######## design 1 ########
**config.mk**
```make
export PLATFORM = sky130hd
export DESIGN_NAME = wavelet_tap_window
export DESIGN_NICKNAME = d
export VERILOG_FILES = /design/src/rtl/wavelet_tap_window_pkg.sv /design/src/rtl/wavelet_tap_window.sv
export SDC_FILE = /design/constraint.sdc
export NUM_CORES = 1
export LEC_CHECK = 0
export CORE_MARGIN = 10
export CORE_UTILIZATION = 40
export CTS_BUF_LIST = sky130_fd_sc_hd__clkbuf_8
export CTS_CLUSTER_SIZE = 20
export DETAILED_ROUTE_END_ITERATION = 8
export PLACE_DENSITY = 0.68
export SLEW_MARGIN = 15
export SYNTH_ARGS = -nofsm -noshare
export SYNTH_HDL_FRONTEND = slang
export SYNTH_SLANG_ARGS = --single-unit
```
**constraint.sdc**
```tcl
create_clock -name clk -period 2.2 [get_ports clk]
set_input_delay 0.22 -clock clk [delete_from_list [all_inputs] [get_ports clk]]
set_output_delay 0.22 -clock clk [all_outputs]
set_load 0.02 [all_outputs]
```
**src/rtl/wavelet_tap_window_pkg.sv**
```systemverilog
`default_nettype none
// ============================================================================
// Module      : wavelet_tap_window_pkg
// Description : Constants and types shared by the wavelet FIR bank and its
//               tap-window feeders.
// Revision    : 1.0 - initial release
// ============================================================================
package wavelet_tap_window_pkg;

    localparam int c_bits_per_elem = 8;
    localparam int c_num_elem      = 7;

    typedef logic signed [c_bits_per_elem-1:0] tap_elem_t;

    typedef enum logic [0:0] {
        FILL = 1'b0,
        RUN  = 1'b1
    } tap_win_state_t;

endpackage : wavelet_tap_window_pkg
`default_nettype wire

```
**src/rtl/wavelet_tap_window.sv**
```systemverilog
`default_nettype none
// ============================================================================
// Module      : wavelet_tap_window
// Description : Sliding sample window feeding one wavelet FIR, with a
//               registered start pulse once full and every STRIDE accepts.
// Revision    : 1.0 - initial release
// ============================================================================
module wavelet_tap_window
    import wavelet_tap_window_pkg::*;
#(
    parameter int BITS_PER_ELEM = c_bits_per_elem,
    parameter int NUM_ELEM      = c_num_elem,
    parameter int STRIDE        = 1
) (
    input  logic                              clk,
    input  logic                              rst,
    input  logic                              i_sample_valid,
    input  logic signed [BITS_PER_ELEM-1:0]   i_sample,
    output logic                              o_sample_ready,
    input  logic                              i_flush,
    output logic [NUM_ELEM*BITS_PER_ELEM-1:0] o_taps,
    output logic                              o_start_calc,
    output logic [$clog2(NUM_ELEM+1)-1:0]     o_fill
);

    localparam int c_taps_w = NUM_ELEM * BITS_PER_ELEM;
    localparam int c_fill_w = $clog2(NUM_ELEM + 1);
    localparam int c_cnt_w  = (STRIDE > 1) ? $clog2(STRIDE) : 1;

    localparam logic [c_fill_w-1:0] c_fill_last = c_fill_w'(NUM_ELEM - 1);
    localparam logic [c_cnt_w-1:0]  c_cnt_last  = c_cnt_w'(STRIDE - 1);

    tap_win_state_t         r_state;
    tap_win_state_t         w_state_next;
    logic [c_fill_w-1:0]    r_fill;
    logic [c_fill_w-1:0]    w_fill_next;
    logic [c_cnt_w-1:0]     r_stride_cnt;
    logic [c_cnt_w-1:0]     w_stride_cnt_next;
    logic                   w_pulse_next;
    logic                   r_start_calc;
    logic [c_taps_w-1:0]    r_taps;
    logic                   w_accept;

    // Backpressure only during reset and flush; flush wins over a valid sample.
    assign o_sample_ready = ~rst & ~i_flush;
    assign w_accept       = i_sample_valid & o_sample_ready;

    always_ff @(posedge clk or posedge rst) begin
        if (rst) begin
            r_taps <= '0;
        end else if (i_flush) begin
            r_taps <= '0;
        end else if (w_accept) begin
            r_taps <= {r_taps[c_taps_w-BITS_PER_ELEM-1:0], i_sample};
        end
    end

    always_ff @(posedge clk or posedge rst) begin
        if (rst) begin
            r_state      <= FILL;
            r_fill       <= '0;
            r_stride_cnt <= '0;
            r_start_calc <= 1'b0;
        end else begin
            r_state      <= w_state_next;
            r_fill       <= w_fill_next;
            r_stride_cnt <= w_stride_cnt_next;
            r_start_calc <= w_pulse_next;
        end
    end

    always_comb begin
        w_state_next      = r_state;
        w_fill_next       = r_fill;
        w_stride_cnt_next = r_stride_cnt;
        w_pulse_next      = 1'b0;
        if (i_flush) begin
            w_state_next      = FILL;
            w_fill_next       = '0;
            w_stride_cnt_next = '0;
        end else if (w_accept) begin
            case (r_state)
                FILL: begin
                    w_fill_next = r_fill + 1'b1;
                    if (r_fill == c_fill_last) begin
                        w_state_next      = RUN;
                        w_stride_cnt_next = '0;
                        w_pulse_next      = 1'b1;
                    end
                end
                RUN: begin
                    if (r_stride_cnt == c_cnt_last) begin
                        w_stride_cnt_next = '0;
                        w_pulse_next      = 1'b1;
                    end else begin
                        w_stride_cnt_next = r_stride_cnt + 1'b1;
                    end
                end
                default: begin
                    w_state_next = FILL;
                end
            endcase
        end
    end

    assign o_taps       = r_taps;
    assign o_start_calc = r_start_calc;
    assign o_fill       = r_fill;

endmodule : wavelet_tap_window
`default_nettype wire

```
==> run summary <==
Notes on the flow run.

- Of the available clock period, the critical path in the final layout requires 0.789.
- The number of cell instances on the worst register-to-register path is 4, for reference.
- The initial antenna violation count came to 0.
- At the end of routability-driven placement, the weighted congestion stood at 0.668.
- The post-synthesis area per instance is 9.21 µm², for reference.
- After synthesis the netlist holds a flip-flop and latch count of 61.
- The gate count of the mapped netlist is 267, for reference.
- The clock tree has to reach 61 sinks.
- The biggest slice of the total power is consumed by registers.
- The cell at the root of the clock tree is clkbuf_8, for reference.
- The leakage power is 1.41 nW, for reference.
- The combinational group share of total power is 0.082, for reference.
- Hold timing on the final database bottoms out at a slack of 0.426 ns.
- The area fraction of the largest cell type after synthesis is 0.621.
- In the placement report, post-DP HPWL is listed as 4.01 mm.
- The flow reports an fmax of 0.576 GHz.
- Of the total power, the clock network draws 0.398.
- The net switching fraction of the power is 0.235, for reference.
- The run finished with clean final reports.
- The violation tally recorded at the end of detailed-routing iteration 0 is 94.
- The origin of the worst setup path is rst, for reference.
- Cell internal power was estimated by the tool at 1.69 mW.
- The relative slew slack is 0.570, for reference.
- The share of the core area taken by cells at floorplan is 0.413.
- The critical path data arrival time is 1.52 ns, for reference.
- The core region area is 5960 µm², for reference.
- The number of gates resized after CTS is 0, for reference.
- The worst-margin pin slew is 0.645 ns, for reference.
- For this design the top-level I/O count stands at 73.
- The count of cells in the finished layout, fillers not included, comes to 415.
- The flow reports power dissipated in combinational cells as 0.181 mW.
- The library cells used most frequently in the layout, excluding fill and tap cells, are nand2_1, clkdlybuf4s50_1, dfrtp_1.
- The most used logic cell in the final layout is nand2_1, for reference.
- For this run, the post-layout net count is 350.
- Looking at the clock tree report, the H-tree level count equals 3.
- In the final report, the number of hold violations comes to 0.
- The endpoint identified for the worst register-to-register timing path is o_fill[2].
- Sorting the synthesized cells by area gives the leading types as dfrtp_1, nand2_1, a21oi_1, buf_4, clkbuf_1.
- The clock transition time at the flip-flop clock pins of the worst setup and hold paths is 0.06 ns, for reference.
- The category of cells accounting for the largest share of critical-path delay is buffers and inverters, for reference.
- The worst setup path is of the in2out kind.
[layer usage]
metal,part of all wire,vias up,GRT usage,wire [µm]
li1,-,1002,-,-
met1,0.46,935,0.160,2760
met2,0.42,60,0.172,2550
met3,0.10,11,0.0705,634
met4,0.019,0,0.0673,113
met5,0,-,0,0
[registers in the layout, summed over array words and instances (netlist names)]
signal        count
o_fill            3
o_taps           56
r_state           1
o_start_calc      1
[cell usage after synthesis]
cell and number:
nand2_1 112, dfrtp_1 61, a21oi_1 57, buf_4 8, clkbuf_1 7, nor2_1 5
buf_2 4, ha_1 2, inv_1 2, xnor2_1 2, a211oi_1 1, a31oi_1 1
and4bb_2 1, nand2b_1 1, nor2b_1 1, nor3_1 1, nor3b_1 1
[cells by family after synthesis]
kind of cell    share of synthesized area
simple gates                        0.194
xor+xnor                          0.00713
buf+inv                            0.0463
fa+ha+maj                          0.0102
flops                               0.621
compound gates                      0.122
[area by class of cell]
cell class                 count  area (µm²)
tap                           75        93.8
sequential                    61        1530
fill                         560        2520
clock buffer                  12         165
timing repair buffer          77         803
multi-input combinational    185         828
inverter                       2        7.51
clock inverter                 3        12.5
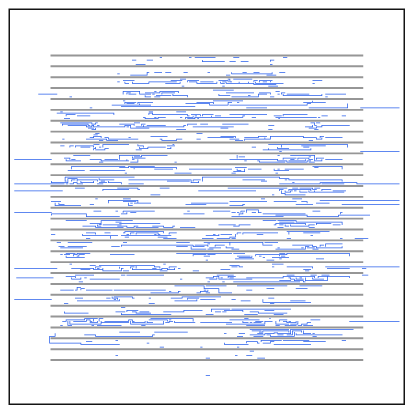
Design 1: met1 routing
(4 px per µm) Supply wires on this layer in grey.
The wires run mostly horizontal. The longest straight run is 19.8 µm. 299 nets have wire on it. The layer holds 46% of the routed length.

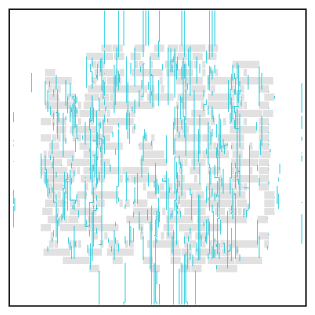
Design 1: M2 wires
(3 px per µm)
The layer holds 42% of the routed length. The layer carries 2550 µm of wire. The longest straight run is 35.2 µm. 256 nets have wire on it.
Total Routed Length: 6.06 mm
count of vias placed by the detailed router: 2008


######## design 2 ########
Design 2, metal 4:
(3 px per µm) Supply wires on this layer in grey.
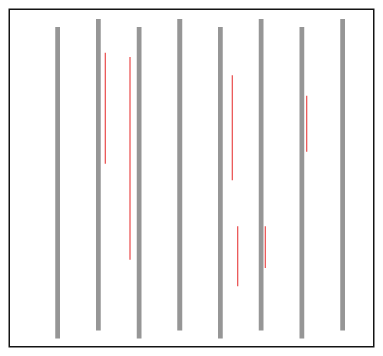
Design 2, met1 routing:
(3 px per µm) Supply wires on this layer in grey.
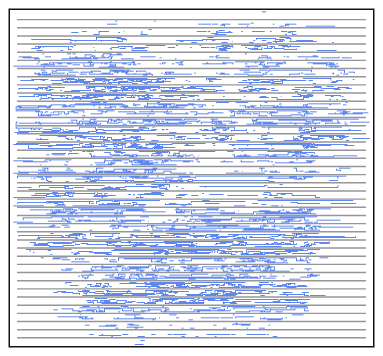
**src/rtl/hazard_pkg.sv**
```systemverilog
// hazard_pkg: shared constants, shadow-entry type and select-code helper for the hazard controller
package hazard_pkg;
  localparam int FWD_RF = 0;
  localparam int RD_W = 8;
  typedef struct packed {
    logic            valid;
    logic [RD_W-1:0] rd;
    logic            reg_write;
    logic            is_load;
  } shd_entry_t;
  // Stage index s counts E=0, M1=1 .. Mk=k, W=k+1; M1 gets the largest code, W gets 1
  function automatic int fwd_code(input int s, input int k);
    return k + 2 - s;
  endfunction
endpackage

```
**src/rtl/hazard_ctrl_if.sv**
```systemverilog
// hazard_ctrl_if: D/E-stage tags in, stall/flush/forward controls and counters out
interface hazard_ctrl_if #(
  parameter int DATA_WIDTH = 32,
  parameter int REG_ADDR_W = 5,
  parameter int FWD_W      = 2
);
  logic                  valid_d;
  logic [REG_ADDR_W-1:0] rs1_d;
  logic [REG_ADDR_W-1:0] rs2_d;
  logic [REG_ADDR_W-1:0] rd_d;
  logic                  reg_write_d;
  logic                  is_load_d;
  logic                  pc_src_e;
  logic                  stall_f;
  logic                  stall_d;
  logic                  flush_d;
  logic                  flush_e;
  logic [FWD_W-1:0]      fwd_a_e;
  logic [FWD_W-1:0]      fwd_b_e;
  logic [DATA_WIDTH-1:0] stall_count;
  logic [DATA_WIDTH-1:0] flush_count;
  modport master (
    output valid_d, rs1_d, rs2_d, rd_d, reg_write_d, is_load_d, pc_src_e,
    input  stall_f, stall_d, flush_d, flush_e, fwd_a_e, fwd_b_e, stall_count, flush_count
  );
  modport slave (
    input  valid_d, rs1_d, rs2_d, rd_d, reg_write_d, is_load_d, pc_src_e,
    output stall_f, stall_d, flush_d, flush_e, fwd_a_e, fwd_b_e, stall_count, flush_count
  );
endinterface

```
**src/rtl/hazard_shadow_pipe.sv**
```systemverilog
// hazard_shadow_pipe: destination-tag shift chain E -> M1..Mk -> W with bubble insertion at E
module hazard_shadow_pipe
  import hazard_pkg::*;
#(
  parameter int MEM_STAGES = 1
) (
  input  logic                         clk,
  input  logic                         rst,
  input  logic                         flush_e_i,
  input  shd_entry_t                   entry_i,
  output shd_entry_t [MEM_STAGES+1:0]  stage_o
);
  shd_entry_t [MEM_STAGES+1:0] stage_q;
  // Index 0 is E; every stage moves one step older each cycle
  always_ff @(posedge clk)
    if (rst) stage_q <= '0;
    else stage_q <= {stage_q[MEM_STAGES:0], flush_e_i ? shd_entry_t'('0) : entry_i};
  assign stage_o = stage_q;
endmodule

```
**src/rtl/hazard_ctrl.sv**
```systemverilog
// hazard_ctrl: operand forwarding selects, load-use stalls, redirect flushes and event counters
module hazard_ctrl
  import hazard_pkg::*;
#(
  parameter int DATA_WIDTH = 32,
  parameter int REG_ADDR_W = 5,
  parameter int MEM_STAGES = 1,
  parameter int FWD_W      = $clog2(MEM_STAGES + 2)
) (
  input logic         clk,
  input logic         rst,
  hazard_ctrl_if.slave bus
);
  localparam int W = MEM_STAGES + 1;
  shd_entry_t [W:0]      stg;
  shd_entry_t            entry;
  logic [REG_ADDR_W-1:0] rs1_e_q, rs2_e_q;
  logic [FWD_W-1:0]      fwd_a, fwd_b;
  logic [DATA_WIDTH-1:0] stall_cnt_q, flush_cnt_q;
  logic                  load_use, redirect, stall, flush_e;
  function automatic logic hit(input shd_entry_t e, input logic [REG_ADDR_W-1:0] rs);
    return e.valid && e.reg_write && (rs != '0) && (e.rd == RD_W'(rs));
  endfunction
  assign entry = '{valid: bus.valid_d, rd: RD_W'(bus.rd_d),
                   reg_write: bus.reg_write_d && (bus.rd_d != '0), is_load: bus.is_load_d};
  hazard_shadow_pipe #(.MEM_STAGES(MEM_STAGES)) u_pipe (
    .clk       (clk),
    .rst       (rst),
    .flush_e_i (flush_e),
    .entry_i   (entry),
    .stage_o   (stg)
  );
  // Walk oldest to youngest so the youngest matching stage wins; loads forward only from W
  always_comb begin
    fwd_a = FWD_W'(FWD_RF);
    fwd_b = FWD_W'(FWD_RF);
    load_use = 1'b0;
    for (int s = W; s >= 1; s--) begin
      if (hit(stg[s], rs1_e_q) && (!stg[s].is_load || s == W)) fwd_a = FWD_W'(fwd_code(s, MEM_STAGES));
      if (hit(stg[s], rs2_e_q) && (!stg[s].is_load || s == W)) fwd_b = FWD_W'(fwd_code(s, MEM_STAGES));
    end
    for (int s = 0; s < MEM_STAGES; s++)
      if (stg[s].is_load && (hit(stg[s], bus.rs1_d) || hit(stg[s], bus.rs2_d))) load_use = 1'b1;
    load_use = load_use && bus.valid_d;
  end
  assign redirect        = bus.pc_src_e;
  assign stall           = load_use && !redirect;
  assign flush_e         = load_use || redirect;
  assign bus.stall_f     = stall;
  assign bus.stall_d     = stall;
  assign bus.flush_d     = redirect;
  assign bus.flush_e     = flush_e;
  assign bus.fwd_a_e     = fwd_a;
  assign bus.fwd_b_e     = fwd_b;
  assign bus.stall_count = stall_cnt_q;
  assign bus.flush_count = flush_cnt_q;
  // E-stage source registers follow the entry into E and are zeroed for bubbles
  always_ff @(posedge clk)
    if (rst || flush_e || !bus.valid_d) {rs1_e_q, rs2_e_q} <= '0;
    else {rs1_e_q, rs2_e_q} <= {bus.rs1_d, bus.rs2_d};
  // Saturating stall and redirect counters
  always_ff @(posedge clk)
    if (rst) begin
      stall_cnt_q <= '0;
      flush_cnt_q <= '0;
    end else begin
      if (stall && !(&stall_cnt_q)) stall_cnt_q <= stall_cnt_q + DATA_WIDTH'(1);
      if (redirect && !(&flush_cnt_q)) flush_cnt_q <= flush_cnt_q + DATA_WIDTH'(1);
    end
endmodule

```
**src/flat_wrapper.sv**
```systemverilog
// flat-port wrapper written by rule: the top's interface ports become plain ports
module hazard_ctrl_flat import hazard_pkg::*;
#(
  parameter int DATA_WIDTH = 32,
  parameter int REG_ADDR_W = 5,
  parameter int MEM_STAGES = 1,
  parameter int FWD_W      = $clog2(MEM_STAGES + 2)
)
  (clk, rst, bus_valid_d, bus_rs1_d, bus_rs2_d, bus_rd_d, bus_reg_write_d, bus_is_load_d, bus_pc_src_e, bus_stall_f, bus_stall_d, bus_flush_d, bus_flush_e, bus_fwd_a_e, bus_fwd_b_e, bus_stall_count, bus_flush_count);
  hazard_ctrl_if #(.DATA_WIDTH(DATA_WIDTH), .REG_ADDR_W(REG_ADDR_W), .FWD_W(FWD_W)) bus_i ();
  input logic clk;
  input logic rst;
  input wire logic [$bits(bus_i.valid_d)-1:0] bus_valid_d;
  input wire logic [$bits(bus_i.rs1_d)-1:0] bus_rs1_d;
  input wire logic [$bits(bus_i.rs2_d)-1:0] bus_rs2_d;
  input wire logic [$bits(bus_i.rd_d)-1:0] bus_rd_d;
  input wire logic [$bits(bus_i.reg_write_d)-1:0] bus_reg_write_d;
  input wire logic [$bits(bus_i.is_load_d)-1:0] bus_is_load_d;
  input wire logic [$bits(bus_i.pc_src_e)-1:0] bus_pc_src_e;
  output wire logic [$bits(bus_i.stall_f)-1:0] bus_stall_f;
  output wire logic [$bits(bus_i.stall_d)-1:0] bus_stall_d;
  output wire logic [$bits(bus_i.flush_d)-1:0] bus_flush_d;
  output wire logic [$bits(bus_i.flush_e)-1:0] bus_flush_e;
  output wire logic [$bits(bus_i.fwd_a_e)-1:0] bus_fwd_a_e;
  output wire logic [$bits(bus_i.fwd_b_e)-1:0] bus_fwd_b_e;
  output wire logic [$bits(bus_i.stall_count)-1:0] bus_stall_count;
  output wire logic [$bits(bus_i.flush_count)-1:0] bus_flush_count;
  assign bus_i.valid_d = bus_valid_d;
  assign bus_i.rs1_d = bus_rs1_d;
  assign bus_i.rs2_d = bus_rs2_d;
  assign bus_i.rd_d = bus_rd_d;
  assign bus_i.reg_write_d = bus_reg_write_d;
  assign bus_i.is_load_d = bus_is_load_d;
  assign bus_i.pc_src_e = bus_pc_src_e;
  assign bus_stall_f = bus_i.stall_f;
  assign bus_stall_d = bus_i.stall_d;
  assign bus_flush_d = bus_i.flush_d;
  assign bus_flush_e = bus_i.flush_e;
  assign bus_fwd_a_e = bus_i.fwd_a_e;
  assign bus_fwd_b_e = bus_i.fwd_b_e;
  assign bus_stall_count = bus_i.stall_count;
  assign bus_flush_count = bus_i.flush_count;
  hazard_ctrl #(.DATA_WIDTH(DATA_WIDTH), .REG_ADDR_W(REG_ADDR_W), .MEM_STAGES(MEM_STAGES), .FWD_W(FWD_W)) u_core (.clk(clk), .rst(rst), .bus(bus_i));
endmodule
```
**config.mk**
```make
export PLATFORM = sky130hd
export DESIGN_NAME = hazard_ctrl_flat
export DESIGN_NICKNAME = d
export VERILOG_FILES = /design/src/rtl/hazard_pkg.sv /design/src/rtl/hazard_ctrl_if.sv /design/src/rtl/hazard_shadow_pipe.sv /design/src/rtl/hazard_ctrl.sv /design/src/flat_wrapper.sv
export SDC_FILE = /design/constraint.sdc
export NUM_CORES = 1
export LEC_CHECK = 0
export ABC_AREA = 1
export CAP_MARGIN = 5
export CORE_AREA = 2 2 119 110
export DETAILED_ROUTE_END_ITERATION = 16
export DIE_AREA = 0 0 121 112
export GPL_TIMING_DRIVEN = 0
export MAX_ROUTING_LAYER = met4
export PLACE_DENSITY = 0.69
export SLEW_MARGIN = 20
export SYNTH_ARGS = -nofsm -noshare
export SYNTH_HDL_FRONTEND = slang
export SYNTH_SLANG_ARGS = --single-unit
export TNS_END_PERCENT = 10
```
**constraint.sdc**
```tcl
create_clock -name clk -period 2 [get_ports clk]
set_input_delay 0.3 -clock clk [delete_from_list [all_inputs] [get_ports clk]]
set_output_delay 0.3 -clock clk [all_outputs]
set_load 0.02 [all_outputs]
```
==> run summary <==
Notes on the flow run.

- After the first detailed-routing iteration, the DRC count stood at 384.
- The worst hold path depth is 3, for reference.
- The run finished with clean final reports.
- The compound-gate portion of the synthesized area is 0.0491, for reference.
- The maximum frequency from static timing analysis is 0.510 GHz, for reference.
- The type recorded for the worst min-delay path is in2reg.
- After layout, the worst setup slack is 0.0398 ns.
- The area recorded from the Yosys report for this design is 5430 µm².
- In this run the vertical extent of the chip is 112 µm.
- The endpoint of the worst hold-timing path is u_core.rs2_e_q[0], for reference.
- The average routed wire per standard cell is 13.1 µm, for reference.
- The critical path maximum fanout is 3.
- The mapped cell area is 5430 µm², for reference.
- The synthesis log from Yosys contains 0 warnings.
- The post-synthesis area per instance is 6.57 µm², for reference.
- TritonCTS built the clock tree.
- The number of global-route vias before repair is 4718, for reference.
- Of the total power, the share spent switching nets is 0.247.
- The wire length recorded after detailed routing is 14.4 mm.
- The simple-gate share of the synthesized area is 0.372, for reference.
- The busiest metal layer after global routing is met2, for reference.
- The number of vias after detailed routing is 5266, for reference.
- The report puts the hold buffer count at CTS at 0.
- In the power breakdown, the internal column shows 2.94 mW.
- After routing, the total negative slack on setup checks comes to 0 ns.
Notes on 'metal 4' of design 2 above:
4 nets have wire on it. The layer holds 1.3% of the routed length. The wires run mostly vertical.

Notes on 'met1 routing' of design 2 above:
The layer holds 50% of the routed length. The layer carries 7250 µm of wire.

[layout make-up]
class,instances,area (µm²)
plain buffers,23,168
clock buffers,10,239
clock inverters,6,48.8
fillers,1226,5300
inverters,119,449
multi-input cells,587,3000
flip-flops and latches,97,1950
well taps,164,205
repair buffers,100,985
[worst min-delay path: cells and delay by family]
family	cells	cell delay (ns)
buffers and inverters	2	0.21
AND/OR/NAND/NOR	1	0.04
[cell usage after synthesis, types with 2 or more instances]
cell type	number	share of area
nand2_1	205	0.14
nor2_1	157	0.11
inv_1	117	0.081
dfxtp_1	97	0.36
xor2_1	51	0.082
nor3_1	34	0.031
a21oi_1	29	0.027
nand3_1	23	0.021
nand4_1	19	0.022
o21ai_0	17	0.016
xnor2_1	15	0.024
clkbuf_1	7	0.0048
buf_4	6	0.0083
buf_6	5	0.010
nor2_2	4	0.0046
nor3_2	4	0.0074
nor3b_2	4	0.0092
buf_2	3	0.0028
o21ai_1	3	0.0028
and3_1	2	0.0023
buf_1	2	0.0014
ha_1	2	0.0046
inv_2	2	0.0014
nand3_2	2	0.0037
nand3b_1	2	0.0028
nor2_4	2	0.0041
nor4_1	2	0.0023

######## design 3 ########
Design 3, met1 routing:
(1.5 px per µm) Supply wires on this layer in grey.
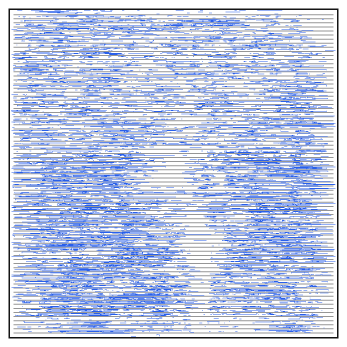
Design 3, M2 wires:
(1 px per µm)
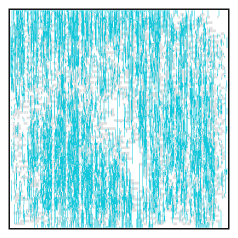
Design 3, the metal 3 layer:
(1.5 px per µm)
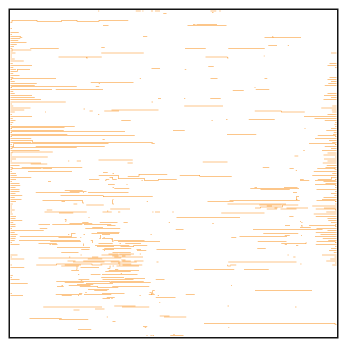
**src/rtl/ysyx_22040895_mem_arb.sv**
```systemverilog
// ysyx_22040895_mem_arb: round-robin IF/LSU arbiter onto one data-memory port.
// One transaction in flight; lane masks, store alignment, load extraction and misalignment errors.
module ysyx_22040895_mem_arb #(
    parameter int ADDR_W = 64,
    parameter int DATA_W = 64
) (
    input  logic                clk,
    input  logic                rst,
    input  logic                if_req_i,
    input  logic [ADDR_W-1:0]   if_addr_i,
    output logic                if_rdy_o,
    output logic                if_rvalid_o,
    output logic [31:0]         if_rdata_o,
    output logic                if_err_o,
    input  logic                ls_req_i,
    input  logic                ls_we_i,
    input  logic [1:0]          ls_size_i,
    input  logic [ADDR_W-1:0]   ls_addr_i,
    input  logic [DATA_W-1:0]   ls_wdata_i,
    output logic                ls_rdy_o,
    output logic                ls_rvalid_o,
    output logic [DATA_W-1:0]   ls_rdata_o,
    output logic                ls_err_o,
    output logic                mem_req_o,
    output logic                mem_we_o,
    output logic [ADDR_W-1:0]   mem_addr_o,
    output logic [DATA_W-1:0]   mem_wdata_o,
    output logic [DATA_W/8-1:0] mem_wmask_o,
    input  logic                mem_gnt_i,
    input  logic                mem_rvalid_i,
    input  logic [DATA_W-1:0]   mem_rdata_i
);
    typedef enum logic [1:0] {IDLE, REQ, WAIT, ERR} state_t;
    state_t state, state_nx;
    // last_ls doubles as the owner of the transaction in flight
    logic last_ls, pick_ls, accept, misalign, done;
    logic [ADDR_W-1:0] a_addr;
    logic [1:0] a_size, size_q;
    logic [2:0] off_q, amask;
    logic [7:0] lane;
    logic [DATA_W-1:0] shifted, lmask;

    assign pick_ls = ls_req_i && (!if_req_i || !last_ls);
    assign accept = rst && state == IDLE && (if_req_i || ls_req_i);
    assign ls_rdy_o = accept && pick_ls;
    assign if_rdy_o = accept && !pick_ls;
    assign a_addr = pick_ls ? ls_addr_i : if_addr_i;
    assign a_size = pick_ls ? ls_size_i : 2'd2;
    assign amask = (3'd1 << a_size) - 3'd1;
    assign misalign = |(a_addr[2:0] & amask);
    assign lane = a_size == 2'd0 ? 8'h01 : a_size == 2'd1 ? 8'h03 : a_size == 2'd2 ? 8'h0F : 8'hFF;
    assign mem_req_o = state == REQ;
    assign done = state == ERR || (state == WAIT && mem_rvalid_i);
    assign shifted = mem_rdata_i >> {off_q, 3'b000};
    assign lmask = size_q == 2'd0 ? 64'hFF : size_q == 2'd1 ? 64'hFFFF :
                   size_q == 2'd2 ? 64'hFFFF_FFFF : '1;

    always_ff @(posedge clk or negedge rst) begin
        if (!rst) state <= IDLE;
        else state <= state_nx;
    end

    always_comb begin
        state_nx = state;
        case (state)
            IDLE: if (accept) state_nx = misalign ? ERR : REQ;
            REQ:  if (mem_gnt_i) state_nx = WAIT;
            WAIT: if (mem_rvalid_i) state_nx = IDLE;
            ERR:  state_nx = IDLE;
            default: state_nx = IDLE;
        endcase
    end

    always_ff @(posedge clk or negedge rst) begin
        if (!rst) begin
            last_ls     <= 1'b0;
            mem_we_o    <= 1'b0;
            mem_addr_o  <= '0;
            mem_wdata_o <= '0;
            mem_wmask_o <= '0;
            off_q       <= '0;
            size_q      <= '0;
            if_rvalid_o <= 1'b0;
            if_err_o    <= 1'b0;
            if_rdata_o  <= '0;
            ls_rvalid_o <= 1'b0;
            ls_err_o    <= 1'b0;
            ls_rdata_o  <= '0;
        end else begin
            if_rvalid_o <= 1'b0;
            if_err_o    <= 1'b0;
            ls_rvalid_o <= 1'b0;
            ls_err_o    <= 1'b0;
            if (accept) begin
                last_ls     <= pick_ls;
                mem_we_o    <= pick_ls && ls_we_i;
                mem_addr_o  <= {a_addr[ADDR_W-1:3], 3'b000};
                mem_wdata_o <= ls_wdata_i << {a_addr[2:0], 3'b000};
                mem_wmask_o <= (pick_ls && ls_we_i) ? lane << a_addr[2:0] : 8'h00;
                off_q       <= a_addr[2:0];
                size_q      <= a_size;
            end
            if (done && last_ls) begin
                ls_rvalid_o <= 1'b1;
                ls_err_o    <= state == ERR;
                ls_rdata_o  <= state == ERR ? '0 : shifted & lmask;
            end
            if (done && !last_ls) begin
                if_rvalid_o <= 1'b1;
                if_err_o    <= state == ERR;
                if_rdata_o  <= state == ERR ? 32'h0 : shifted[31:0];
            end
        end
    end
endmodule

```
**config.mk**
```make
export PLATFORM = sky130hd
export DESIGN_NAME = ysyx_22040895_mem_arb
export DESIGN_NICKNAME = d
export VERILOG_FILES = /design/src/rtl/ysyx_22040895_mem_arb.sv
export SDC_FILE = /design/constraint.sdc
export NUM_CORES = 1
export LEC_CHECK = 0
export ABC_AREA = 1
export CAP_MARGIN = 20
export CELL_PAD_IN_SITES_DETAIL_PLACEMENT = 1
export CELL_PAD_IN_SITES_GLOBAL_PLACEMENT = 1
export CORE_MARGIN = 2
export CORE_UTILIZATION = 28
export CTS_CLUSTER_DIAMETER = 30
export DETAILED_ROUTE_END_ITERATION = 10
export PLACE_DENSITY_LB_ADDON = 0.1
export SLEW_MARGIN = 10
export SYNTH_ARGS = -nofsm -noshare
export SYNTH_HDL_FRONTEND = slang
export SYNTH_SLANG_ARGS = --single-unit
```
**constraint.sdc**
```tcl
create_clock -name clk -period 1.32 [get_ports clk]
set_input_delay 0.198 -clock clk [delete_from_list [all_inputs] [get_ports clk]]
set_output_delay 0.198 -clock clk [all_outputs]
set_load 0.01 [all_outputs]
```
==> run summary <==
Notes on the flow run.

- The run finished, with violations left.
- The checks that failed: setup timing.
- The worst clock skew on the final layout is 0.0212 ns, for reference.
- Per the run report, area growth between synthesis and finish was 94.5%.
- The most frequently used cell type in the post-synthesis netlist is nand2_1, for reference.
- Final hold analysis gives a worst-case slack of 0.169 ns.
- For reference, the clock transition at the flip-flops on the worst setup and hold paths is 0.05 ns.
- Summed over all routing layers, the global router reports a total usage of 0.294.
- The internal portion of the total power is 37.6 mW.
- The placement report lists the number of port buffers as 501.
- Of the post-synthesis cell area, the dominant cell type holds 0.472.
- The final core utilization is 0.551, for reference.
- The placed instance count is 2969, for reference.
- The top-level I/O count is 505, for reference.
- Measured along the y axis, the die boundary spans 218 µm.
- Per the OpenROAD power report, switching power amounts to 23.0 mW.
- The share of total power dissipated in combinational logic is 0.474.
- The final setup slack of the worst path is -0.463 ns, for reference.
- The setup check on the worst reg-to-reg path leaves a slack of -0.46 ns.
- The H-tree level count is 3, for reference.
- The critical-path maximum fanout is 17, for reference.
- The delay of the slowest cell on the worst path is 0.44 ns, for reference.
- For the completed layout, the total cell area is recorded as 24900 µm².
- Post-synth the commonest register cell is dfrtp_1.
- The number of nets with antenna violations after routing is 0, for reference.
- The wire length of the first global-routing pass is 106 mm, for reference.
- The tally of yosys warning messages is 0, for reference.
- The startpoint of the most critical register-to-register path is last_ls, for reference.
- The origin of the worst setup path is last_ls, for reference.
- After detailed routing, the number of vias per cell comes to 5.08.
- The final timing report counts setup violations totalling 358.
- The number of global-route vias before repair came to 17154.
Notes on 'met1 routing' of design 3 above:
The layer holds 39% of the routed length. 2566 nets have wire on it.
routing usage on met1: 0.358
count of vias placed by the detailed router: 16303
Total Routed Length: 74.8 mm

Notes on 'M2 wires' of design 3 above:
The wires run mostly vertical. The layer carries 37.2 mm of wire. The longest straight run is 122 µm.
global routing usage on met2: 0.504

Notes on 'the metal 3 layer' of design 3 above:
The longest straight run is 87.2 µm. The layer carries 5310 µm of wire. The layer holds 7.1% of the routed length. The wires run mostly horizontal. 362 nets have wire on it.
global-route track usage on met3: 0.0622

## state kept, by name, indices dropped and copies added (netlist names), 2 cells and up
name         flops
state            2
size_q           2
mem_wmask_o      8
mem_addr_o      61
off_q            3
mem_wdata_o     64
if_rdata_o      32
ls_rdata_o      64
## metal layers
layer	up-vias	part of all wire	routed length, µm	track usage
met1	8043	0.39	29100	0.358
met4	0	0.042	3160	0.119
met5	-	0	0	0
met3	189	0.071	5310	0.0622
met2	691	0.50	37200	0.504
li1	7380	-	-	-
## cell families after synthesis
family,Yosys count,share of synthesized area
AND-OR/OR-AND,141,0.0597
buffers and inverters,170,0.0583
other,1,0.000292
AND/OR/NAND/NOR,1230,0.409
flip-flops,242,0.472
## area by class of cell
class	count	share of cell area
Inverter	50	0.00873
Antenna cell	3	0.000301
Clock inverter	42	0.0247
Sequential cell	242	0.243
Timing Repair Buffer	799	0.321
Multi-Input combinational cell	1374	0.287
Clock buffer	98	0.0849
Tap cell	600	0.0301
## power groups by stage
stage	Sequential (mW)	Clock (mW)	Combinational (mW)
final	12.4	19.4	28.7
after global routing	12.7	20.1	30.6
after CTS	12.3	19.7	25.9
after detailed placement	12.2	0	24.4
after global placement	12.1	0	24.0
after floorplan	12.9	0	9.20

######## design 4 ########
Design 4, met1 routing:
(2 px per µm) Supply wires on this layer in grey.
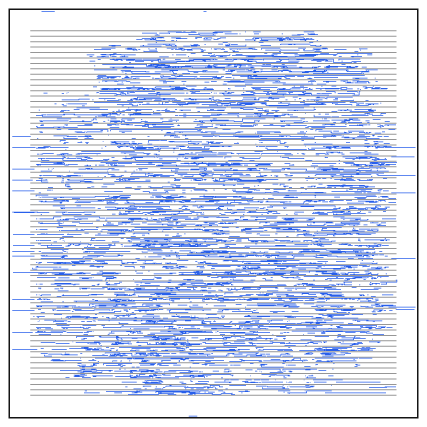
$ cat src/rtl/game_pkg.sv
// Shared definitions for the element table: packet layout, special IDs and FSM states.
package game_pkg;

    localparam int unsigned PKT_W        = 40;
    localparam int unsigned ID_LSB       = 32;
    localparam int unsigned ID_W         = 8;
    localparam int unsigned X_LSB        = 16;
    localparam int unsigned Y_LSB        = 0;
    localparam int unsigned POS_W        = 16;

    localparam logic [7:0]  CLEAR_ID     = 8'hFF;
    localparam int unsigned STARVE_LIMIT = 4;

    typedef enum logic [1:0] {
        ST_IDLE  = 2'd0,
        ST_WRITE = 2'd1,
        ST_CLEAR = 2'd2
    } state_e;

endpackage

$ cat src/rtl/pkt_fifo.sv
// Synchronous packet FIFO; a push on a full FIFO is accepted when a pop happens in the same cycle.
module pkt_fifo #(
    parameter int unsigned WIDTH = 40,
    parameter int unsigned DEPTH = 4
) (
    input  logic             clk,
    input  logic             rst_n,
    input  logic             push_i,
    input  logic             pop_i,
    input  logic [WIDTH-1:0] wdata_i,
    output logic [WIDTH-1:0] rdata_o,
    output logic             full_o,
    output logic             empty_o
);

    localparam int unsigned AW = (DEPTH > 1) ? $clog2(DEPTH) : 1;
    localparam int unsigned CW = AW + 1;

    logic [WIDTH-1:0] mem_q [DEPTH];
    logic [AW-1:0]    wptr_q;
    logic [AW-1:0]    rptr_q;
    logic [CW-1:0]    cnt_q;
    logic             do_push;
    logic             do_pop;

    assign full_o  = (cnt_q == CW'(DEPTH));
    assign empty_o = (cnt_q == '0);
    assign rdata_o = mem_q[rptr_q];

    assign do_pop  = pop_i && !empty_o;
    assign do_push = push_i && (!full_o || do_pop);

    // Storage needs no reset; occupancy is tracked by the pointers and count.
    always_ff @(posedge clk) begin
        if (do_push) begin
            mem_q[wptr_q] <= wdata_i;
        end
    end

    always_ff @(posedge clk or negedge rst_n) begin
        if (!rst_n) begin
            wptr_q <= '0;
            rptr_q <= '0;
            cnt_q  <= '0;
        end else begin
            if (do_push) begin
                wptr_q <= wptr_q + AW'(1);
            end
            if (do_pop) begin
                rptr_q <= rptr_q + AW'(1);
            end
            if (do_push && !do_pop) begin
                cnt_q <= cnt_q + CW'(1);
            end else if (!do_push && do_pop) begin
                cnt_q <= cnt_q - CW'(1);
            end
        end
    end

endmodule

$ cat src/rtl/element_table_ctrl.sv
// Element position table fed by buffered UART packets, with a read port that has priority
// over table updates except when the starvation guard forces a write.
module element_table_ctrl
    import game_pkg::*;
#(
    parameter int unsigned NUM_ELEM   = 8,
    parameter int unsigned FIFO_DEPTH = 4
) (
    input  logic                        clk50,
    input  logic                        rst_n,
    input  logic [PKT_W-1:0]            packet,
    input  logic                        dataReceived,
    input  logic                        rd_req,
    input  logic [$clog2(NUM_ELEM)-1:0] rd_id,
    output logic                        rd_ready,
    output logic                        rd_valid,
    output logic [POS_W-1:0]            rd_x,
    output logic [POS_W-1:0]            rd_y,
    output logic                        rd_active,
    input  logic                        clr_ovf,
    output logic                        overflow,
    output logic [7:0]                  ign_cnt
);

    localparam int unsigned IDX_W = $clog2(NUM_ELEM);
    localparam int unsigned SW    = $clog2(STARVE_LIMIT + 1);

    state_e              state_q, state_d;
    logic [SW-1:0]       starve_q, starve_d;
    logic                overflow_q, overflow_d;
    logic [7:0]          ign_q, ign_d;

    logic [POS_W-1:0]    x_q [NUM_ELEM];
    logic [POS_W-1:0]    y_q [NUM_ELEM];
    logic [NUM_ELEM-1:0] active_q;

    logic                rd_valid_q;
    logic [POS_W-1:0]    rd_x_q, rd_y_q;
    logic                rd_active_q;

    logic [PKT_W-1:0]    head;
    logic                fifo_full, fifo_empty;
    logic [ID_W-1:0]     head_id;
    logic [POS_W-1:0]    head_x, head_y;
    logic [IDX_W-1:0]    head_slot;

    logic                force_c, pop_c, wr_en_c, ign_c, clear_c, rd_accept_c, drop_c;

    pkt_fifo #(
        .WIDTH (PKT_W),
        .DEPTH (FIFO_DEPTH)
    ) u_fifo (
        .clk     (clk50),
        .rst_n   (rst_n),
        .push_i  (dataReceived),
        .pop_i   (pop_c),
        .wdata_i (packet),
        .rdata_o (head),
        .full_o  (fifo_full),
        .empty_o (fifo_empty)
    );

    assign head_id   = head[ID_LSB +: ID_W];
    assign head_x    = head[X_LSB +: POS_W];
    assign head_y    = head[Y_LSB +: POS_W];
    assign head_slot = head_id[IDX_W-1:0];

    assign force_c     = (state_q == ST_WRITE) && !fifo_empty && (starve_q >= SW'(STARVE_LIMIT));
    assign rd_ready    = !force_c;
    assign rd_accept_c = rd_req && rd_ready;
    assign drop_c      = dataReceived && fifo_full && !pop_c;

    // Next-state and pop decode; a pop happens only when no read is accepted.
    always_comb begin
        state_d = state_q;
        pop_c   = 1'b0;
        wr_en_c = 1'b0;
        ign_c   = 1'b0;
        clear_c = 1'b0;
        unique case (state_q)
            ST_IDLE: begin
                if (!fifo_empty) begin
                    state_d = ST_WRITE;
                end
            end
            ST_WRITE: begin
                if (fifo_empty) begin
                    state_d = ST_IDLE;
                end else if (!rd_accept_c) begin
                    pop_c = 1'b1;
                    if (head_id == CLEAR_ID) begin
                        state_d = ST_CLEAR;
                    end else if (32'(head_id) < NUM_ELEM) begin
                        wr_en_c = 1'b1;
                    end else begin
                        ign_c = 1'b1;
                    end
                end
            end
            ST_CLEAR: begin
                clear_c = 1'b1;
                state_d = fifo_empty ? ST_IDLE : ST_WRITE;
            end
            default: state_d = ST_IDLE;
        endcase
    end

    // Starvation counter, overflow flag and ignore counter updates.
    always_comb begin
        starve_d   = starve_q;
        overflow_d = overflow_q;
        ign_d      = ign_q;
        if (pop_c || clear_c || fifo_empty) begin
            starve_d = '0;
        end else if ((state_q == ST_WRITE) && rd_accept_c && (starve_q < SW'(STARVE_LIMIT))) begin
            starve_d = starve_q + SW'(1);
        end
        if (clr_ovf) begin
            overflow_d = 1'b0;
        end else if (drop_c) begin
            overflow_d = 1'b1;
        end
        if (ign_c && (ign_q != 8'hFF)) begin
            ign_d = ign_q + 8'd1;
        end
    end

    always_ff @(posedge clk50 or negedge rst_n) begin
        if (!rst_n) begin
            state_q    <= ST_IDLE;
            starve_q   <= '0;
            overflow_q <= 1'b0;
            ign_q      <= '0;
        end else begin
            state_q    <= state_d;
            starve_q   <= starve_d;
            overflow_q <= overflow_d;
            ign_q      <= ign_d;
        end
    end

    // Element table; CLEAR drops only the active flags, positions are kept.
    always_ff @(posedge clk50 or negedge rst_n) begin
        if (!rst_n) begin
            for (int i = 0; i < NUM_ELEM; i++) begin
                x_q[i] <= '0;
                y_q[i] <= '0;
            end
            active_q <= '0;
        end else begin
            if (wr_en_c) begin
                x_q[head_slot]      <= head_x;
                y_q[head_slot]      <= head_y;
                active_q[head_slot] <= 1'b1;
            end
            if (clear_c) begin
                active_q <= '0;
            end
        end
    end

    // Read port: one-cycle latency, data held while rd_valid is low.
    always_ff @(posedge clk50 or negedge rst_n) begin
        if (!rst_n) begin
            rd_valid_q  <= 1'b0;
            rd_x_q      <= '0;
            rd_y_q      <= '0;
            rd_active_q <= 1'b0;
        end else begin
            rd_valid_q <= rd_accept_c;
            if (rd_accept_c) begin
                rd_x_q      <= x_q[rd_id];
                rd_y_q      <= y_q[rd_id];
                rd_active_q <= active_q[rd_id];
            end
        end
    end

    assign rd_valid  = rd_valid_q;
    assign rd_x      = rd_x_q;
    assign rd_y      = rd_y_q;
    assign rd_active = rd_active_q;
    assign overflow  = overflow_q;
    assign ign_cnt   = ign_q;

endmodule
$ cat config.mk
export PLATFORM = sky130hd
export DESIGN_NAME = element_table_ctrl
export DESIGN_NICKNAME = d
export VERILOG_FILES = /design/src/rtl/game_pkg.sv /design/src/rtl/pkt_fifo.sv /design/src/rtl/element_table_ctrl.sv
export SDC_FILE = /design/constraint.sdc
export NUM_CORES = 1
export LEC_CHECK = 0
export CAP_MARGIN = 0
export CORE_MARGIN = 10
export CORE_UTILIZATION = 59
export CTS_CLUSTER_DIAMETER = 80
export DETAILED_ROUTE_END_ITERATION = 12
export HOLD_SLACK_MARGIN = 0.02
export MAX_ROUTING_LAYER = met4
export PLACE_DENSITY = 0.75
export SYNTH_ARGS = -nofsm -noshare
export SYNTH_HDL_FRONTEND = slang
export SYNTH_HIERARCHICAL = 1
export SYNTH_SLANG_ARGS = --single-unit
$ cat constraint.sdc
create_clock -name clk50 -period 5.05 [get_ports clk50]
set_input_delay 0.505 -clock clk50 [delete_from_list [all_inputs] [get_ports clk50]]
set_output_delay 0.505 -clock clk50 [all_outputs]
set_load 0.05 [all_outputs]
==> run summary <==
Notes on the flow run.

- The count of warning messages emitted by the tools is 31, for reference.
- The type of origin of the critical path is a flip-flop, for reference.
- The run finished with clean final reports.
- Of all flip-flops after synthesis, the portion carrying an async set or reset was 0.666.
- Summed over all routing layers, the global router reports a total usage of 0.198.
- A synthesized cell averages 17.8 µm².
- The number of violations of the max-capacitance limit is 0, for reference.
- The sequential share of power is 0.447, for reference.
- The tree is rooted in a clkbuf_16.
- The synthesis-stage register bit count is 479, for reference.
- By area the synthesized netlist is led by dfrtp_1, edfxtp_1, mux2_2, mux4_2, mux2i_1.
- Post-CTS timing repair inserted 0 buffers for setup.
- The net count after synthesis is 1172.
- The start point of the worst min-delay path is rd_y[11], for reference.
- For this design the ratio of total power to cell area is 593 nW/µm².
- The initial antenna violation count is 0.
- Per Yosys stat, the portion of area used by sequential elements is 0.644.
- The combined flip-flop and latch cell area is 12800 µm², for reference.
- The initialized floorplan defines 67 standard-cell rows.
- The path with the worst hold slack has its endpoint at rd_y[11].
- The TritonCTS buffer count is 49, for reference.
- The worst-case IR drop observed on VDD is 0.322 mV.
## Picture notes: 'met1 routing' of design 4
The wires run mostly horizontal. The longest straight run is 51.5 µm.
Total Routed Length: 38.8 mm
routing usage on met1: 0.267
count of vias placed by the detailed router: 10081

-- power groups by stage --
stage / Sequential (mW) / Combinational [mW] / Clock (mW)
after global routing: 6.21 / 4.20 / 3.87
final: 6.06 / 3.87 / 3.62
after floorplan: 6.36 / 2.53 / 0
after CTS: 6.05 / 3.94 / 3.70
after detailed placement: 6.11 / 3.93 / 0
after global placement: 6.04 / 3.82 / 0
-- layout make-up --
class	instances	area share
flip-flops and latches	479	0.560
multi-input cells	560	0.294
clock inverters	32	0.0140
repair buffers	116	0.0484
inverters	13	0.00214
well taps	448	0.0245
clock buffers	60	0.0578
-- registers in the layout, indices dropped and copies added (netlist names) --
register / flops
active_q: 8
ign_cnt: 8
overflow: 1
rd_active: 1
rd_valid: 1
rd_x: 16
rd_y: 16
starve_q: 3
state_q: 2
u_fifo/cnt_q: 3
u_fifo/mem_q: 160
u_fifo/rptr_q: 2
u_fifo/wptr_q: 2
x_q: 128
y_q: 128
-- metal layers --
layer / track usage / vias to the layer above / part of all wire
met5: - / - / 0
met4: 0.0405 / 0 / 0.011
met3: 0.0271 / 44 / 0.040
met2: 0.320 / 171 / 0.50
met1: 0.267 / 5401 / 0.45
li1: - / 4465 / -

######## design 5 ########
Design 5, met1 routing:
(1 px per µm) Supply wires on this layer in grey.
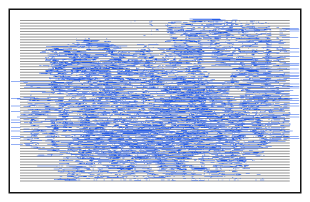
Design 5, M2 wires:
(1 px per µm)
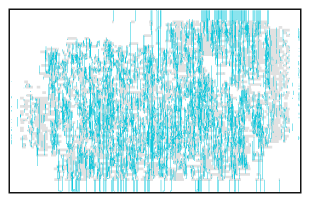
Design 5, the metal 3 layer:
(1 px per µm)
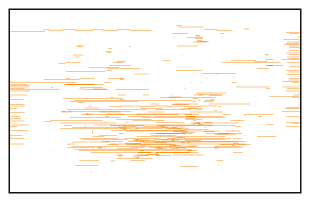
<file path="src/rtl/norm_pkg.sv">
// Shared definitions for the psum normalizer: FSM state encoding and the
// fixed-point fraction width of the normalized lanes.
package norm_pkg;

    localparam int NORM_FRAC = 12;

    typedef enum logic [2:0] {
        IDLE = 3'd0,
        SUM  = 3'd1,
        XCHG = 3'd2,
        DIV  = 3'd3,
        DONE = 3'd4
    } norm_state_e;

endpackage

</file>
<file path="src/rtl/norm_div.sv">
// Serial restoring divider, one quotient bit per cycle. The start cycle
// already performs the first iteration, so a result takes exactly DVD_W cycles.
module norm_div #(
    parameter int DVD_W = 24,
    parameter int DVS_W = 19
) (
    input  logic             clk,
    input  logic             reset,
    input  logic             start_i,
    input  logic [DVD_W-1:0] dividend_i,
    input  logic [DVS_W-1:0] divisor_i,
    output logic             busy_o,
    output logic             done_o,
    output logic [DVD_W-1:0] quotient_o
);
    localparam int CNT_W = $clog2(DVD_W + 1);

    logic [DVS_W-1:0] rem_q, rem_d, rem_in;
    logic [DVD_W-1:0] quo_q, quo_d, quo_in;
    logic [DVS_W:0]   trial;
    logic             fits;
    logic [CNT_W-1:0] cnt_q;
    logic             busy_q;

    // Quotient bits shift in from the right as dividend bits shift out the left.
    always_comb begin
        rem_in = start_i ? '0 : rem_q;
        quo_in = start_i ? dividend_i : quo_q;
        trial  = {rem_in, quo_in[DVD_W-1]};
        fits   = (trial >= {1'b0, divisor_i});
        rem_d  = fits ? DVS_W'(trial - {1'b0, divisor_i}) : trial[DVS_W-1:0];
        quo_d  = {quo_in[DVD_W-2:0], fits};
    end

    always_ff @(posedge clk) begin
        if (reset) begin
            busy_q <= 1'b0;
            cnt_q  <= '0;
            rem_q  <= '0;
            quo_q  <= '0;
        end else if (start_i) begin
            busy_q <= 1'b1;
            cnt_q  <= CNT_W'(DVD_W - 1);
            rem_q  <= rem_d;
            quo_q  <= quo_d;
        end else if (busy_q) begin
            rem_q <= rem_d;
            quo_q <= quo_d;
            cnt_q <= cnt_q - CNT_W'(1);
            if (cnt_q == CNT_W'(1)) begin
                busy_q <= 1'b0;
            end
        end
    end

    assign busy_o     = busy_q;
    assign done_o     = busy_q && (cnt_q == CNT_W'(1));
    assign quotient_o = quo_d;

endmodule

</file>
<file path="src/rtl/norm_unit.sv">
// Normalizes a vector of signed psums by the sum of their magnitudes (Q.12).
// Optional macro NORM_DUAL_CORE_SUM_EN adds the partner core's sum to the divisor.
module norm_unit
    import norm_pkg::*;
#(
    parameter int bw_psum = 12,
    parameter int col     = 8
) (
    input  logic                   clk,
    input  logic                   reset,
    input  logic [bw_psum*col-1:0] psum_in,
    input  logic                   in_valid,
    output logic                   in_ready,
    output logic [bw_psum+6:0]     sum_out,
    output logic                   sum_out_valid,
    input  logic [bw_psum+6:0]     sum_in,
    input  logic                   sum_in_valid,
    output logic [bw_psum*col-1:0] norm_out,
    output logic                   out_valid,
    input  logic                   out_ready
);
    localparam int SUM_W  = bw_psum + 7;
    localparam int DVD_W  = bw_psum + NORM_FRAC;
    localparam int LANE_W = (col > 1) ? $clog2(col) : 1;

    norm_state_e state_q, state_d;

    logic [bw_psum-1:0] psum_q [col];
    logic [bw_psum-1:0] abs_d  [col];
    logic [bw_psum-1:0] abs_q  [col];
    logic [bw_psum-1:0] norm_q [col];
    logic [SUM_W-1:0]   sum_d, sum_q, t_d, t_q;
    logic [LANE_W-1:0]  lane_q;
    logic               in_ready_d, in_ready_q;
    logic               accept, xchg_go, t_zero, last_lane;
    logic               div_start, div_busy, div_done;
    logic [DVD_W-1:0]   div_quo;
    logic               unused_quo_hi;

    assign accept    = in_valid && in_ready_q;
    assign t_zero    = (t_q == '0);
    assign last_lane = (lane_q == LANE_W'(col - 1));

`ifdef NORM_DUAL_CORE_SUM_EN
    assign xchg_go = sum_in_valid;
    assign t_d     = sum_q + sum_in;
`else
    logic unused_sum_in;
    assign unused_sum_in = ^{sum_in, sum_in_valid};
    assign xchg_go = 1'b1;
    assign t_d     = sum_q;
`endif

    // Unsigned magnitude: the most negative code maps onto 2^(bw_psum-1).
    always_comb begin
        sum_d = '0;
        for (int q = 0; q < col; q++) begin
            abs_d[q] = psum_q[q][bw_psum-1] ? -psum_q[q] : psum_q[q];
            sum_d    = sum_d + SUM_W'(abs_d[q]);
        end
    end

    always_ff @(posedge clk) begin
        if (reset) begin
            state_q <= IDLE;
        end else begin
            state_q <= state_d;
        end
    end

    always_comb begin
        state_d = state_q;
        case (state_q)
            IDLE: if (accept) state_d = SUM;
            SUM:  state_d = XCHG;
            XCHG: if (xchg_go) state_d = DIV;
            DIV: begin
                if (t_zero || (div_done && last_lane)) begin
                    state_d = DONE;
                end
            end
            DONE: if (out_ready) state_d = IDLE;
            default: state_d = IDLE;
        endcase
    end

    always_comb begin
        in_ready_d    = (state_d == IDLE);
        out_valid     = (state_q == DONE);
        sum_out_valid = (state_q == XCHG) || (state_q == DIV) || (state_q == DONE);
        div_start     = (state_q == DIV) && !t_zero && !div_busy;
    end

    always_ff @(posedge clk) begin
        if (reset) begin
            in_ready_q <= 1'b0;
            sum_q      <= '0;
            t_q        <= '0;
            lane_q     <= '0;
            for (int q = 0; q < col; q++) begin
                psum_q[q] <= '0;
                abs_q[q]  <= '0;
                norm_q[q] <= '0;
            end
        end else begin
            in_ready_q <= in_ready_d;
            if (accept) begin
                for (int q = 0; q < col; q++) begin
                    psum_q[q] <= psum_in[bw_psum*q +: bw_psum];
                end
            end
            if (state_q == SUM) begin
                abs_q <= abs_d;
                sum_q <= sum_d;
            end
            if ((state_q == XCHG) && xchg_go) begin
                t_q    <= t_d;
                lane_q <= '0;
            end
            if (state_q == DIV) begin
                if (t_zero) begin
                    for (int q = 0; q < col; q++) begin
                        norm_q[q] <= '0;
                    end
                end else if (div_done) begin
                    norm_q[lane_q] <= div_quo[bw_psum-1:0];
                    lane_q         <= lane_q + LANE_W'(1);
                end
            end
        end
    end

    norm_div #(
        .DVD_W (DVD_W),
        .DVS_W (SUM_W)
    ) u_div (
        .clk        (clk),
        .reset      (reset),
        .start_i    (div_start),
        .dividend_i ({abs_q[lane_q], {NORM_FRAC{1'b0}}}),
        .divisor_i  (t_q),
        .busy_o     (div_busy),
        .done_o     (div_done),
        .quotient_o (div_quo)
    );

    // Quotients of 2^bw_psum and above wrap; only the low bits are kept.
    assign unused_quo_hi = ^div_quo[DVD_W-1:bw_psum];

    // Lane 0 sits in the most significant slot of the output bus.
    always_comb begin
        norm_out = '0;
        for (int q = 0; q < col; q++) begin
            norm_out[bw_psum*(col-1-q) +: bw_psum] = norm_q[q];
        end
    end

    assign in_ready = in_ready_q;
    assign sum_out  = sum_q;

endmodule

</file>
<file path="config.mk">
export PLATFORM = sky130hd
export DESIGN_NAME = norm_unit
export DESIGN_NICKNAME = d
export VERILOG_FILES = /design/src/rtl/norm_pkg.sv /design/src/rtl/norm_div.sv /design/src/rtl/norm_unit.sv
export SDC_FILE = /design/constraint.sdc
export NUM_CORES = 1
export LEC_CHECK = 0
export CORE_ASPECT_RATIO = 0.6
export CORE_MARGIN = 10
export CORE_UTILIZATION = 45
export DETAILED_ROUTE_END_ITERATION = 16
export PLACE_DENSITY = 0.69
export SYNTH_ARGS = -nofsm -noshare
export SYNTH_HDL_FRONTEND = slang
export SYNTH_HIERARCHICAL = 1
export SYNTH_SLANG_ARGS = --single-unit
</file>
<file path="constraint.sdc">
create_clock -name clk -period 5.4 [get_ports clk]
set_input_delay 1.08 -clock clk [delete_from_list [all_inputs] [get_ports clk]]
set_output_delay 1.08 -clock clk [all_outputs]
set_load 0.02 [all_outputs]
</file>
==> run summary <==
Notes on the flow run.

- The clock-cell share of area is 0.0540, for reference.
- By instance count after routing, the leading logic cell types are nor2_1, clkdlybuf4s50_1, edfxtp_1.
- The number of warnings reported in the stage logs is 48.
- The leakage power is 9.39 nW, for reference.
- The final timing report counts setup violations totalling 1.
- The final setup slack of the worst path is -0.0350 ns, for reference.
- The area share of the leading cell type in the synthesized netlist is 0.293, for reference.
- The flow ran to the end, but the final reports show violations.
- The mapped cell area is 19700 µm², for reference.
- Of the total power, registers draw 0.247.
- STA classifies the critical path endpoint as a flip-flop.
- The count of input and output buffers is 213, for reference.
- The start point of the worst min-delay path is abs_q[59], for reference.
- Per the final report, the share of cell area in non-clock buffers is 0.118.
- The checks that failed: setup timing.
- The worst ir drop on vdd is 0.758 mV, for reference.
- The final layout report lists a clock buffer count of 57.
- Per the synth stats, the flop cell with the highest instance count is edfxtp_1.
- The startpoint of the most critical register-to-register path is psum_q[1][17], for reference.
- The HPWL reported at the end of detailed placement is 42.9 mm, for reference.
About 'met1 routing' of design 5:
The layer carries 26.6 mm of wire. 2335 nets have wire on it.

About 'M2 wires' of design 5:
The layer carries 23.3 mm of wire. 2051 nets have wire on it.

About 'the metal 3 layer' of design 5:
The longest straight run is 124 µm. The layer carries 6720 µm of wire. The wires run mostly horizontal.

[critical path, delay by kind of cell (launching register included)]
family                     cells  cell delay, ns
AOI/OAI and AO/OA              5            0.96
buffers and inverters          3            0.27
adders and majority gates      5            2.38
DFF                            1            0.40
and+or+nand+nor                3            1.17
xor gates and xnor gates       1            0.16
[sequential cells by signal, summed over array words and instances (netlist names)]
name,flops
sum_out,15
in_ready,1
u_div/cnt_q,5
norm_q,96
t_q,15
state_q,3
u_div/quo_q,24
psum_q,96
lane_q,3
u_div/rem_q,19
u_div/busy_o,1
abs_q,96
[per-layer routing]
| metal | GRT usage | share of wire | up-vias |
|---|---|---|---|
| met5 | 0 | 0 | - |
| met4 | 0.0376 | 0.015 | 0 |
| met3 | 0.0688 | 0.12 | 63 |
| met2 | 0.294 | 0.41 | 639 |
| met1 | 0.312 | 0.46 | 7401 |
| li1 | - | - | 7322 |
[stage by stage]
stage                     power (mW)   util  std cells  area, µm²  TNS (ns)
after global routing            14.9  0.570       2872      24700    -0.636
after CTS                       13.0  0.563       2866      24400         0
after detailed placement        10.0  0.529       2790      22900    -0.547
after global placement          9.87  0.529       2790      22900    -0.471
after floorplan                 7.48      -       2024      19700         0
final                           13.9  0.570       2872      24700   -0.0350

######## design 6 ########
Design 6, met1 routing:
(4 px per µm) Supply wires on this layer in grey.
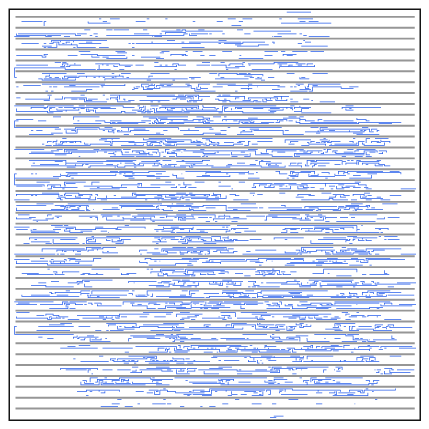
Design 6, M2 wires:
(3 px per µm)
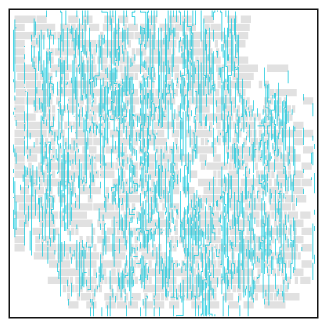
### src/rtl/mmio_debug_bridge.sv
// mmio_debug_bridge
//   UART-byte-driven MMIO initiator. A command stream of
//     'R' (0x52) + addr[4]            -> single MMIO read, reply rdata (4 bytes, LSB first)
//     'W' (0x57) + addr[4] + data[4]  -> single MMIO write, reply 'K'
//   (all multi-byte fields little-endian) is turned into one MMIO request
//   cycle and a byte response. Unknown opcodes reply '?', a read that gets no
//   valid within TIMEOUT cycles replies 'T'.
//
// Ports
//   clk, rst            clock, synchronous active-high reset
//   rx_data, rx_valid   received byte + one-cycle strobe
//   tx_data, tx_we      byte to transmitter + one-cycle write strobe
//   tx_ready            transmitter can accept a byte
//   oe, we              MMIO access enable / byte write enables (request cycle only)
//   addr, wdata         MMIO byte address / write data
//   rdata, valid        MMIO read data + response strobe
//   busy                FSM not idle
//   overrun             a received byte was dropped this cycle
module mmio_debug_bridge #(
  parameter int MEM_SCALE = 27,
  parameter int TIMEOUT   = 1024
) (
  input  logic                 clk,
  input  logic                 rst,
  input  logic [7:0]           rx_data,
  input  logic                 rx_valid,
  output logic [7:0]           tx_data,
  output logic                 tx_we,
  input  logic                 tx_ready,
  output logic [3:0]           oe,
  output logic [MEM_SCALE-1:0] addr,
  output logic [31:0]          wdata,
  output logic [3:0]           we,
  input  logic [31:0]          rdata,
  input  logic                 valid,
  output logic                 busy,
  output logic                 overrun
);

  localparam int TW = $clog2(TIMEOUT) + 1;

  typedef enum logic [2:0] {
    S_IDLE, S_ADDR, S_DATA, S_REQ, S_WAIT, S_SEND, S_GAP
  } state_t;

  state_t        state_q, state_d;
  logic          is_wr_q, is_wr_d;
  logic [1:0]    cnt_q, cnt_d;
  logic [31:0]   addr_q, addr_d;
  logic [31:0]   wdata_q, wdata_d;
  logic [31:0]   resp_q, resp_d;     // pending response bytes, next one in [7:0]
  logic [2:0]    resp_n_q, resp_n_d; // number of response bytes still to send
  logic [TW-1:0] tmo_q, tmo_d;

  always_ff @(posedge clk) begin
    if (rst) begin
      state_q  <= S_IDLE;
      is_wr_q  <= 1'b0;
      cnt_q    <= '0;
      addr_q   <= '0;
      wdata_q  <= '0;
      resp_q   <= '0;
      resp_n_q <= '0;
      tmo_q    <= '0;
    end else begin
      state_q  <= state_d;
      is_wr_q  <= is_wr_d;
      cnt_q    <= cnt_d;
      addr_q   <= addr_d;
      wdata_q  <= wdata_d;
      resp_q   <= resp_d;
      resp_n_q <= resp_n_d;
      tmo_q    <= tmo_d;
    end
  end

  always_comb begin
    state_d  = state_q;
    is_wr_d  = is_wr_q;
    cnt_d    = cnt_q;
    addr_d   = addr_q;
    wdata_d  = wdata_q;
    resp_d   = resp_q;
    resp_n_d = resp_n_q;
    tmo_d    = tmo_q;

    case (state_q)
      S_IDLE: begin
        if (rx_valid) begin
          if (rx_data == 8'h52 || rx_data == 8'h57) begin
            is_wr_d = (rx_data == 8'h57);
            cnt_d   = '0;
            state_d = S_ADDR;
          end else begin
            resp_d   = 32'h0000_003F;
            resp_n_d = 3'd1;
            state_d  = S_SEND;
          end
        end
      end
      S_ADDR: begin
        if (rx_valid) begin
          addr_d[8*cnt_q +: 8] = rx_data;
          cnt_d = cnt_q + 2'd1;  // wraps to 0 after the 4th byte, ready for DATA
          if (cnt_q == 2'd3) state_d = is_wr_q ? S_DATA : S_REQ;
        end
      end
      S_DATA: begin
        if (rx_valid) begin
          wdata_d[8*cnt_q +: 8] = rx_data;
          cnt_d = cnt_q + 2'd1;
          if (cnt_q == 2'd3) state_d = S_REQ;
        end
      end
      S_REQ: begin
        if (is_wr_q) begin
          // Writes are posted: acknowledge immediately, valid is not awaited.
          resp_d   = 32'h0000_004B;
          resp_n_d = 3'd1;
          state_d  = S_SEND;
        end else begin
          tmo_d   = '0;
          state_d = S_WAIT;
        end
      end
      S_WAIT: begin
        // valid wins over a timeout landing in the same cycle
        if (valid) begin
          resp_d   = rdata;
          resp_n_d = 3'd4;
          state_d  = S_SEND;
        end else if (tmo_q == TW'(TIMEOUT - 1)) begin
          resp_d   = 32'h0000_0054;
          resp_n_d = 3'd1;
          state_d  = S_SEND;
        end else begin
          tmo_d = tmo_q + TW'(1);
        end
      end
      S_SEND: begin
        if (tx_ready) begin
          resp_d   = resp_q >> 8;
          resp_n_d = resp_n_q - 3'd1;
          state_d  = S_GAP;
        end
      end
      S_GAP: begin
        // One dead cycle guarantees tx_we is never asserted back to back.
        state_d = (resp_n_q != 3'd0) ? S_SEND : S_IDLE;
      end
      default: state_d = S_IDLE;
    endcase
  end

  // Strobes are masked by rst so a reset cycle can never emit a pulse.
  assign oe      = (!rst && state_q == S_REQ) ? 4'hF : 4'h0;
  assign we      = (!rst && state_q == S_REQ && is_wr_q) ? 4'hF : 4'h0;
  assign tx_we   = !rst && (state_q == S_SEND) && tx_ready;
  assign tx_data = (state_q == S_SEND) ? resp_q[7:0] : 8'h00;
  assign busy    = (state_q != S_IDLE);
  assign overrun = !rst && rx_valid &&
                   (state_q == S_REQ  || state_q == S_WAIT ||
                    state_q == S_SEND || state_q == S_GAP);
  assign addr    = addr_q[MEM_SCALE-1:0];
  assign wdata   = wdata_q;

  // Address bits above MEM_SCALE are accepted on the wire but never used.
  generate
    if (MEM_SCALE < 32) begin : g_addr_trunc
      logic unused_addr_hi;
      assign unused_addr_hi = ^addr_q[31:MEM_SCALE];
    end
  endgenerate

endmodule
### config.mk
export PLATFORM = sky130hd
export DESIGN_NAME = mmio_debug_bridge
export DESIGN_NICKNAME = d
export VERILOG_FILES = /design/src/rtl/mmio_debug_bridge.sv
export SDC_FILE = /design/constraint.sdc
export NUM_CORES = 1
export LEC_CHECK = 0
export ABC_AREA = 1
export CAP_MARGIN = 25
export CORE_MARGIN = 1
export CORE_UTILIZATION = 55
export CTS_CLUSTER_SIZE = 40
export DETAILED_ROUTE_END_ITERATION = 10
export PLACE_DENSITY = 0.86
export SLEW_MARGIN = 20
export SYNTH_ARGS = -nofsm -noshare
export SYNTH_HDL_FRONTEND = slang
export SYNTH_SLANG_ARGS = --single-unit
### constraint.sdc
create_clock -name clk -period 3.1 [get_ports clk]
set_input_delay 0.93 -clock clk [delete_from_list [all_inputs] [get_ports clk]]
set_output_delay 0.93 -clock clk [all_outputs]
set_load 0.01 [all_outputs]
==> run summary <==
Notes on the flow run.

- The gate count of the mapped netlist is 849, for reference.
- According to the cell report, the number of logic gates is 605.
- After layout, the minimum clock period comes to 3.03 ns.
- The type of origin of the critical path is an input pin, for reference.
- The H-tree level count is 3, for reference.
- The run finished with clean final reports.
- Setup repair after global routing left no endpoint under its margin.
- The reported clock group power is 0.850 mW, for reference.
- The combined flip-flop and latch cell area is 2230 µm², for reference.
- For this configuration, the core starts out at a cell density of 0.567.
- Based on the critical path, the design can be clocked at up to 0.330 GHz.
- The post-synth area from yosys stat is 5540 µm², for reference.
- In the final timing run, aggregate negative setup slack is 0 ns.
- The vertical extent of the die is 102 µm, for reference.
- The number of nets with antenna violations after routing is 0, for reference.
- After routing the design area is 7060 µm².
- The most frequently used library cell after synthesis is nand2_1.
- The non-filler instance count after layout is 1098, for reference.
- STA classifies the critical path endpoint as an output port.
- STA on the placed design reports a worst setup slack of -0.276 ns.
- The synthesized design contains 0 enable-type register cells.
- The worst-case IR drop observed on VDD is 0.656 mV.
- Measured along the x axis, the die boundary spans 102 µm.
- The script computed a power per unit cell area of 721 nW/µm².
- Ranked by total cell area, the synthesized netlist is headed by dfxtp_1, nand2_1, nor2_1, a21oi_1, inv_1.
- The share of post-route cells with drive strength above 1 is 0.0664, for reference.
- After its last routability iteration, the placer logged a weighted congestion of 0.943.
- The worst-case hold slack is 0.470 ns, for reference.
- The overall die size recorded for this design is 10500 µm².
- In this run, post-CTS repair resized a total of 5 instances.
## Picture notes: 'met1 routing' of design 6
930 nets have wire on it. The layer carries 6580 µm of wire. The longest straight run is 37.0 µm. The layer holds 45% of the routed length.
count of vias placed by the detailed router: 5649
routing usage on met1: 0.373
Total Routed Length: 14.6 mm

## Picture notes: 'M2 wires' of design 6
The longest straight run is 38.4 µm. 783 nets have wire on it. The layer holds 46% of the routed length. The wires run mostly vertical. The layer carries 6670 µm of wire.

==> routing by layer <==
metal / part of all wire / vias to the layer above
met3: 0.073 / 21
met5: 0 / -
met2: 0.46 / 198
li1: - / 2883
met1: 0.45 / 2547
met4: 0.018 / 0
==> path summary, 6_finish.rpt <==
path | startpoint | to | slack (ns)
hold / removal | wdata[11] | wdata[11] | 0.47
hold reg to reg | wdata[11] | wdata[11] | 0.47
setup / recovery | rx_valid | overrun | 0.07
setup reg to reg | cnt_q[0] | wdata[12] | 0.64
==> placed cells by master, fill, tap and decap left out, types with 4 or more instances in the layout <==
cell type          n
nor2_1           148
inv_2              4
o21ai_0           39
inv_1             82
dfxtp_1          109
a21oi_1           70
nor3_1             8
clkdlybuf4s50_1  119
buf_4             21
ha_1               8
nand4_1           18
nor2_4             4
nand2_2            5
clkbuf_8           9
nand3_1           45
nand2_1          236
==> registers in the layout (all words and copies together) (netlist names) <==
register and flops:
resp_q 32, wdata 32, addr_q 27, tmo_q 11, resp_n_q 3, state_q 3
cnt_q 2, is_wr_q 1
==> critical path, delay by kind of cell <==
| kind | cells | cell delay [ns] |
|---|---|---|
| compound gates | 1 | 0.31 |
| buf+inv | 3 | 0.86 |

######## design 7 ########
Design 7, met1 routing:
(2 px per µm) Supply wires on this layer in grey.
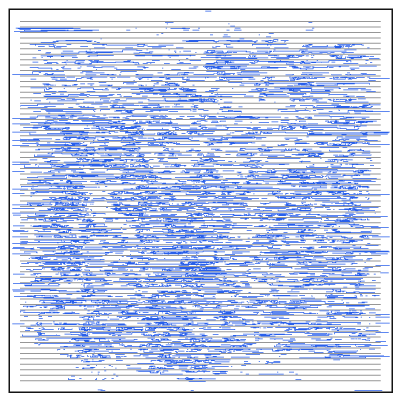
Design 7, M2 wires:
(1.5 px per µm)
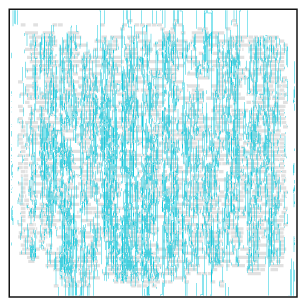
**config.mk**
```make
export PLATFORM = sky130hd
export DESIGN_NAME = fetch_queue
export DESIGN_NICKNAME = d
export VERILOG_FILES = /design/src/rtl/fetch_queue.sv
export SDC_FILE = /design/constraint.sdc
export NUM_CORES = 1
export LEC_CHECK = 0
export CAP_MARGIN = 20
export CORE_MARGIN = 5
export CORE_UTILIZATION = 55
export DETAILED_ROUTE_END_ITERATION = 16
export PLACE_DENSITY_LB_ADDON = 0.25
export SYNTH_ARGS = -nofsm -noshare
export SYNTH_HDL_FRONTEND = slang
export SYNTH_SLANG_ARGS = --single-unit
export TNS_END_PERCENT = 30
```
**constraint.sdc**
```tcl
create_clock -name clock -period 5.6 [get_ports clock]
set_input_delay 0.84 -clock clock [delete_from_list [all_inputs] [get_ports clock]]
set_output_delay 0.84 -clock clock [all_outputs]
set_load 0.01 [all_outputs]
```
**src/rtl/fetch_queue.sv**
```systemverilog
// Instruction fetch stage: sequential imem reads into a DEPTH-entry prefetch FIFO,
// redirect flush, push-button instruction injection. Optional macro FETCH_JPREDECODE_EN.
module fetch_queue #(
    parameter int              XLEN      = 32,
    parameter int              DEPTH     = 4,
    parameter int              NUM_INJ   = 2,
    parameter logic [XLEN-1:0] RESET_PC  = '0,
    parameter int              INJ_FUNC0 = 4
) (
    input  logic               clock,
    input  logic               aclr_n,
    output logic [XLEN-1:0]    imem_addr,
    output logic               imem_en,
    input  logic [XLEN-1:0]    imem_rdata,
    input  logic               redirect,
    input  logic [XLEN-1:0]    redirect_pc,
    input  logic [NUM_INJ-1:0] inj_req,
    output logic               out_valid,
    input  logic               out_ready,
    output logic [XLEN-1:0]    out_ins,
    output logic [XLEN-1:0]    out_pc1,
    output logic [XLEN-1:0]    out_jtgt,
    output logic               out_inj
);

    localparam int PW = (DEPTH > 1) ? $clog2(DEPTH) : 1;
    localparam int CW = $clog2(DEPTH + 1);

    typedef struct packed {
        logic [XLEN-1:0] ins;
        logic [XLEN-1:0] pc1;
        logic [XLEN-1:0] jtgt;
        logic            inj;
    } entry_t;

    logic [XLEN-1:0]    pc_q, pc_d;
    logic [XLEN-1:0]    cap_q, cap_d;
    logic               infl_q, infl_d;
    logic [PW-1:0]      rd_q, rd_d, wr_q, wr_d;
    logic [CW-1:0]      count_q, count_d;
    logic [NUM_INJ-1:0] inj_prev_q, inj_pend_q, inj_pend_d;
    entry_t             mem_q [DEPTH];

    logic               pop, issue, resp_push, inj_push, push, jump;
    logic [CW:0]        occ_after;
    logic [XLEN-1:0]    resp_pc1, resp_jtgt;
    logic [NUM_INJ-1:0] inj_clr;
    logic [4:0]         inj_func;
    logic [31:0]        inj_ins32;
    entry_t             push_ent;

    assign out_valid = (count_q != '0);
    assign pop       = out_valid & out_ready;
    assign out_ins   = mem_q[rd_q].ins;
    assign out_pc1   = mem_q[rd_q].pc1;
    assign out_jtgt  = mem_q[rd_q].jtgt;
    assign out_inj   = mem_q[rd_q].inj;
    assign imem_addr = pc_q;

    // Entries already owed (queued + in flight) minus the one leaving this cycle.
    assign occ_after = {1'b0, count_q} + (CW+1)'(infl_q) - (CW+1)'(pop);
    assign issue     = aclr_n & ~redirect & ~(|inj_pend_q) & (occ_after < (CW+1)'(DEPTH));
    assign imem_en   = issue;

    assign resp_pc1  = cap_q + XLEN'(1);
    assign resp_jtgt = {resp_pc1[XLEN-1:27], imem_rdata[26:0]};
    assign resp_push = infl_q & ~redirect;

`ifdef FETCH_JPREDECODE_EN
    assign jump = resp_push & (imem_rdata[31:27] == 5'b00001);
`else
    assign jump = 1'b0;
`endif

    // Lowest pending channel wins: scan high to low so the last hit sticks.
    always_comb begin
        inj_clr  = '0;
        inj_func = '0;
        for (int i = NUM_INJ - 1; i >= 0; i--) begin
            if (inj_pend_q[i]) begin
                inj_clr    = '0;
                inj_clr[i] = 1'b1;
                inj_func   = 5'((INJ_FUNC0 + i) % 32);
            end
        end
    end

    assign inj_ins32 = {5'b00000, 5'd1, 5'd1, 5'd0, 5'd1, inj_func, 2'b00};
    assign inj_push  = (|inj_pend_q) & ~infl_q & ~redirect &
                       ((count_q != CW'(DEPTH)) | pop);
    assign push      = resp_push | inj_push;

    always_comb begin
        push_ent = '0;
        if (resp_push) begin
            push_ent.ins  = imem_rdata;
            push_ent.pc1  = resp_pc1;
            push_ent.jtgt = resp_jtgt;
            push_ent.inj  = 1'b0;
        end else begin
            push_ent.ins  = XLEN'(inj_ins32);
            push_ent.pc1  = pc_q;
            push_ent.jtgt = '0;
            push_ent.inj  = 1'b1;
        end
    end

    always_comb begin
        pc_d       = pc_q;
        cap_d      = cap_q;
        infl_d     = issue & ~jump;
        rd_d       = rd_q;
        wr_d       = wr_q;
        count_d    = count_q;
        inj_pend_d = (inj_pend_q & ~(inj_push ? inj_clr : '0)) | (inj_req & ~inj_prev_q);

        if (redirect)   pc_d = redirect_pc;
        else if (jump)  pc_d = resp_jtgt;
        else if (issue) pc_d = pc_q + XLEN'(1);
        if (issue) cap_d = pc_q;

        if (redirect) begin
            rd_d    = '0;
            wr_d    = '0;
            count_d = '0;
        end else begin
            if (push) wr_d = wr_q + PW'(1);
            if (pop)  rd_d = rd_q + PW'(1);
            count_d = count_q + CW'(push) - CW'(pop);
        end
    end

    always_ff @(posedge clock or negedge aclr_n) begin
        if (!aclr_n) begin
            pc_q       <= RESET_PC;
            cap_q      <= '0;
            infl_q     <= 1'b0;
            rd_q       <= '0;
            wr_q       <= '0;
            count_q    <= '0;
            inj_prev_q <= '0;
            inj_pend_q <= '0;
        end else begin
            pc_q       <= pc_d;
            cap_q      <= cap_d;
            infl_q     <= infl_d;
            rd_q       <= rd_d;
            wr_q       <= wr_d;
            count_q    <= count_d;
            inj_prev_q <= inj_req;
            inj_pend_q <= inj_pend_d;
        end
    end

    // Storage is cleared on reset so the head outputs read zero immediately.
    always_ff @(posedge clock or negedge aclr_n) begin
        if (!aclr_n) begin
            for (int i = 0; i < DEPTH; i++) mem_q[i] <= '0;
        end else if (push && !redirect) begin
            mem_q[wr_q] <= push_ent;
        end
    end

endmodule

```
==> run summary <==
Notes on the flow run.

- The flow ran to the end, and the final reports show no timing, DRC or antenna violations.
- Fill cells in the final layout number 2489.
- STA classifies the critical path startpoint as an input pin.
- The average routed wire per standard cell is 22.5 µm, for reference.
- The area enclosed by the die boundary is 36400 µm², for reference.
- Summing all flip-flop and latch instances after layout gives 9420 µm².
- Gates resized during post-CTS repair numbered 0.
- The script computed the net switching share of total power as 0.323.
- At the placement stage, the worst setup path has a slack of 1.13 ns.
- The post-layout period usage of the worst path is 0.798, for reference.
- The wire length of the first global-routing pass is 78.1 mm, for reference.
- The class of the tightest hold or removal check is in2async, for reference.
- Before antenna repair, the detailed router went through 6 iterations.
- The leakage power is 9.14 nW, for reference.
- The initial cell density of the core is 0.555, for reference.
- The max-slew violation count is 0, for reference.
- The timing report gives the biggest stage delay along the critical path as 0.65 ns.
- Setup slack on the critical path of the routed design comes to 1.13 ns.
- The synthesis-stage register bit count is 376, for reference.
- The fraction of registers with async set or reset after synthesis is 1.00, for reference.
- After floorplanning, the core was sized to cover 32400 µm².
- The critical-path maximum fanout is 21, for reference.
- The critical path contains buffers and inverters numbering 4 combined.
- The count of flip-flops with a built-in enable after synthesis is 0, for reference.
- The category of cells accounting for the largest share of critical-path delay is buffers and inverters, for reference.
- The simple-gate share of the synthesized area is 0.116, for reference.
- After synthesis, the most frequently instantiated cells are dfrtp_1, nand2_1, a22o_1.
- The script computed a power per unit cell area of 453 nW/µm².
- The gate count of the mapped netlist is 1545, for reference.
- The Yosys step of the flow raised 0 warnings.
- The main flop type is dfrtp_1, for reference.
- In this run the power spent charging and discharging nets is 3.15 mW.
- According to the floorplan report, the die width is 191 µm.
- The power consumption is 9.77 mW, for reference.
- The total number of cells along the worst setup path is 10, for reference.
- In this run the cell area measured after placement is 20100 µm².
- The area share of the leading cell type in the synthesized netlist is 0.524, for reference.
- The slack of the worst reg-to-reg path is 2.14 ns, for reference.
- The global route total overflow is 0, for reference.
- The number of global-route vias before repair came to 14170.
- In the final timing run, aggregate negative setup slack is 0 ns.
- STA puts the critical path data required time at 4.76 ns.
## Picture notes: 'met1 routing' of design 7
The layer carries 20.1 mm of wire. The wires run mostly horizontal. 1594 nets have wire on it. The layer holds 42% of the routed length.

## Picture notes: 'M2 wires' of design 7
1503 nets have wire on it. The wires run mostly vertical. The longest straight run is 62.6 µm. The layer carries 23.4 mm of wire. The layer holds 49% of the routed length.
global routing usage on met2: 0.443
count of vias placed by the detailed router: 13414
Total Routed Length: 48.1 mm

[final cells by class]
class / instances / area share
multi-input cells: 1005 / 0.366
well taps: 442 / 0.0257
clock buffers: 65 / 0.0578
inverters: 19 / 0.00331
flip-flops and latches: 376 / 0.437
repair buffers: 229 / 0.105
clock inverters: 7 / 0.00546
[per-layer routing]
metal  share of wire  vias up  track usage  wire length [µm]
li1                -     5900            -                 -
met3           0.073       97       0.0432              3520
met1            0.42     6820        0.373             20100
met2            0.49      597        0.443             23400
met4           0.022        0       0.0757              1080
met5               0        -            0                 0
[cell usage in the layout (no fill, tap or decap), types with 25 or more instances in the layout]
cell             count
a22o_1             104
a22oi_1             25
buf_4               27
clkbuf_16           41
clkdlybuf4s50_1    198
dfrtp_1            374
mux2_2              75
mux4_2              75
nand2_1            216
nand3_1             51
nor2_1              68
o21ai_0             81
[logic make-up after synthesis]
family / after synthesis
AND-OR/OR-AND: 338
XOR/XNOR: 49
adder cells (fa/ha/maj): 12
buffers and inverters: 164
flip-flops: 376
multiplexers: 164
AND/OR/NAND/NOR: 442

######## design 8 ########
==> config.mk <==
export PLATFORM = sky130hd
export DESIGN_NAME = output_reg_arbiter
export DESIGN_NICKNAME = d
export VERILOG_FILES = /design/src/rtl/output_reg_arbiter_pkg.sv /design/src/rtl/output_reg_arbiter_rr_arbiter.sv /design/src/rtl/output_reg_arbiter.sv
export SDC_FILE = /design/constraint.sdc
export NUM_CORES = 1
export LEC_CHECK = 0
export ABC_AREA = 1
export CAP_MARGIN = 40
export CORE_MARGIN = 2
export CORE_UTILIZATION = 43
export DETAILED_ROUTE_END_ITERATION = 8
export GPL_TIMING_DRIVEN = 0
export PLACE_DENSITY = 0.85
export SYNTH_ARGS = -nofsm -noshare
export SYNTH_HDL_FRONTEND = slang
export SYNTH_SLANG_ARGS = --single-unit
export TNS_END_PERCENT = 100
==> constraint.sdc <==
create_clock -name clk -period 8.29 [get_ports clk]
set_clock_uncertainty 0.1 [all_clocks]
set_input_delay 1.2435 -clock clk [delete_from_list [all_inputs] [get_ports clk]]
set_output_delay 1.2435 -clock clk [all_outputs]
set_load 0.03 [all_outputs]
==> src/rtl/output_reg_arbiter_pkg.sv <==
// Shared types and constants for the output-register arbiter and its neighbours
// (output register, matrix unit).
package output_reg_arbiter_pkg;

  localparam int unsigned WORD_W    = 16;
  localparam int unsigned NUM_WORDS = 16;
  localparam int unsigned CNT_W     = $clog2(NUM_WORDS);

  typedef enum logic [1:0] {
    ST_IDLE   = 2'd0,
    ST_LOAD   = 2'd1,
    ST_COMMIT = 2'd2,
    ST_DONE   = 2'd3
  } state_t;

  // Index width that stays legal for a single requester.
  function automatic int unsigned idx_width(input int unsigned n);
    return (n > 1) ? $clog2(n) : 1;
  endfunction

endpackage

==> src/rtl/output_reg_arbiter_rr_arbiter.sv <==
// Combinational round-robin picker: one-hot winner is the first set request
// found searching upward (with wrap) from pointer i_ptr.
module rr_arbiter #(
  parameter int unsigned NUM_REQ = 2,
  parameter int unsigned IDX_W   = 1
) (
  input  logic [NUM_REQ-1:0] i_req,
  input  logic [IDX_W-1:0]   i_ptr,
  output logic [NUM_REQ-1:0] o_grant
);

  logic [2*NUM_REQ-1:0] w_req2;
  logic [2*NUM_REQ-1:0] w_gnt2;
  logic [NUM_REQ-1:0]   w_rot;
  logic [NUM_REQ-1:0]   w_rot_gnt;

  // Rotate so the pointer sits at bit 0, isolate the lowest set bit, rotate back.
  always_comb begin
    w_req2    = {i_req, i_req} >> i_ptr;
    w_rot     = w_req2[NUM_REQ-1:0];
    w_rot_gnt = w_rot & (~w_rot + NUM_REQ'(1));
    w_gnt2    = {NUM_REQ'(0), w_rot_gnt} << i_ptr;
    o_grant   = w_gnt2[2*NUM_REQ-1:NUM_REQ] | w_gnt2[NUM_REQ-1:0];
  end

endmodule

==> src/rtl/output_reg_arbiter.sv <==
// Round-robin owner of the 4x4 output register: stages one requester's 16 words,
// then strobes write_data so the register captures the whole matrix at once.
module output_reg_arbiter
  import output_reg_arbiter_pkg::*;
#(
  parameter int unsigned NUM_REQ = 2
) (
  input  logic                        clk,
  input  logic                        reset,
  input  logic [NUM_REQ-1:0]          req,
  input  logic [NUM_REQ-1:0]          req_valid,
  input  logic [NUM_REQ*WORD_W-1:0]   req_word,
  output logic [NUM_REQ-1:0]          req_ready,
  output logic [NUM_REQ-1:0]          grant,
  output logic                        write_data,
  output logic [NUM_WORDS*WORD_W-1:0] data_to_write,
  output logic                        done,
  output logic                        busy
);

  localparam int unsigned IDX_W = idx_width(NUM_REQ);

  state_t            r_state;
  logic [CNT_W-1:0]  r_count;
  logic [IDX_W-1:0]  r_gnt_idx;
  logic [IDX_W-1:0]  r_ptr;
  logic [WORD_W-1:0] r_buf [NUM_WORDS];

  logic [NUM_REQ-1:0] w_win;
  logic [IDX_W-1:0]   w_win_idx;
  logic [IDX_W-1:0]   w_ptr_next;
  logic [WORD_W-1:0]  w_words [NUM_REQ];
  logic [WORD_W-1:0]  w_word;
  logic               w_abort;
  logic               w_accept;

  rr_arbiter #(
    .NUM_REQ (NUM_REQ),
    .IDX_W   (IDX_W)
  ) u_rr_arbiter (
    .i_req   (req),
    .i_ptr   (r_ptr),
    .o_grant (w_win)
  );

  // Decode the winner, select the owner's word and qualify the handshake.
  always_comb begin
    w_win_idx = '0;
    for (int i = 0; i < int'(NUM_REQ); i++) begin
      if (w_win[i]) w_win_idx = IDX_W'(i);
      w_words[i] = req_word[i*WORD_W +: WORD_W];
    end
    w_word     = w_words[r_gnt_idx];
    w_ptr_next = (r_gnt_idx == IDX_W'(NUM_REQ - 1)) ? '0 : r_gnt_idx + IDX_W'(1);
    w_abort    = (r_state == ST_LOAD) && !req[r_gnt_idx];
    w_accept   = (r_state == ST_LOAD) && req[r_gnt_idx] && req_valid[r_gnt_idx]
                 && req_ready[r_gnt_idx];
  end

  always_comb begin
    data_to_write = '0;
    for (int i = 0; i < int'(NUM_WORDS); i++) begin
      data_to_write[i*WORD_W +: WORD_W] = r_buf[i];
    end
  end

  always_ff @(posedge clk or posedge reset) begin
    if (reset) begin
      r_state    <= ST_IDLE;
      r_count    <= '0;
      r_gnt_idx  <= '0;
      r_ptr      <= '0;
      grant      <= '0;
      req_ready  <= '0;
      write_data <= 1'b0;
      done       <= 1'b0;
      busy       <= 1'b0;
      for (int i = 0; i < int'(NUM_WORDS); i++) r_buf[i] <= '0;
    end else begin
      write_data <= 1'b0;
      done       <= 1'b0;
      case (r_state)
        ST_IDLE: begin
          if (|req) begin
            grant     <= w_win;
            req_ready <= w_win;
            r_gnt_idx <= w_win_idx;
            r_count   <= '0;
            busy      <= 1'b1;
            r_state   <= ST_LOAD;
          end
        end
        ST_LOAD: begin
          // A dropped request abandons the transfer; the next owner gets first pick.
          if (w_abort) begin
            grant     <= '0;
            req_ready <= '0;
            busy      <= 1'b0;
            r_ptr     <= w_ptr_next;
            r_state   <= ST_IDLE;
          end else if (w_accept) begin
            r_buf[r_count] <= w_word;
            if (r_count == CNT_W'(NUM_WORDS - 1)) begin
              req_ready  <= '0;
              write_data <= 1'b1;
              r_state    <= ST_COMMIT;
            end else begin
              r_count <= r_count + CNT_W'(1);
            end
          end
        end
        ST_COMMIT: begin
          grant   <= '0;
          done    <= 1'b1;
          r_ptr   <= w_ptr_next;
          r_state <= ST_DONE;
        end
        ST_DONE: begin
          busy    <= 1'b0;
          r_state <= ST_IDLE;
        end
        default: r_state <= ST_IDLE;
      endcase
    end
  end

endmodule

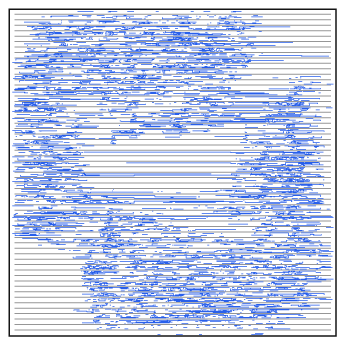
Design 8: met1 routing
(2 px per µm) Supply wires on this layer in grey.
The layer holds 40% of the routed length. The wires run mostly horizontal. The layer carries 13800 µm of wire. 1350 nets have wire on it. The longest straight run is 73.4 µm.

==> run summary <==
Notes on the flow run.

- In this run the mean area of a mapped cell was 9.56 µm².
- Per the final report, max-transition violations number 0.
- CTS added clock buffers totalling 28.
- The share of post-route cells with drive strength above 1 is 0.0938, for reference.
- The final period demand of the worst path is 2.99 ns, for reference.
- The type of origin of the critical path is a flip-flop, for reference.
- Setup repair after global routing left no endpoint under its margin.
- The number of buffers inserted for hold repair after clock tree synthesis is 0, for reference.
- The net switching power in the latest report is 1.22 mW.
- Setup total negative slack on the finished layout was measured at 0 ns.
- The main flop type is dfrtp_1, for reference.
- The most used logic cell in the final layout is nand2_1, for reference.
- The count of plain and timing-repair buffers in the layout is 375, for reference.
- Once synthesis finished, the tally of register bits stood at 271.
- The number of gates resized after CTS is 0, for reference.
- Ranked by power, first place goes to registers.
- The post-CTS setup repair buffer count is 0, for reference.
- The synthesized netlist occupies a cell area of 10800 µm².
- nand2_1 is the most common cell in the netlist.
- The run finished with clean final reports.
- Per the final timing report, the hold violations number 0.
- Per the summary, power density relative to cell area is 235 nW/µm².
- The category of cells accounting for the largest share of critical-path delay is buffers and inverters, for reference.
- The count of input and output buffers is 300, for reference.
- The sequential share of power is 0.399, for reference.
- Detailed routing placed a total of 16.5 mm of wire on met2.
- The compound-gate portion of the synthesized area is 0.0930, for reference.
- The worst setup path is captured at an output port.
- The script logs the mean routed wire length per placed instance as 18.8 µm.
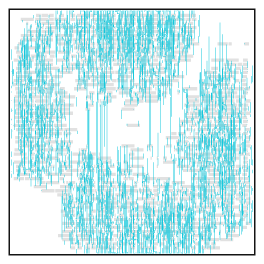
Design 8: M2 wires
(1.5 px per µm)
1283 nets have wire on it. The layer holds 48% of the routed length. The layer carries 16500 µm of wire.
global routing usage on met2: 0.423
Total Routed Length: 34.2 mm
count of vias placed by the detailed router: 9337

==> kinds of logic after synthesis <==
logic type	Yosys count
and+or+nand+nor	553
DFF	271
AOI/OAI and AO/OA	192
buffers and inverters	105
adders and majority gates	10
xor gates and xnor gates	1
==> path summary, 6_finish.rpt <==
kind	slack (ns)	cells after the start	from	to
setup / recovery	5.30	1	data_to_write[20]	data_to_write[20]
hold / removal	0.38	2	data_to_write[198]	data_to_write[198]
setup reg to reg	5.85	7	r_gnt_idx	data_to_write[33]
hold reg to reg	0.38	2	data_to_write[198]	data_to_write[198]
max in group asynchronous	5.85	5	reset	data_to_write[223]
min in group asynchronous	1.11	2	reset	data_to_write[90]
==> per-stage QoR <==
| step | hold WS [ns] | util | total power, mW | cells |
|---|---|---|---|---|
| 2_1_floorplan | 0.407 | - | 1.93 | 1132 |
| 3_3_place_gp | 0.363 | 0.571 | 2.30 | 1762 |
| 3_5_place_dp | 0.364 | 0.578 | 2.34 | 1773 |
| 4_1_cts | 0.381 | 0.616 | 3.62 | 1823 |
| 5_1_grt | 0.396 | 0.616 | 3.75 | 1823 |
| 6_report | 0.377 | 0.616 | 3.61 | 1823 |

######## design 9 ########
Design 9, met1 routing:
(10 px per µm) Supply wires on this layer in grey.
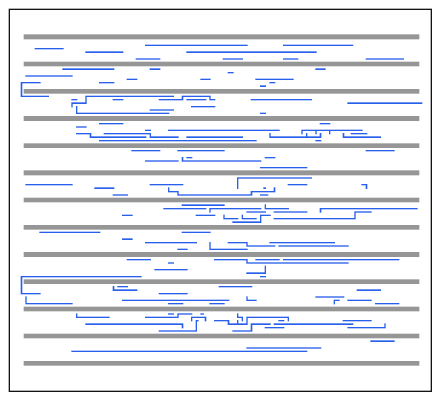
Design 9, M2 wires:
(6 px per µm)
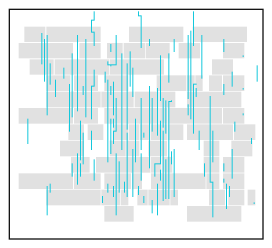
Design 9, the metal 3 layer:
(10 px per µm)
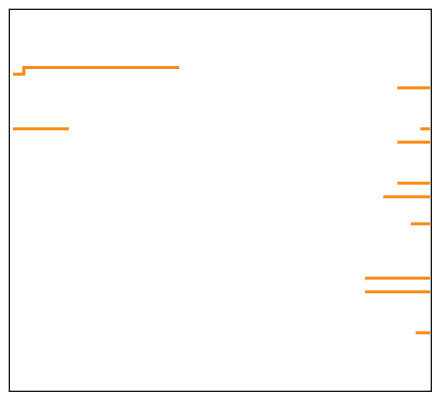
$ cat config.mk
export PLATFORM = sky130hd
export DESIGN_NAME = usr_deser_flat
export DESIGN_NICKNAME = d
export VERILOG_FILES = /design/src/rtl/usr_deser_if.sv /design/src/rtl/usr_deser.sv /design/src/flat_wrapper.sv
export SDC_FILE = /design/constraint.sdc
export NUM_CORES = 1
export LEC_CHECK = 0
export CORE_ASPECT_RATIO = 0.9
export CORE_UTILIZATION = 48
export DETAILED_ROUTE_END_ITERATION = 8
export HOLD_SLACK_MARGIN = 0.06
export MAX_ROUTING_LAYER = met4
export PLACE_DENSITY = 0.73
export SLEW_MARGIN = 10
export SYNTH_ARGS = -nofsm -noshare
export SYNTH_HDL_FRONTEND = slang
export SYNTH_SLANG_ARGS = --single-unit
$ cat constraint.sdc
create_clock -name clk -period 1.6 [get_ports clk]
set_input_delay 0.32 -clock clk [delete_from_list [all_inputs] [get_ports clk]]
set_output_delay 0.32 -clock clk [all_outputs]
set_load 0.01 [all_outputs]
$ cat src/rtl/usr_deser_if.sv
`default_nettype none
// ============================================================================
//  Module      : usr_deser_if
//  Description : Serial-in / parallel-out bundle for usr_deser. The slave
//                modport is the deserializer's view; the master modport is
//                the view of whatever drives the serial line and consumes
//                the parallel words.
//  Revision    : 1.0 - initial release
// ============================================================================
interface usr_deser_if #(
    parameter int WIDTH = 4
) ();
    logic             sin;
    logic             sin_en;
    logic             pready;
    logic [WIDTH-1:0] pout;
    logic             pvalid;
    logic             busy;
    logic             frm_err;
    logic             par_err;
    logic             ovr_err;

    modport slave (
        input  sin, sin_en, pready,
        output pout, pvalid, busy, frm_err, par_err, ovr_err
    );

    modport master (
        output sin, sin_en, pready,
        input  pout, pvalid, busy, frm_err, par_err, ovr_err
    );
endinterface
`default_nettype wire

$ cat src/rtl/usr_deser.sv
`default_nettype none
// ============================================================================
//  Module      : usr_deser
//  Description : Serial-frame deserializer. Frame = start(0), WIDTH data bits
//                MSB first, optional even parity, stop(1). Good words land in
//                a one-entry valid/ready holding register; bad words raise
//                single-cycle error pulses.
//                Optional feature macro: USR_DESER_PARITY_EN (adds the parity
//                bit to the frame and makes par_err functional).
//  Revision    : 1.0 - initial release
// ============================================================================
module usr_deser #(
    parameter int WIDTH = 4
) (
    input  logic         clk,
    input  logic         rst,   // asynchronous, active low
    usr_deser_if.slave   bus
);

    localparam int                c_CW   = $clog2(WIDTH + 1);
    localparam logic [c_CW-1:0]   c_LAST = c_CW'(WIDTH - 1);

    typedef enum logic [1:0] {
        S_IDLE   = 2'd0,
        S_DATA   = 2'd1,
        S_PARITY = 2'd2,
        S_STOP   = 2'd3
    } state_t;

    state_t            r_state;
    logic [c_CW-1:0]   r_cnt;
    logic [WIDTH-1:0]  r_shift;
    logic [WIDTH-1:0]  r_pout;
    logic              r_pvalid;
    logic              r_frm_err;
    logic              r_ovr_err;
`ifdef USR_DESER_PARITY_EN
    logic              r_par;
    logic              r_par_err;
`endif

    logic              w_par_ok;
    logic              w_load;
    logic              w_pop;

    // Even parity over data plus parity bit; always good when parity is absent.
`ifdef USR_DESER_PARITY_EN
    assign w_par_ok = ~(^{r_shift, r_par});
`else
    assign w_par_ok = 1'b1;
`endif

    // A word is delivered on the stop strobe only when stop=1 and parity holds.
    assign w_load = bus.sin_en && (r_state == S_STOP) && bus.sin && w_par_ok;
    assign w_pop  = r_pvalid && bus.pready;

    // Frame sequencer, shift register, holding register and error pulses.
    always_ff @(posedge clk or negedge rst) begin
        if (!rst) begin
            r_state   <= S_IDLE;
            r_cnt     <= '0;
            r_shift   <= '0;
            r_pout    <= '0;
            r_pvalid  <= 1'b0;
            r_frm_err <= 1'b0;
            r_ovr_err <= 1'b0;
`ifdef USR_DESER_PARITY_EN
            r_par     <= 1'b0;
            r_par_err <= 1'b0;
`endif
        end else begin
            r_frm_err <= 1'b0;
            r_ovr_err <= 1'b0;
`ifdef USR_DESER_PARITY_EN
            r_par_err <= 1'b0;
`endif
            if (bus.sin_en) begin
                case (r_state)
                    S_IDLE: begin
                        if (!bus.sin) begin
                            r_state <= S_DATA;
                            r_cnt   <= '0;
                        end
                    end
                    S_DATA: begin
                        r_shift <= {r_shift[WIDTH-2:0], bus.sin};
                        r_cnt   <= r_cnt + 1'b1;
                        if (r_cnt == c_LAST) begin
`ifdef USR_DESER_PARITY_EN
                            r_state <= S_PARITY;
`else
                            r_state <= S_STOP;
`endif
                        end
                    end
`ifdef USR_DESER_PARITY_EN
                    S_PARITY: begin
                        r_par   <= bus.sin;
                        r_state <= S_STOP;
                    end
`endif
                    S_STOP: begin
                        r_state   <= S_IDLE;
                        r_frm_err <= ~bus.sin;
`ifdef USR_DESER_PARITY_EN
                        r_par_err <= ~w_par_ok;
`endif
                    end
                    default: r_state <= S_IDLE;
                endcase
            end

            // A full, unread holding register wins over a new word.
            if (w_load) begin
                if (r_pvalid && !bus.pready) begin
                    r_ovr_err <= 1'b1;
                end else begin
                    r_pout   <= r_shift;
                    r_pvalid <= 1'b1;
                end
            end else if (w_pop) begin
                r_pvalid <= 1'b0;
            end
        end
    end

    assign bus.pout    = r_pout;
    assign bus.pvalid  = r_pvalid;
    assign bus.busy    = (r_state != S_IDLE);
    assign bus.frm_err = r_frm_err;
    assign bus.ovr_err = r_ovr_err;
`ifdef USR_DESER_PARITY_EN
    assign bus.par_err = r_par_err;
`else
    assign bus.par_err = 1'b0;
`endif

endmodule
`default_nettype wire

$ cat src/flat_wrapper.sv
// flat-port wrapper written by rule: the top's interface ports become plain ports
module usr_deser_flat 
#(
    parameter int WIDTH = 4
)
  (clk, rst, bus_sin, bus_sin_en, bus_pready, bus_pout, bus_pvalid, bus_busy, bus_frm_err, bus_par_err, bus_ovr_err);
  usr_deser_if #(.WIDTH(WIDTH)) bus_i ();
  input  logic clk;
  input  logic rst;
  input wire logic [$bits(bus_i.sin)-1:0] bus_sin;
  input wire logic [$bits(bus_i.sin_en)-1:0] bus_sin_en;
  input wire logic [$bits(bus_i.pready)-1:0] bus_pready;
  output wire logic [$bits(bus_i.pout)-1:0] bus_pout;
  output wire logic [$bits(bus_i.pvalid)-1:0] bus_pvalid;
  output wire logic [$bits(bus_i.busy)-1:0] bus_busy;
  output wire logic [$bits(bus_i.frm_err)-1:0] bus_frm_err;
  output wire logic [$bits(bus_i.par_err)-1:0] bus_par_err;
  output wire logic [$bits(bus_i.ovr_err)-1:0] bus_ovr_err;
  assign bus_i.sin = bus_sin;
  assign bus_i.sin_en = bus_sin_en;
  assign bus_i.pready = bus_pready;
  assign bus_pout = bus_i.pout;
  assign bus_pvalid = bus_i.pvalid;
  assign bus_busy = bus_i.busy;
  assign bus_frm_err = bus_i.frm_err;
  assign bus_par_err = bus_i.par_err;
  assign bus_ovr_err = bus_i.ovr_err;
  usr_deser #(.WIDTH(WIDTH)) u_core (.clk(clk), .rst(rst), .bus(bus_i));
endmodule
==> run summary <==
Notes on the flow run.

- Leaving out the clock tree, the finished layout contains a buffer count of 20.
- CTS built an H-tree with a depth of 1.
- After technology mapping, the gate count stands at 51.
- The global routing report lists combined usage of all routing layers as 0.161.
- The combined flip-flop and latch cell area is 400 µm², for reference.
- The top-level I/O count is 14, for reference.
- The layout inverter count without the clock tree is 2, for reference.
- Of the cells placed in the final design, the portion with a size suffix greater than 1 is 0.356.
- Along the worst path, the maximum fanout reaches 2.
- Looking at the group totals, the largest power group turns out to be registers.
- The worst endpoint required time is 1.28 ns, for reference.
- The vertical extent of the die is 38.1 µm, for reference.
- Of the total synthesized cell area, the portion taken by XOR and XNOR cells is 0.
- The count of warning messages emitted by the tools is 26, for reference.
- The flow ran to the end, and the final reports show no timing, DRC or antenna violations.
- After filler insertion, the fill cell instance count of the layout stands at 87.
- The sequential group power is 0.644 mW, for reference.
- The worst path meets setup with 0.0932 ns of slack.
- The number of rows in the core area is 12, for reference.
- Static timing analysis puts the maximum clock frequency at 0.664 GHz.
- The combinational group share of total power is 0.398, for reference.
- In this run the power density over the cells is 1650 nW/µm².
- OpenSTA, run right after detailed placement, puts the worst setup slack at -0.114 ns.
- The cell-internal power is 1.06 mW, for reference.
About 'met1 routing' of design 9:
69 nets have wire on it. The layer carries 526 µm of wire. The longest straight run is 23.5 µm. The wires run mostly horizontal. The layer holds 49% of the routed length.
count of vias placed by the detailed router: 439
routing usage on met1: 0.210
Total Routed Length: 1.08 mm

About 'M2 wires' of design 9:
The wires run mostly vertical. The longest straight run is 16.2 µm. The layer carries 503 µm of wire.

About 'the metal 3 layer' of design 9:
The layer carries 51.5 µm of wire. The wires run mostly horizontal. The longest straight run is 15.4 µm. The layer holds 4.8% of the routed length.

## stage by stage
stage / TNS [ns] / util / power [mW]
CTS: 0 / 0.707 / 1.53
global placement: -0.253 / 0.680 / 1.25
finish: 0 / 0.708 / 1.51
floorplan: 0 / - / 0.990
global route: 0 / 0.708 / 1.61
detailed placement: -0.537 / 0.680 / 1.27
## routing by layer
layer / up-vias / global-route usage / part of all wire
li1: 216 / - / -
met1: 212 / 0.210 / 0.49
met2: 11 / 0.254 / 0.46
met3: 0 / 0.0425 / 0.047
met4: 0 / 0.0469 / 0
met5: - / - / 0
## registers in the layout, summed over array words and instances (netlist names)
register and cells:
u_core.bus.frm_err 1, u_core.r_cnt 3, u_core.bus.pout 4, u_core.r_state 2, u_core.bus.pvalid 1, u_core.r_shift 4, u_core.bus.ovr_err 1
## cell families (layout without fill, tap and decap cells)
kind of cell    count (synthesis)  after routing
other cells                     1              1
simple gates                   12             12
flops                          16             16
mux                             9              9
buf+inv                         4             26
compound gates                  7              7
fa+ha+maj                       2              2
## what timing repair did
action                                  in CTS  in global routing
resized                                      1                  1
hold endpoints to repair                     0                  0
setup buffers                                0                  0
cloned                                       0                  0
endpoints found under the setup margin       1                  1

######## design 10 ########
Design 10, met1 routing:
(4 px per µm) Supply wires on this layer in grey.
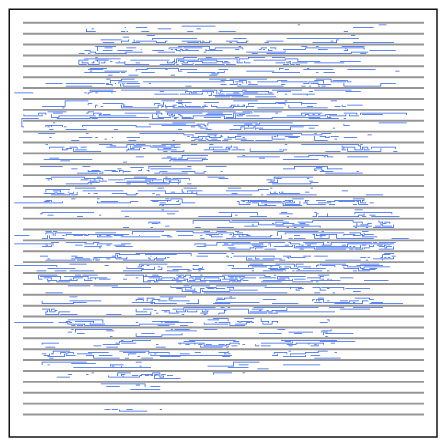
Design 10, M2 wires:
(2 px per µm)
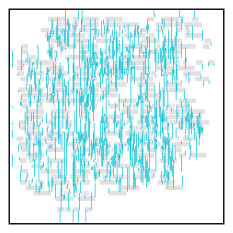
Design 10, the metal 3 layer:
(4 px per µm)
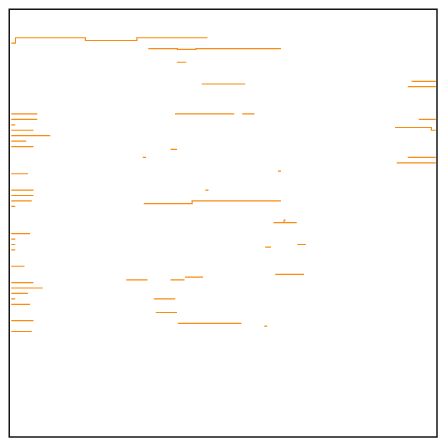
$ cat src/rtl/rc_tdc_pkg.sv
// Shared types and constants for the RC time-to-digital result path.
// Holds the FSM state encoding and default widths/divisor.
package rc_tdc_pkg;

  localparam int unsigned CNT_W_DEF   = 24;
  localparam int unsigned RES_W       = 8;
  localparam int unsigned DIVISOR_DEF = 69;

  localparam logic [RES_W-1:0] RES_SAT_CODE = 8'hFF;

  typedef enum logic [1:0] {
    StIdle,
    StDiv,
    StSat,
    StDone
  } rc_state_e;

endpackage

$ cat src/rtl/rc_seq_divider.sv
// Restoring divider by a constant, one quotient bit per step, MSB first.
// o_quot_next is the quotient including the bit resolved in the current step.
module rc_seq_divider #(
  parameter int unsigned DIVISOR = 69,
  parameter int unsigned CNT_W   = 24
) (
  input  logic             clk,
  input  logic             reset,
  input  logic             i_start,
  input  logic             i_step,
  input  logic [CNT_W-1:0] i_dividend,
  output logic [CNT_W-1:0] o_quot_next,
  output logic             o_last
);

  localparam int unsigned RemW = CNT_W + 1;
  localparam int unsigned BitW = $clog2(CNT_W);
  localparam logic [RemW:0] DivisorW = (RemW + 1)'(DIVISOR);

  logic [CNT_W-1:0] r_dividend;
  logic [CNT_W-1:0] r_quot;
  logic [RemW-1:0]  r_rem;
  logic [BitW-1:0]  r_bitcnt;

  logic [RemW:0]    w_rem_shift;
  logic [RemW:0]    w_rem_sub;
  logic [RemW-1:0]  w_rem_next;
  logic             w_qbit;

  // Bits are consumed/placed by index rather than shifted, so no register bit goes unused.
  always_comb begin
    w_rem_shift = {r_rem, r_dividend[r_bitcnt]};
    w_qbit      = (w_rem_shift >= DivisorW);
    w_rem_sub   = w_rem_shift - DivisorW;
    w_rem_next  = w_qbit ? RemW'(w_rem_sub) : RemW'(w_rem_shift);
    o_quot_next = r_quot | (CNT_W'(w_qbit) << r_bitcnt);
    o_last      = (r_bitcnt == '0);
  end

  always_ff @(posedge clk or posedge reset) begin
    if (reset) begin
      r_dividend <= '0;
      r_quot     <= '0;
      r_rem      <= '0;
      r_bitcnt   <= '0;
    end else if (i_start) begin
      r_dividend <= i_dividend;
      r_quot     <= '0;
      r_rem      <= '0;
      r_bitcnt   <= BitW'(CNT_W - 1);
    end else if (i_step) begin
      r_quot     <= o_quot_next;
      r_rem      <= w_rem_next;
      r_bitcnt   <= r_bitcnt - 1'b1;
    end
  end

endmodule

$ cat src/rtl/rc_result_calc.sv
// Converts a raw RC-discharge timer count into an 8-bit resistance code.
// Handles the valid/ready handshakes, overflow bypass and saturation.
module rc_result_calc
  import rc_tdc_pkg::*;
#(
  parameter int unsigned DIVISOR = DIVISOR_DEF,
  parameter int unsigned CNT_W   = CNT_W_DEF
) (
  input  logic             clk,
  input  logic             reset,
  input  logic [CNT_W-1:0] count_in,
  input  logic             count_valid,
  input  logic             overflow_in,
  output logic             count_ready,
  output logic [RES_W-1:0] res_out,
  output logic             res_valid,
  output logic             res_sat,
  input  logic             res_ready,
  output logic             busy
);

  if (DIVISOR == 0) begin : g_bad_divisor
    $error("rc_result_calc: DIVISOR must be non-zero");
  end

  rc_state_e        r_state;
  rc_state_e        w_state_d;
  logic [RES_W-1:0] r_res_out;
  logic [RES_W-1:0] w_res_out_d;
  logic             r_res_sat;
  logic             w_res_sat_d;
  logic             w_start;
  logic             w_step;
  logic             w_last;
  logic             w_accept;
  logic             w_quot_ovf;
  logic [CNT_W-1:0] w_quot_next;

  rc_seq_divider #(
    .DIVISOR (DIVISOR),
    .CNT_W   (CNT_W)
  ) u_div (
    .clk         (clk),
    .reset       (reset),
    .i_start     (w_start),
    .i_step      (w_step),
    .i_dividend  (count_in),
    .o_quot_next (w_quot_next),
    .o_last      (w_last)
  );

  assign w_quot_ovf = |w_quot_next[CNT_W-1:RES_W];
  assign w_accept   = count_valid && count_ready;

  always_comb begin
    w_state_d   = r_state;
    w_res_out_d = r_res_out;
    w_res_sat_d = r_res_sat;
    w_start     = 1'b0;
    w_step      = 1'b0;
    unique case (r_state)
      StIdle: begin
        if (w_accept) begin
          if (overflow_in) begin
            w_state_d = StSat;
          end else begin
            w_start   = 1'b1;
            w_state_d = StDiv;
          end
        end
      end
      StDiv: begin
        w_step = 1'b1;
        if (w_last) begin
          w_state_d = StDone;
          if (w_quot_ovf) begin
            w_res_out_d = RES_SAT_CODE;
            w_res_sat_d = 1'b1;
          end else begin
            w_res_out_d = w_quot_next[RES_W-1:0];
            w_res_sat_d = 1'b0;
          end
        end
      end
      StSat: begin
        w_res_out_d = RES_SAT_CODE;
        w_res_sat_d = 1'b1;
        w_state_d   = StDone;
      end
      StDone: begin
        if (res_ready) w_state_d = StIdle;
      end
      default: w_state_d = StIdle;
    endcase
  end

  always_ff @(posedge clk or posedge reset) begin
    if (reset) begin
      r_state   <= StIdle;
      r_res_out <= '0;
      r_res_sat <= 1'b0;
    end else begin
      r_state   <= w_state_d;
      r_res_out <= w_res_out_d;
      r_res_sat <= w_res_sat_d;
    end
  end

  // Gate with reset so no count is offered while the block is held.
  assign count_ready = (r_state == StIdle) && !reset;
  assign res_valid   = (r_state == StDone);
  assign busy        = (r_state != StIdle);
  assign res_out     = r_res_out;
  assign res_sat     = r_res_sat;

endmodule

$ cat config.mk
export PLATFORM = sky130hd
export DESIGN_NAME = rc_result_calc
export DESIGN_NICKNAME = d
export VERILOG_FILES = /design/src/rtl/rc_tdc_pkg.sv /design/src/rtl/rc_seq_divider.sv /design/src/rtl/rc_result_calc.sv
export SDC_FILE = /design/constraint.sdc
export NUM_CORES = 1
export LEC_CHECK = 0
export ABC_CLOCK_PERIOD_IN_PS = 7600
export CORE_MARGIN = 3
export CORE_UTILIZATION = 45
export DETAILED_ROUTE_END_ITERATION = 16
export PLACE_DENSITY = 0.68
export SYNTH_ARGS = -nofsm -noshare
export SYNTH_HDL_FRONTEND = slang
export SYNTH_SLANG_ARGS = --single-unit
$ cat constraint.sdc
create_clock -name clk -period 7.6 [get_ports clk]
set_input_delay 1.9 -clock clk [delete_from_list [all_inputs] [get_ports clk]]
set_output_delay 1.9 -clock clk [all_outputs]
set_load 0.1 [all_outputs]
==> run summary <==
Notes on the flow run.

- The number of global-route vias before repair came to 3406.
- The worst clock skew on the final layout is 0.0130 ns, for reference.
- As logged by OpenROAD, the buffers inserted on ports number 40.
- The finished cells cover 5230 µm².
- The average routed wire per standard cell is 14.3 µm, for reference.
- On the critical path the data arrives at 3.58 ns.
- The maximum frequency from static timing analysis is 0.183 GHz, for reference.
- The pre-CTS setup slack is 2.13 ns, for reference.
- Detailed-route iteration 0 reported a violation count of 231.
- Setup repair after global routing left no endpoint under its margin.
- The accumulated negative setup slack is 0 ns, for reference.
- The wire length on met3 is 346 µm, for reference.
- The horizontal die dimension reported for this design is 107 µm.
- The TritonCTS buffer count is 9, for reference.
- Routed signal wires occupy layers up through met4.
- The cell-mix breakdown from Yosys lists the compound-gate area share as 0.136.
- The cell at the root of the clock tree is clkbuf_8, for reference.
- The clock transition time at the flip-flop clock pins of the worst setup and hold paths is 0.09 ns, for reference.
- The worst hold path depth is 2, for reference.
- The post-synth area from yosys stat is 4550 µm², for reference.
- The mapped cell area is 4550 µm², for reference.
- The core region area is 9820 µm², for reference.
- For this run, the leading register cell type out of synthesis is dfrtp_1.
- The leakage power is 2.20 nW, for reference.
- The area enclosed by the die boundary is 11400 µm², for reference.
- The HPWL reported at the end of detailed placement is 6.08 mm, for reference.
- The detail route stage leaves a number of antenna-violating nets equal to 0.
- The run finished with clean final reports.
- Per the timing report, the biggest fanout along the worst path comes to 2.
- The report puts the cell count of the worst reg-to-reg path at 12.
- After layout, the worst setup slack is 2.12 ns.
- For reference, the top cells by count after synthesis are nand2_1, dfrtp_1, nor2_1.
- The number of detailed-route iterations in the first pass is 5, for reference.
- The final number of hold-violating endpoints is 0, for reference.
- The final core utilization is 0.532, for reference.
- The vertical extent of the die is 107 µm, for reference.
- The endpoint of the worst hold-timing path is u_div.r_dividend[3], for reference.
- The synthesis-stage register bit count is 89, for reference.
- The power per cell area is 389 nW/µm², for reference.
Notes on 'met1 routing' of design 10 above:
The layer carries 4590 µm of wire. The longest straight run is 26.7 µm. The layer holds 49% of the routed length. The wires run mostly horizontal.

Notes on 'M2 wires' of design 10 above:
The longest straight run is 30.1 µm. The layer carries 4230 µm of wire. The layer holds 45% of the routed length. The wires run mostly vertical. 419 nets have wire on it.
global routing usage on met2: 0.276
count of vias placed by the detailed router: 3501
Total Routed Length: 9.31 mm

Notes on 'the metal 3 layer' of design 10 above:
The layer carries 346 µm of wire. The longest straight run is 22.1 µm. 44 nets have wire on it.
global-route track usage on met3: 0.0322

[power breakdown]
group	internal [mW]	total, mW	leakage, nW	switching [mW]
Sequential	0.677	0.890	1.05	0.213
Clock	0.165	0.348	0.105	0.183
Combinational	0.336	0.795	1.04	0.460
Total	1.18	2.03	2.20	0.855
[area by class of cell]
type	count	area (µm²)	share of cell area
multi-input cells	357	2150	0.411
well taps	133	166	0.0318
clock buffers	10	138	0.0263
clock inverters	6	71.3	0.0136
flip-flops and latches	89	2230	0.426
inverters	13	50.0	0.00958
repair buffers	43	423	0.0809
[how the worst max path moves through the flow]
stage                from                 to  slack, ns
floorplan           reset  u_div.r_bitcnt[3]       2.40
global placement    reset        count_ready       2.12
detailed placement  reset        count_ready       2.13
CTS                 reset        count_ready       2.11
global route        reset        count_ready       2.08
finish              reset        count_ready       2.12
[state kept, by name, indices dropped and copies added (netlist names)]
signal / cells
u_div.r_rem: 25
u_div.r_dividend: 24
u_div.r_quot: 24
res_out: 8
u_div.r_bitcnt: 5
r_state: 2
res_sat: 1
[critical path: stages]
cell	delay (ns)
clkdlybuf4s50_1	0.43
nor2_1	0.10
clkdlybuf4s50_1	1.14

######## design 11 ########
Design 11, met1 routing:
(2 px per µm) Supply wires on this layer in grey.
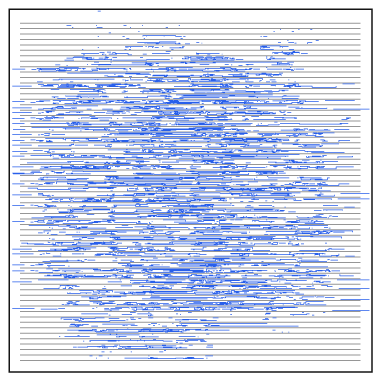
Design 11, M2 wires:
(1.5 px per µm)
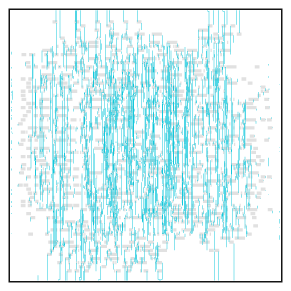
Design 11, the metal 3 layer:
(2 px per µm)
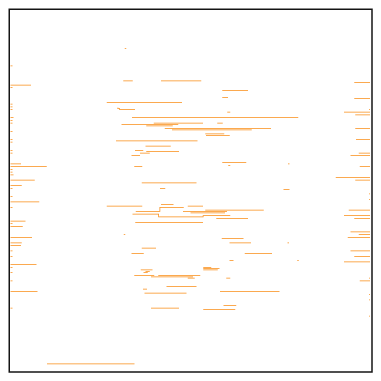
File: config.mk
export PLATFORM = sky130hd
export DESIGN_NAME = pipelined_prefix_adder
export DESIGN_NICKNAME = d
export VERILOG_FILES = /design/src/rtl/pipelined_prefix_adder_pkg.sv /design/src/rtl/pipelined_prefix_adder_level.sv /design/src/rtl/pipelined_prefix_adder.sv
export SDC_FILE = /design/constraint.sdc
export NUM_CORES = 1
export LEC_CHECK = 0
export CAP_MARGIN = 0
export CORE_MARGIN = 5
export CORE_UTILIZATION = 30
export DETAILED_ROUTE_END_ITERATION = 16
export GPL_TIMING_DRIVEN = 0
export HOLD_SLACK_MARGIN = 0.1
export PLACE_DENSITY_LB_ADDON = 0.12
export SYNTH_ARGS = -nofsm -noshare
export SYNTH_HDL_FRONTEND = slang
export SYNTH_SLANG_ARGS = --single-unit
File: constraint.sdc
create_clock -name clk -period 2.5 [get_ports clk]
set_clock_uncertainty 0.2 [all_clocks]
set_input_delay 0.5 -clock clk [delete_from_list [all_inputs] [get_ports clk]]
set_output_delay 0.5 -clock clk [all_outputs]
set_load 0.005 [all_outputs]
File: src/rtl/pipelined_prefix_adder_pkg.sv
// Shared helpers for the Kogge-Stone prefix adder: prefix cell, level span, mask arithmetic.
// Latency: n/a (functions only).
// Backpressure: n/a.
package pipelined_prefix_adder_pkg;

    // Group generate/propagate combine: (g,p) o (g',p') = (g | p&g', p&p')
    function automatic logic [1:0] prefix_cell(input logic g_hi, input logic p_hi,
                                               input logic g_lo, input logic p_lo);
        return {g_hi | (p_hi & g_lo), p_hi & p_lo};
    endfunction

    // Distance to the partner bit at a given prefix level: 1, 2, 4, ...
    function automatic int span(input int level);
        return 1 << level;
    endfunction

    function automatic int popcount(input logic [31:0] m);
        int n;
        n = 0;
        for (int i = 0; i < 32; i++) begin
            n += int'(m[i]);
        end
        return n;
    endfunction

    // Pipeline stage whose register sits after prefix level 'level'.
    // Stage 0 is the input register; each set mask bit below 'level' adds one stage.
    function automatic int stage_after_level(input logic [31:0] mask, input int level);
        return 1 + popcount(mask & ((32'd1 << level) - 32'd1));
    endfunction

endpackage

File: src/rtl/pipelined_prefix_adder_level.sv
// One Kogge-Stone prefix level, optionally followed by a pipeline register.
// Latency: 0 cycles when REG=0, 1 cycle when REG=1.
// Backpressure: register only captures when load is high, otherwise holds.
module prefix_level
    import pipelined_prefix_adder_pkg::*;
#(
    parameter int WIDTH = 32,
    parameter int SPAN  = 1,
    parameter int REG   = 0
) (
    input  logic             clk,
    input  logic             rst,
    input  logic             load,
    input  logic [WIDTH-1:0] g_in,
    input  logic [WIDTH-1:0] p_in,
    input  logic [WIDTH:0]   x_in,
    output logic [WIDTH-1:0] g_out,
    output logic [WIDTH-1:0] p_out,
    output logic [WIDTH:0]   x_out
);

    logic [WIDTH-1:0] g_d;
    logic [WIDTH-1:0] p_d;

    // Bits below SPAN have no partner at this level and pass straight through.
    for (genvar j = 0; j < WIDTH; j++) begin : g_bit
        if (j >= SPAN) begin : g_cell
            assign {g_d[j], p_d[j]} = prefix_cell(g_in[j], p_in[j], g_in[j-SPAN], p_in[j-SPAN]);
        end else begin : g_pass
            assign g_d[j] = g_in[j];
            assign p_d[j] = p_in[j];
        end
    end

    if (REG != 0) begin : g_reg
        logic [WIDTH-1:0] g_q;
        logic [WIDTH-1:0] p_q;
        logic [WIDTH:0]   x_q;

        // Stage register: capture the level result when this stage loads.
        always_ff @(posedge clk) begin
            if (rst) begin
                g_q <= '0;
                p_q <= '0;
                x_q <= '0;
            end else if (load) begin
                g_q <= g_d;
                p_q <= p_d;
                x_q <= x_in;
            end
        end

        assign g_out = g_q;
        assign p_out = p_q;
        assign x_out = x_q;
    end else begin : g_comb
        logic unused_comb;
        assign unused_comb = ^{clk, rst, load};
        assign g_out = g_d;
        assign p_out = p_d;
        assign x_out = x_in;
    end

endmodule

File: src/rtl/pipelined_prefix_adder.sv
// Kogge-Stone add/sub with sum, carry-out, overflow and zero flags; prefix registers per PIPE_MASK.
// Latency: N = 2 + popcount(PIPE_MASK) register stages from input transfer to out_valid.
// Backpressure: per-stage valid bits, bubbles collapse; in_ready is combinational from out_ready.
module pipelined_prefix_adder
    import pipelined_prefix_adder_pkg::*;
#(
    parameter int                WIDTH     = 32,
    parameter int                LEVELS    = $clog2(WIDTH),
    parameter logic [LEVELS-1:0] PIPE_MASK = LEVELS'(5'b00100)
) (
    input  logic             clk,
    input  logic             rst,
    input  logic             in_valid,
    output logic             in_ready,
    input  logic [WIDTH-1:0] a,
    input  logic [WIDTH-1:0] b,
    input  logic             c0,
    input  logic             sub,
    output logic             out_valid,
    input  logic             out_ready,
    output logic [WIDTH-1:0] sum,
    output logic             cout,
    output logic             ovf,
    output logic             zero
);

    localparam int NSTG = 2 + popcount(32'(PIPE_MASK));

    // ---------------- valid chain ----------------
    logic [NSTG-1:0] v_q, v_d, rdy, load, up_v;
    logic            rdy_chain;

    // Valid arriving at each stage: stage 0 from the input port, others from the stage before.
    assign up_v = {v_q[NSTG-2:0], in_valid};

    // Ready ripples back from out_ready: a stage can take a beat if empty or if it empties this edge.
    always_comb begin
        rdy       = '0;
        rdy_chain = out_ready;
        for (int k = NSTG - 1; k >= 0; k--) begin
            rdy[k]    = ~v_q[k] | rdy_chain;
            rdy_chain = rdy[k];
        end
        load = up_v & rdy;
        v_d  = (rdy & up_v) | (~rdy & v_q);
    end

    // Valid bits; reset drops every in-flight beat.
    always_ff @(posedge clk) begin
        if (rst) begin
            v_q <= '0;
        end else begin
            v_q <= v_d;
        end
    end

    assign in_ready  = rdy[0];
    assign out_valid = v_q[NSTG-1];

    // ---------------- S0 input register ----------------
    logic [WIDTH-1:0] a_q, a_d, b_q, b_d;
    logic             ci_q, ci_d;

    // Subtraction becomes A + ~B + 1, so the effective operand and carry are captured here.
    always_comb begin
        a_d  = a_q;
        b_d  = b_q;
        ci_d = ci_q;
        if (load[0]) begin
            a_d  = a;
            b_d  = sub ? ~b : b;
            ci_d = sub | c0;
        end
    end

    // Input stage register.
    always_ff @(posedge clk) begin
        if (rst) begin
            a_q  <= '0;
            b_q  <= '0;
            ci_q <= 1'b0;
        end else begin
            a_q  <= a_d;
            b_q  <= b_d;
            ci_q <= ci_d;
        end
    end

    // ---------------- g/p precompute and prefix tree ----------------
    logic [WIDTH-1:0] g_lv [LEVELS+1];
    logic [WIDTH-1:0] p_lv [LEVELS+1];
    logic [WIDTH:0]   x_lv [LEVELS+1];
    logic [WIDTH-1:0] h0, g0;

    // Carry-in acts as g[-1] with p[-1]=0, so it folds directly into bit 0's generate.
    always_comb begin
        h0    = a_q ^ b_q;
        g0    = a_q & b_q;
        g0[0] = g0[0] | (h0[0] & ci_q);
    end

    assign g_lv[0] = g0;
    assign p_lv[0] = h0;
    assign x_lv[0] = {h0, ci_q};   // half-sums plus carry-in travel alongside for the final XOR

    for (genvar i = 0; i < LEVELS; i++) begin : g_level
        localparam int STG = stage_after_level(32'(PIPE_MASK), i);
        prefix_level #(
            .WIDTH (WIDTH),
            .SPAN  (span(i)),
            .REG   (int'(PIPE_MASK[i]))
        ) u_level (
            .clk   (clk),
            .rst   (rst),
            .load  (load[STG]),
            .g_in  (g_lv[i]),
            .p_in  (p_lv[i]),
            .x_in  (x_lv[i]),
            .g_out (g_lv[i+1]),
            .p_out (p_lv[i+1]),
            .x_out (x_lv[i+1])
        );
    end

    // ---------------- output register and flags ----------------
    logic [WIDTH-1:0] gc, sum_nx, sum_q, sum_d;
    logic             cout_q, cout_d, ovf_q, ovf_d, zero_q, zero_d;
    logic             unused_p;

    assign gc       = g_lv[LEVELS];
    assign unused_p = ^p_lv[LEVELS];

    // sum[i] = h[i] ^ carry into bit i; bit 0's carry is the carry-in itself.
    assign sum_nx = x_lv[LEVELS][WIDTH:1] ^ {gc[WIDTH-2:0], x_lv[LEVELS][0]};

    // Output stage captures result and flags together; holds while downstream stalls.
    always_comb begin
        sum_d  = sum_q;
        cout_d = cout_q;
        ovf_d  = ovf_q;
        zero_d = zero_q;
        if (load[NSTG-1]) begin
            sum_d  = sum_nx;
            cout_d = gc[WIDTH-1];
            ovf_d  = gc[WIDTH-1] ^ gc[WIDTH-2];
            zero_d = ~|sum_nx;
        end
    end

    // Output register.
    always_ff @(posedge clk) begin
        if (rst) begin
            sum_q  <= '0;
            cout_q <= 1'b0;
            ovf_q  <= 1'b0;
            zero_q <= 1'b0;
        end else begin
            sum_q  <= sum_d;
            cout_q <= cout_d;
            ovf_q  <= ovf_d;
            zero_q <= zero_d;
        end
    end

    assign sum  = sum_q;
    assign cout = cout_q;
    assign ovf  = ovf_q;
    assign zero = zero_q;

endmodule

==> run summary <==
Notes on the flow run.

- The flow ran to the end, and the final reports show no timing, DRC or antenna violations.
- In the post-synthesis netlist, the biggest area contributors are dfxtp_1, a21oi_1, nand2_1, nor2_1, xnor2_1.
- The skew report gives the latency at the later pin of the worst-skew pair as 0.44 ns.
- In the finished design, the share of the clock period the worst path needs comes to 0.966.
- The number of nets with antenna violations after routing is 0, for reference.
- Compared with the post-synthesis result, the final layout area differs by 24.3%.
- STA classifies the critical path endpoint as an output port.
- The count of flip-flops with a built-in enable after synthesis is 0, for reference.
- 0 antenna diodes ended up in the layout.
- The share of synthesized area spent on multiplexers is 0, for reference.
- The register with the most flip-flops in the layout has 33 of them.
- The cell total in the yosys stat output is 1092, for reference.
- The placed standard-cell area is 10300 µm², for reference.
- The per-cell via count in the routed design is 4.87, for reference.
- Clock-pin slew was measured on the worst setup and hold paths at 0.07 ns.
Notes on 'met1 routing' of design 11 above:
1244 nets have wire on it. The wires run mostly horizontal.

Notes on 'M2 wires' of design 11 above:
979 nets have wire on it. The longest straight run is 103 µm. The layer carries 12300 µm of wire. The layer holds 43% of the routed length.

Notes on 'the metal 3 layer' of design 11 above:
The layer holds 4.6% of the routed length. The longest straight run is 82.8 µm. 110 nets have wire on it. The layer carries 1310 µm of wire.
count of vias placed by the detailed router: 7858
Total Routed Length: 28.3 mm
global-route track usage on met3: 0.0262

cell type report:
cell class	count	area, µm²
timing repair buffer	105	1050
clock inverter	10	103
fill	3147	17800
multi-input combinational	803	4530
tap	384	480
inverter	7	26.3
buffer	89	360
clock buffer	22	464
sequential	192	3840
routing by layer:
layer,vias to the layer above,track usage,part of all wire
met5,-,0,0
met4,0,0.0484,0.018
met3,28,0.0262,0.046
met2,194,0.264,0.43
met1,3622,0.246,0.50
li1,4014,-,-
power by group:
part	internal, mW	leakage, nW	switching [mW]	total [mW]
logic	0.410	2.30	0.634	1.04
registers	3.20	1.57	0.0957	3.30
clock network	1.44	0.265	1.25	2.69
total	5.05	4.14	1.98	7.03
repair_timing:
| item | CTS | global route |
|---|---|---|
| gates resized | 4 | 15 |
| endpoints found under the setup margin | 61 | 77 |
| hold buffers | 0 | 0 |
worst paths after layout:
path / endpoint / slack (ns) / depth (start not counted)
worst max-delay path: in_ready / 0.09 / 5
worst min-delay path: sum[25] / 0.25 / 2
worst max register to register: g_level[2].u_level.g_out[5] / 0.20 / 7
worst min register to register: sum[25] / 0.25 / 2


==> notes/layouts.md <==
Pictures saved along the way, in no particular order.

The metal 3 layer.
image #1
(2 px per µm)
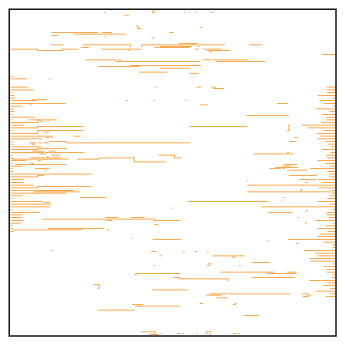
image #2
(2 px per µm)
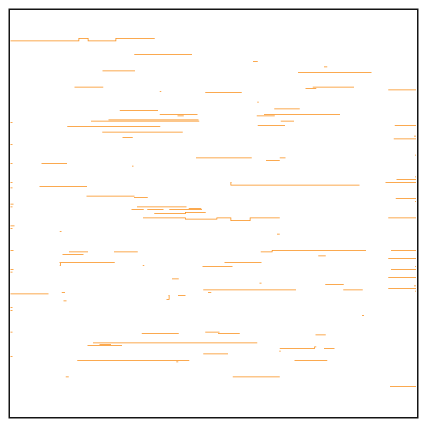
image #3
(2 px per µm)
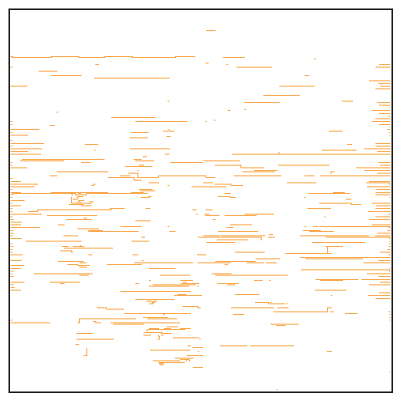
image #4
(4 px per µm)
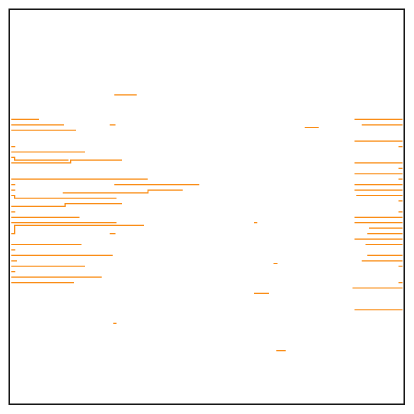
image #5
(3 px per µm)
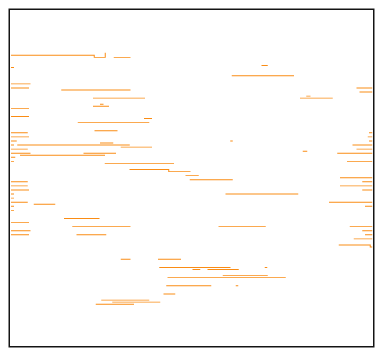
image #6
(4 px per µm)
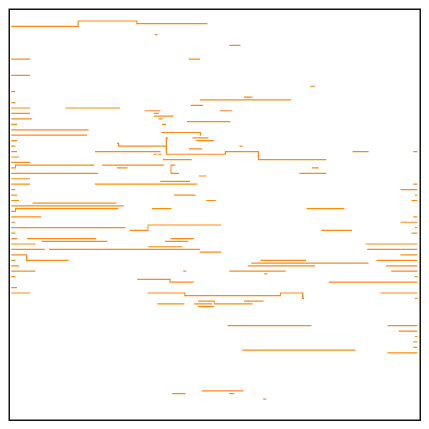
For design 4, see image #2.
For design 2, see image #5.
For design 6, see image #6.
For design 8, see image #1.
For design 7, see image #3.
For design 1, see image #4.


==> layout pictures side by side <==
Cell outlines without signal wires.
Plate I
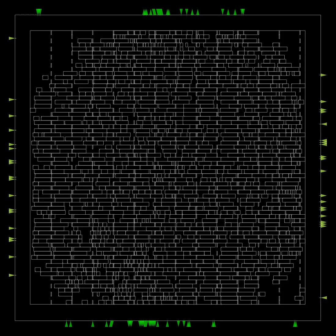
Plate II
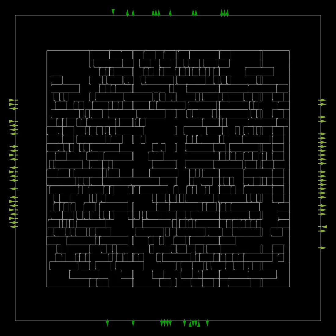
Plate III
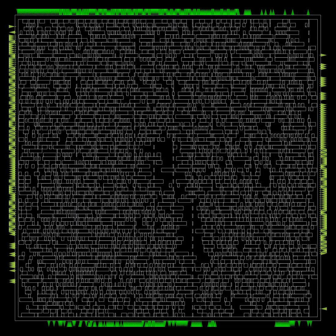
Plate IV
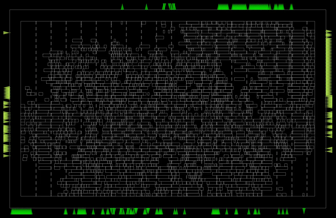
Plate V
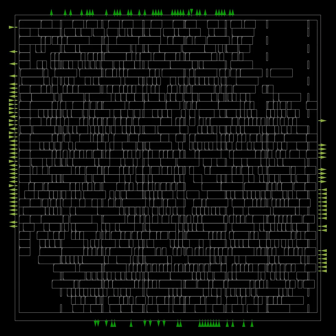
Plate VI
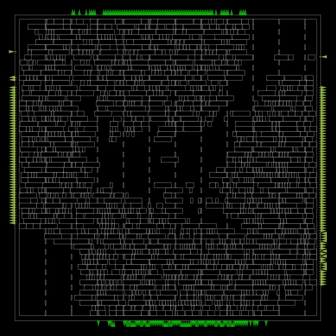
Of these, fewest cells: Plate II
Of these, fewest sequential cells: Plate II
For design 1, see Plate II.
For design 4, see Plate I.
For design 3, see Plate III.
For design 6, see Plate V.
For design 8, see Plate VI.
For design 5, see Plate IV.

Power figures rest on the tool's default switching activity, not on a simulated workload.
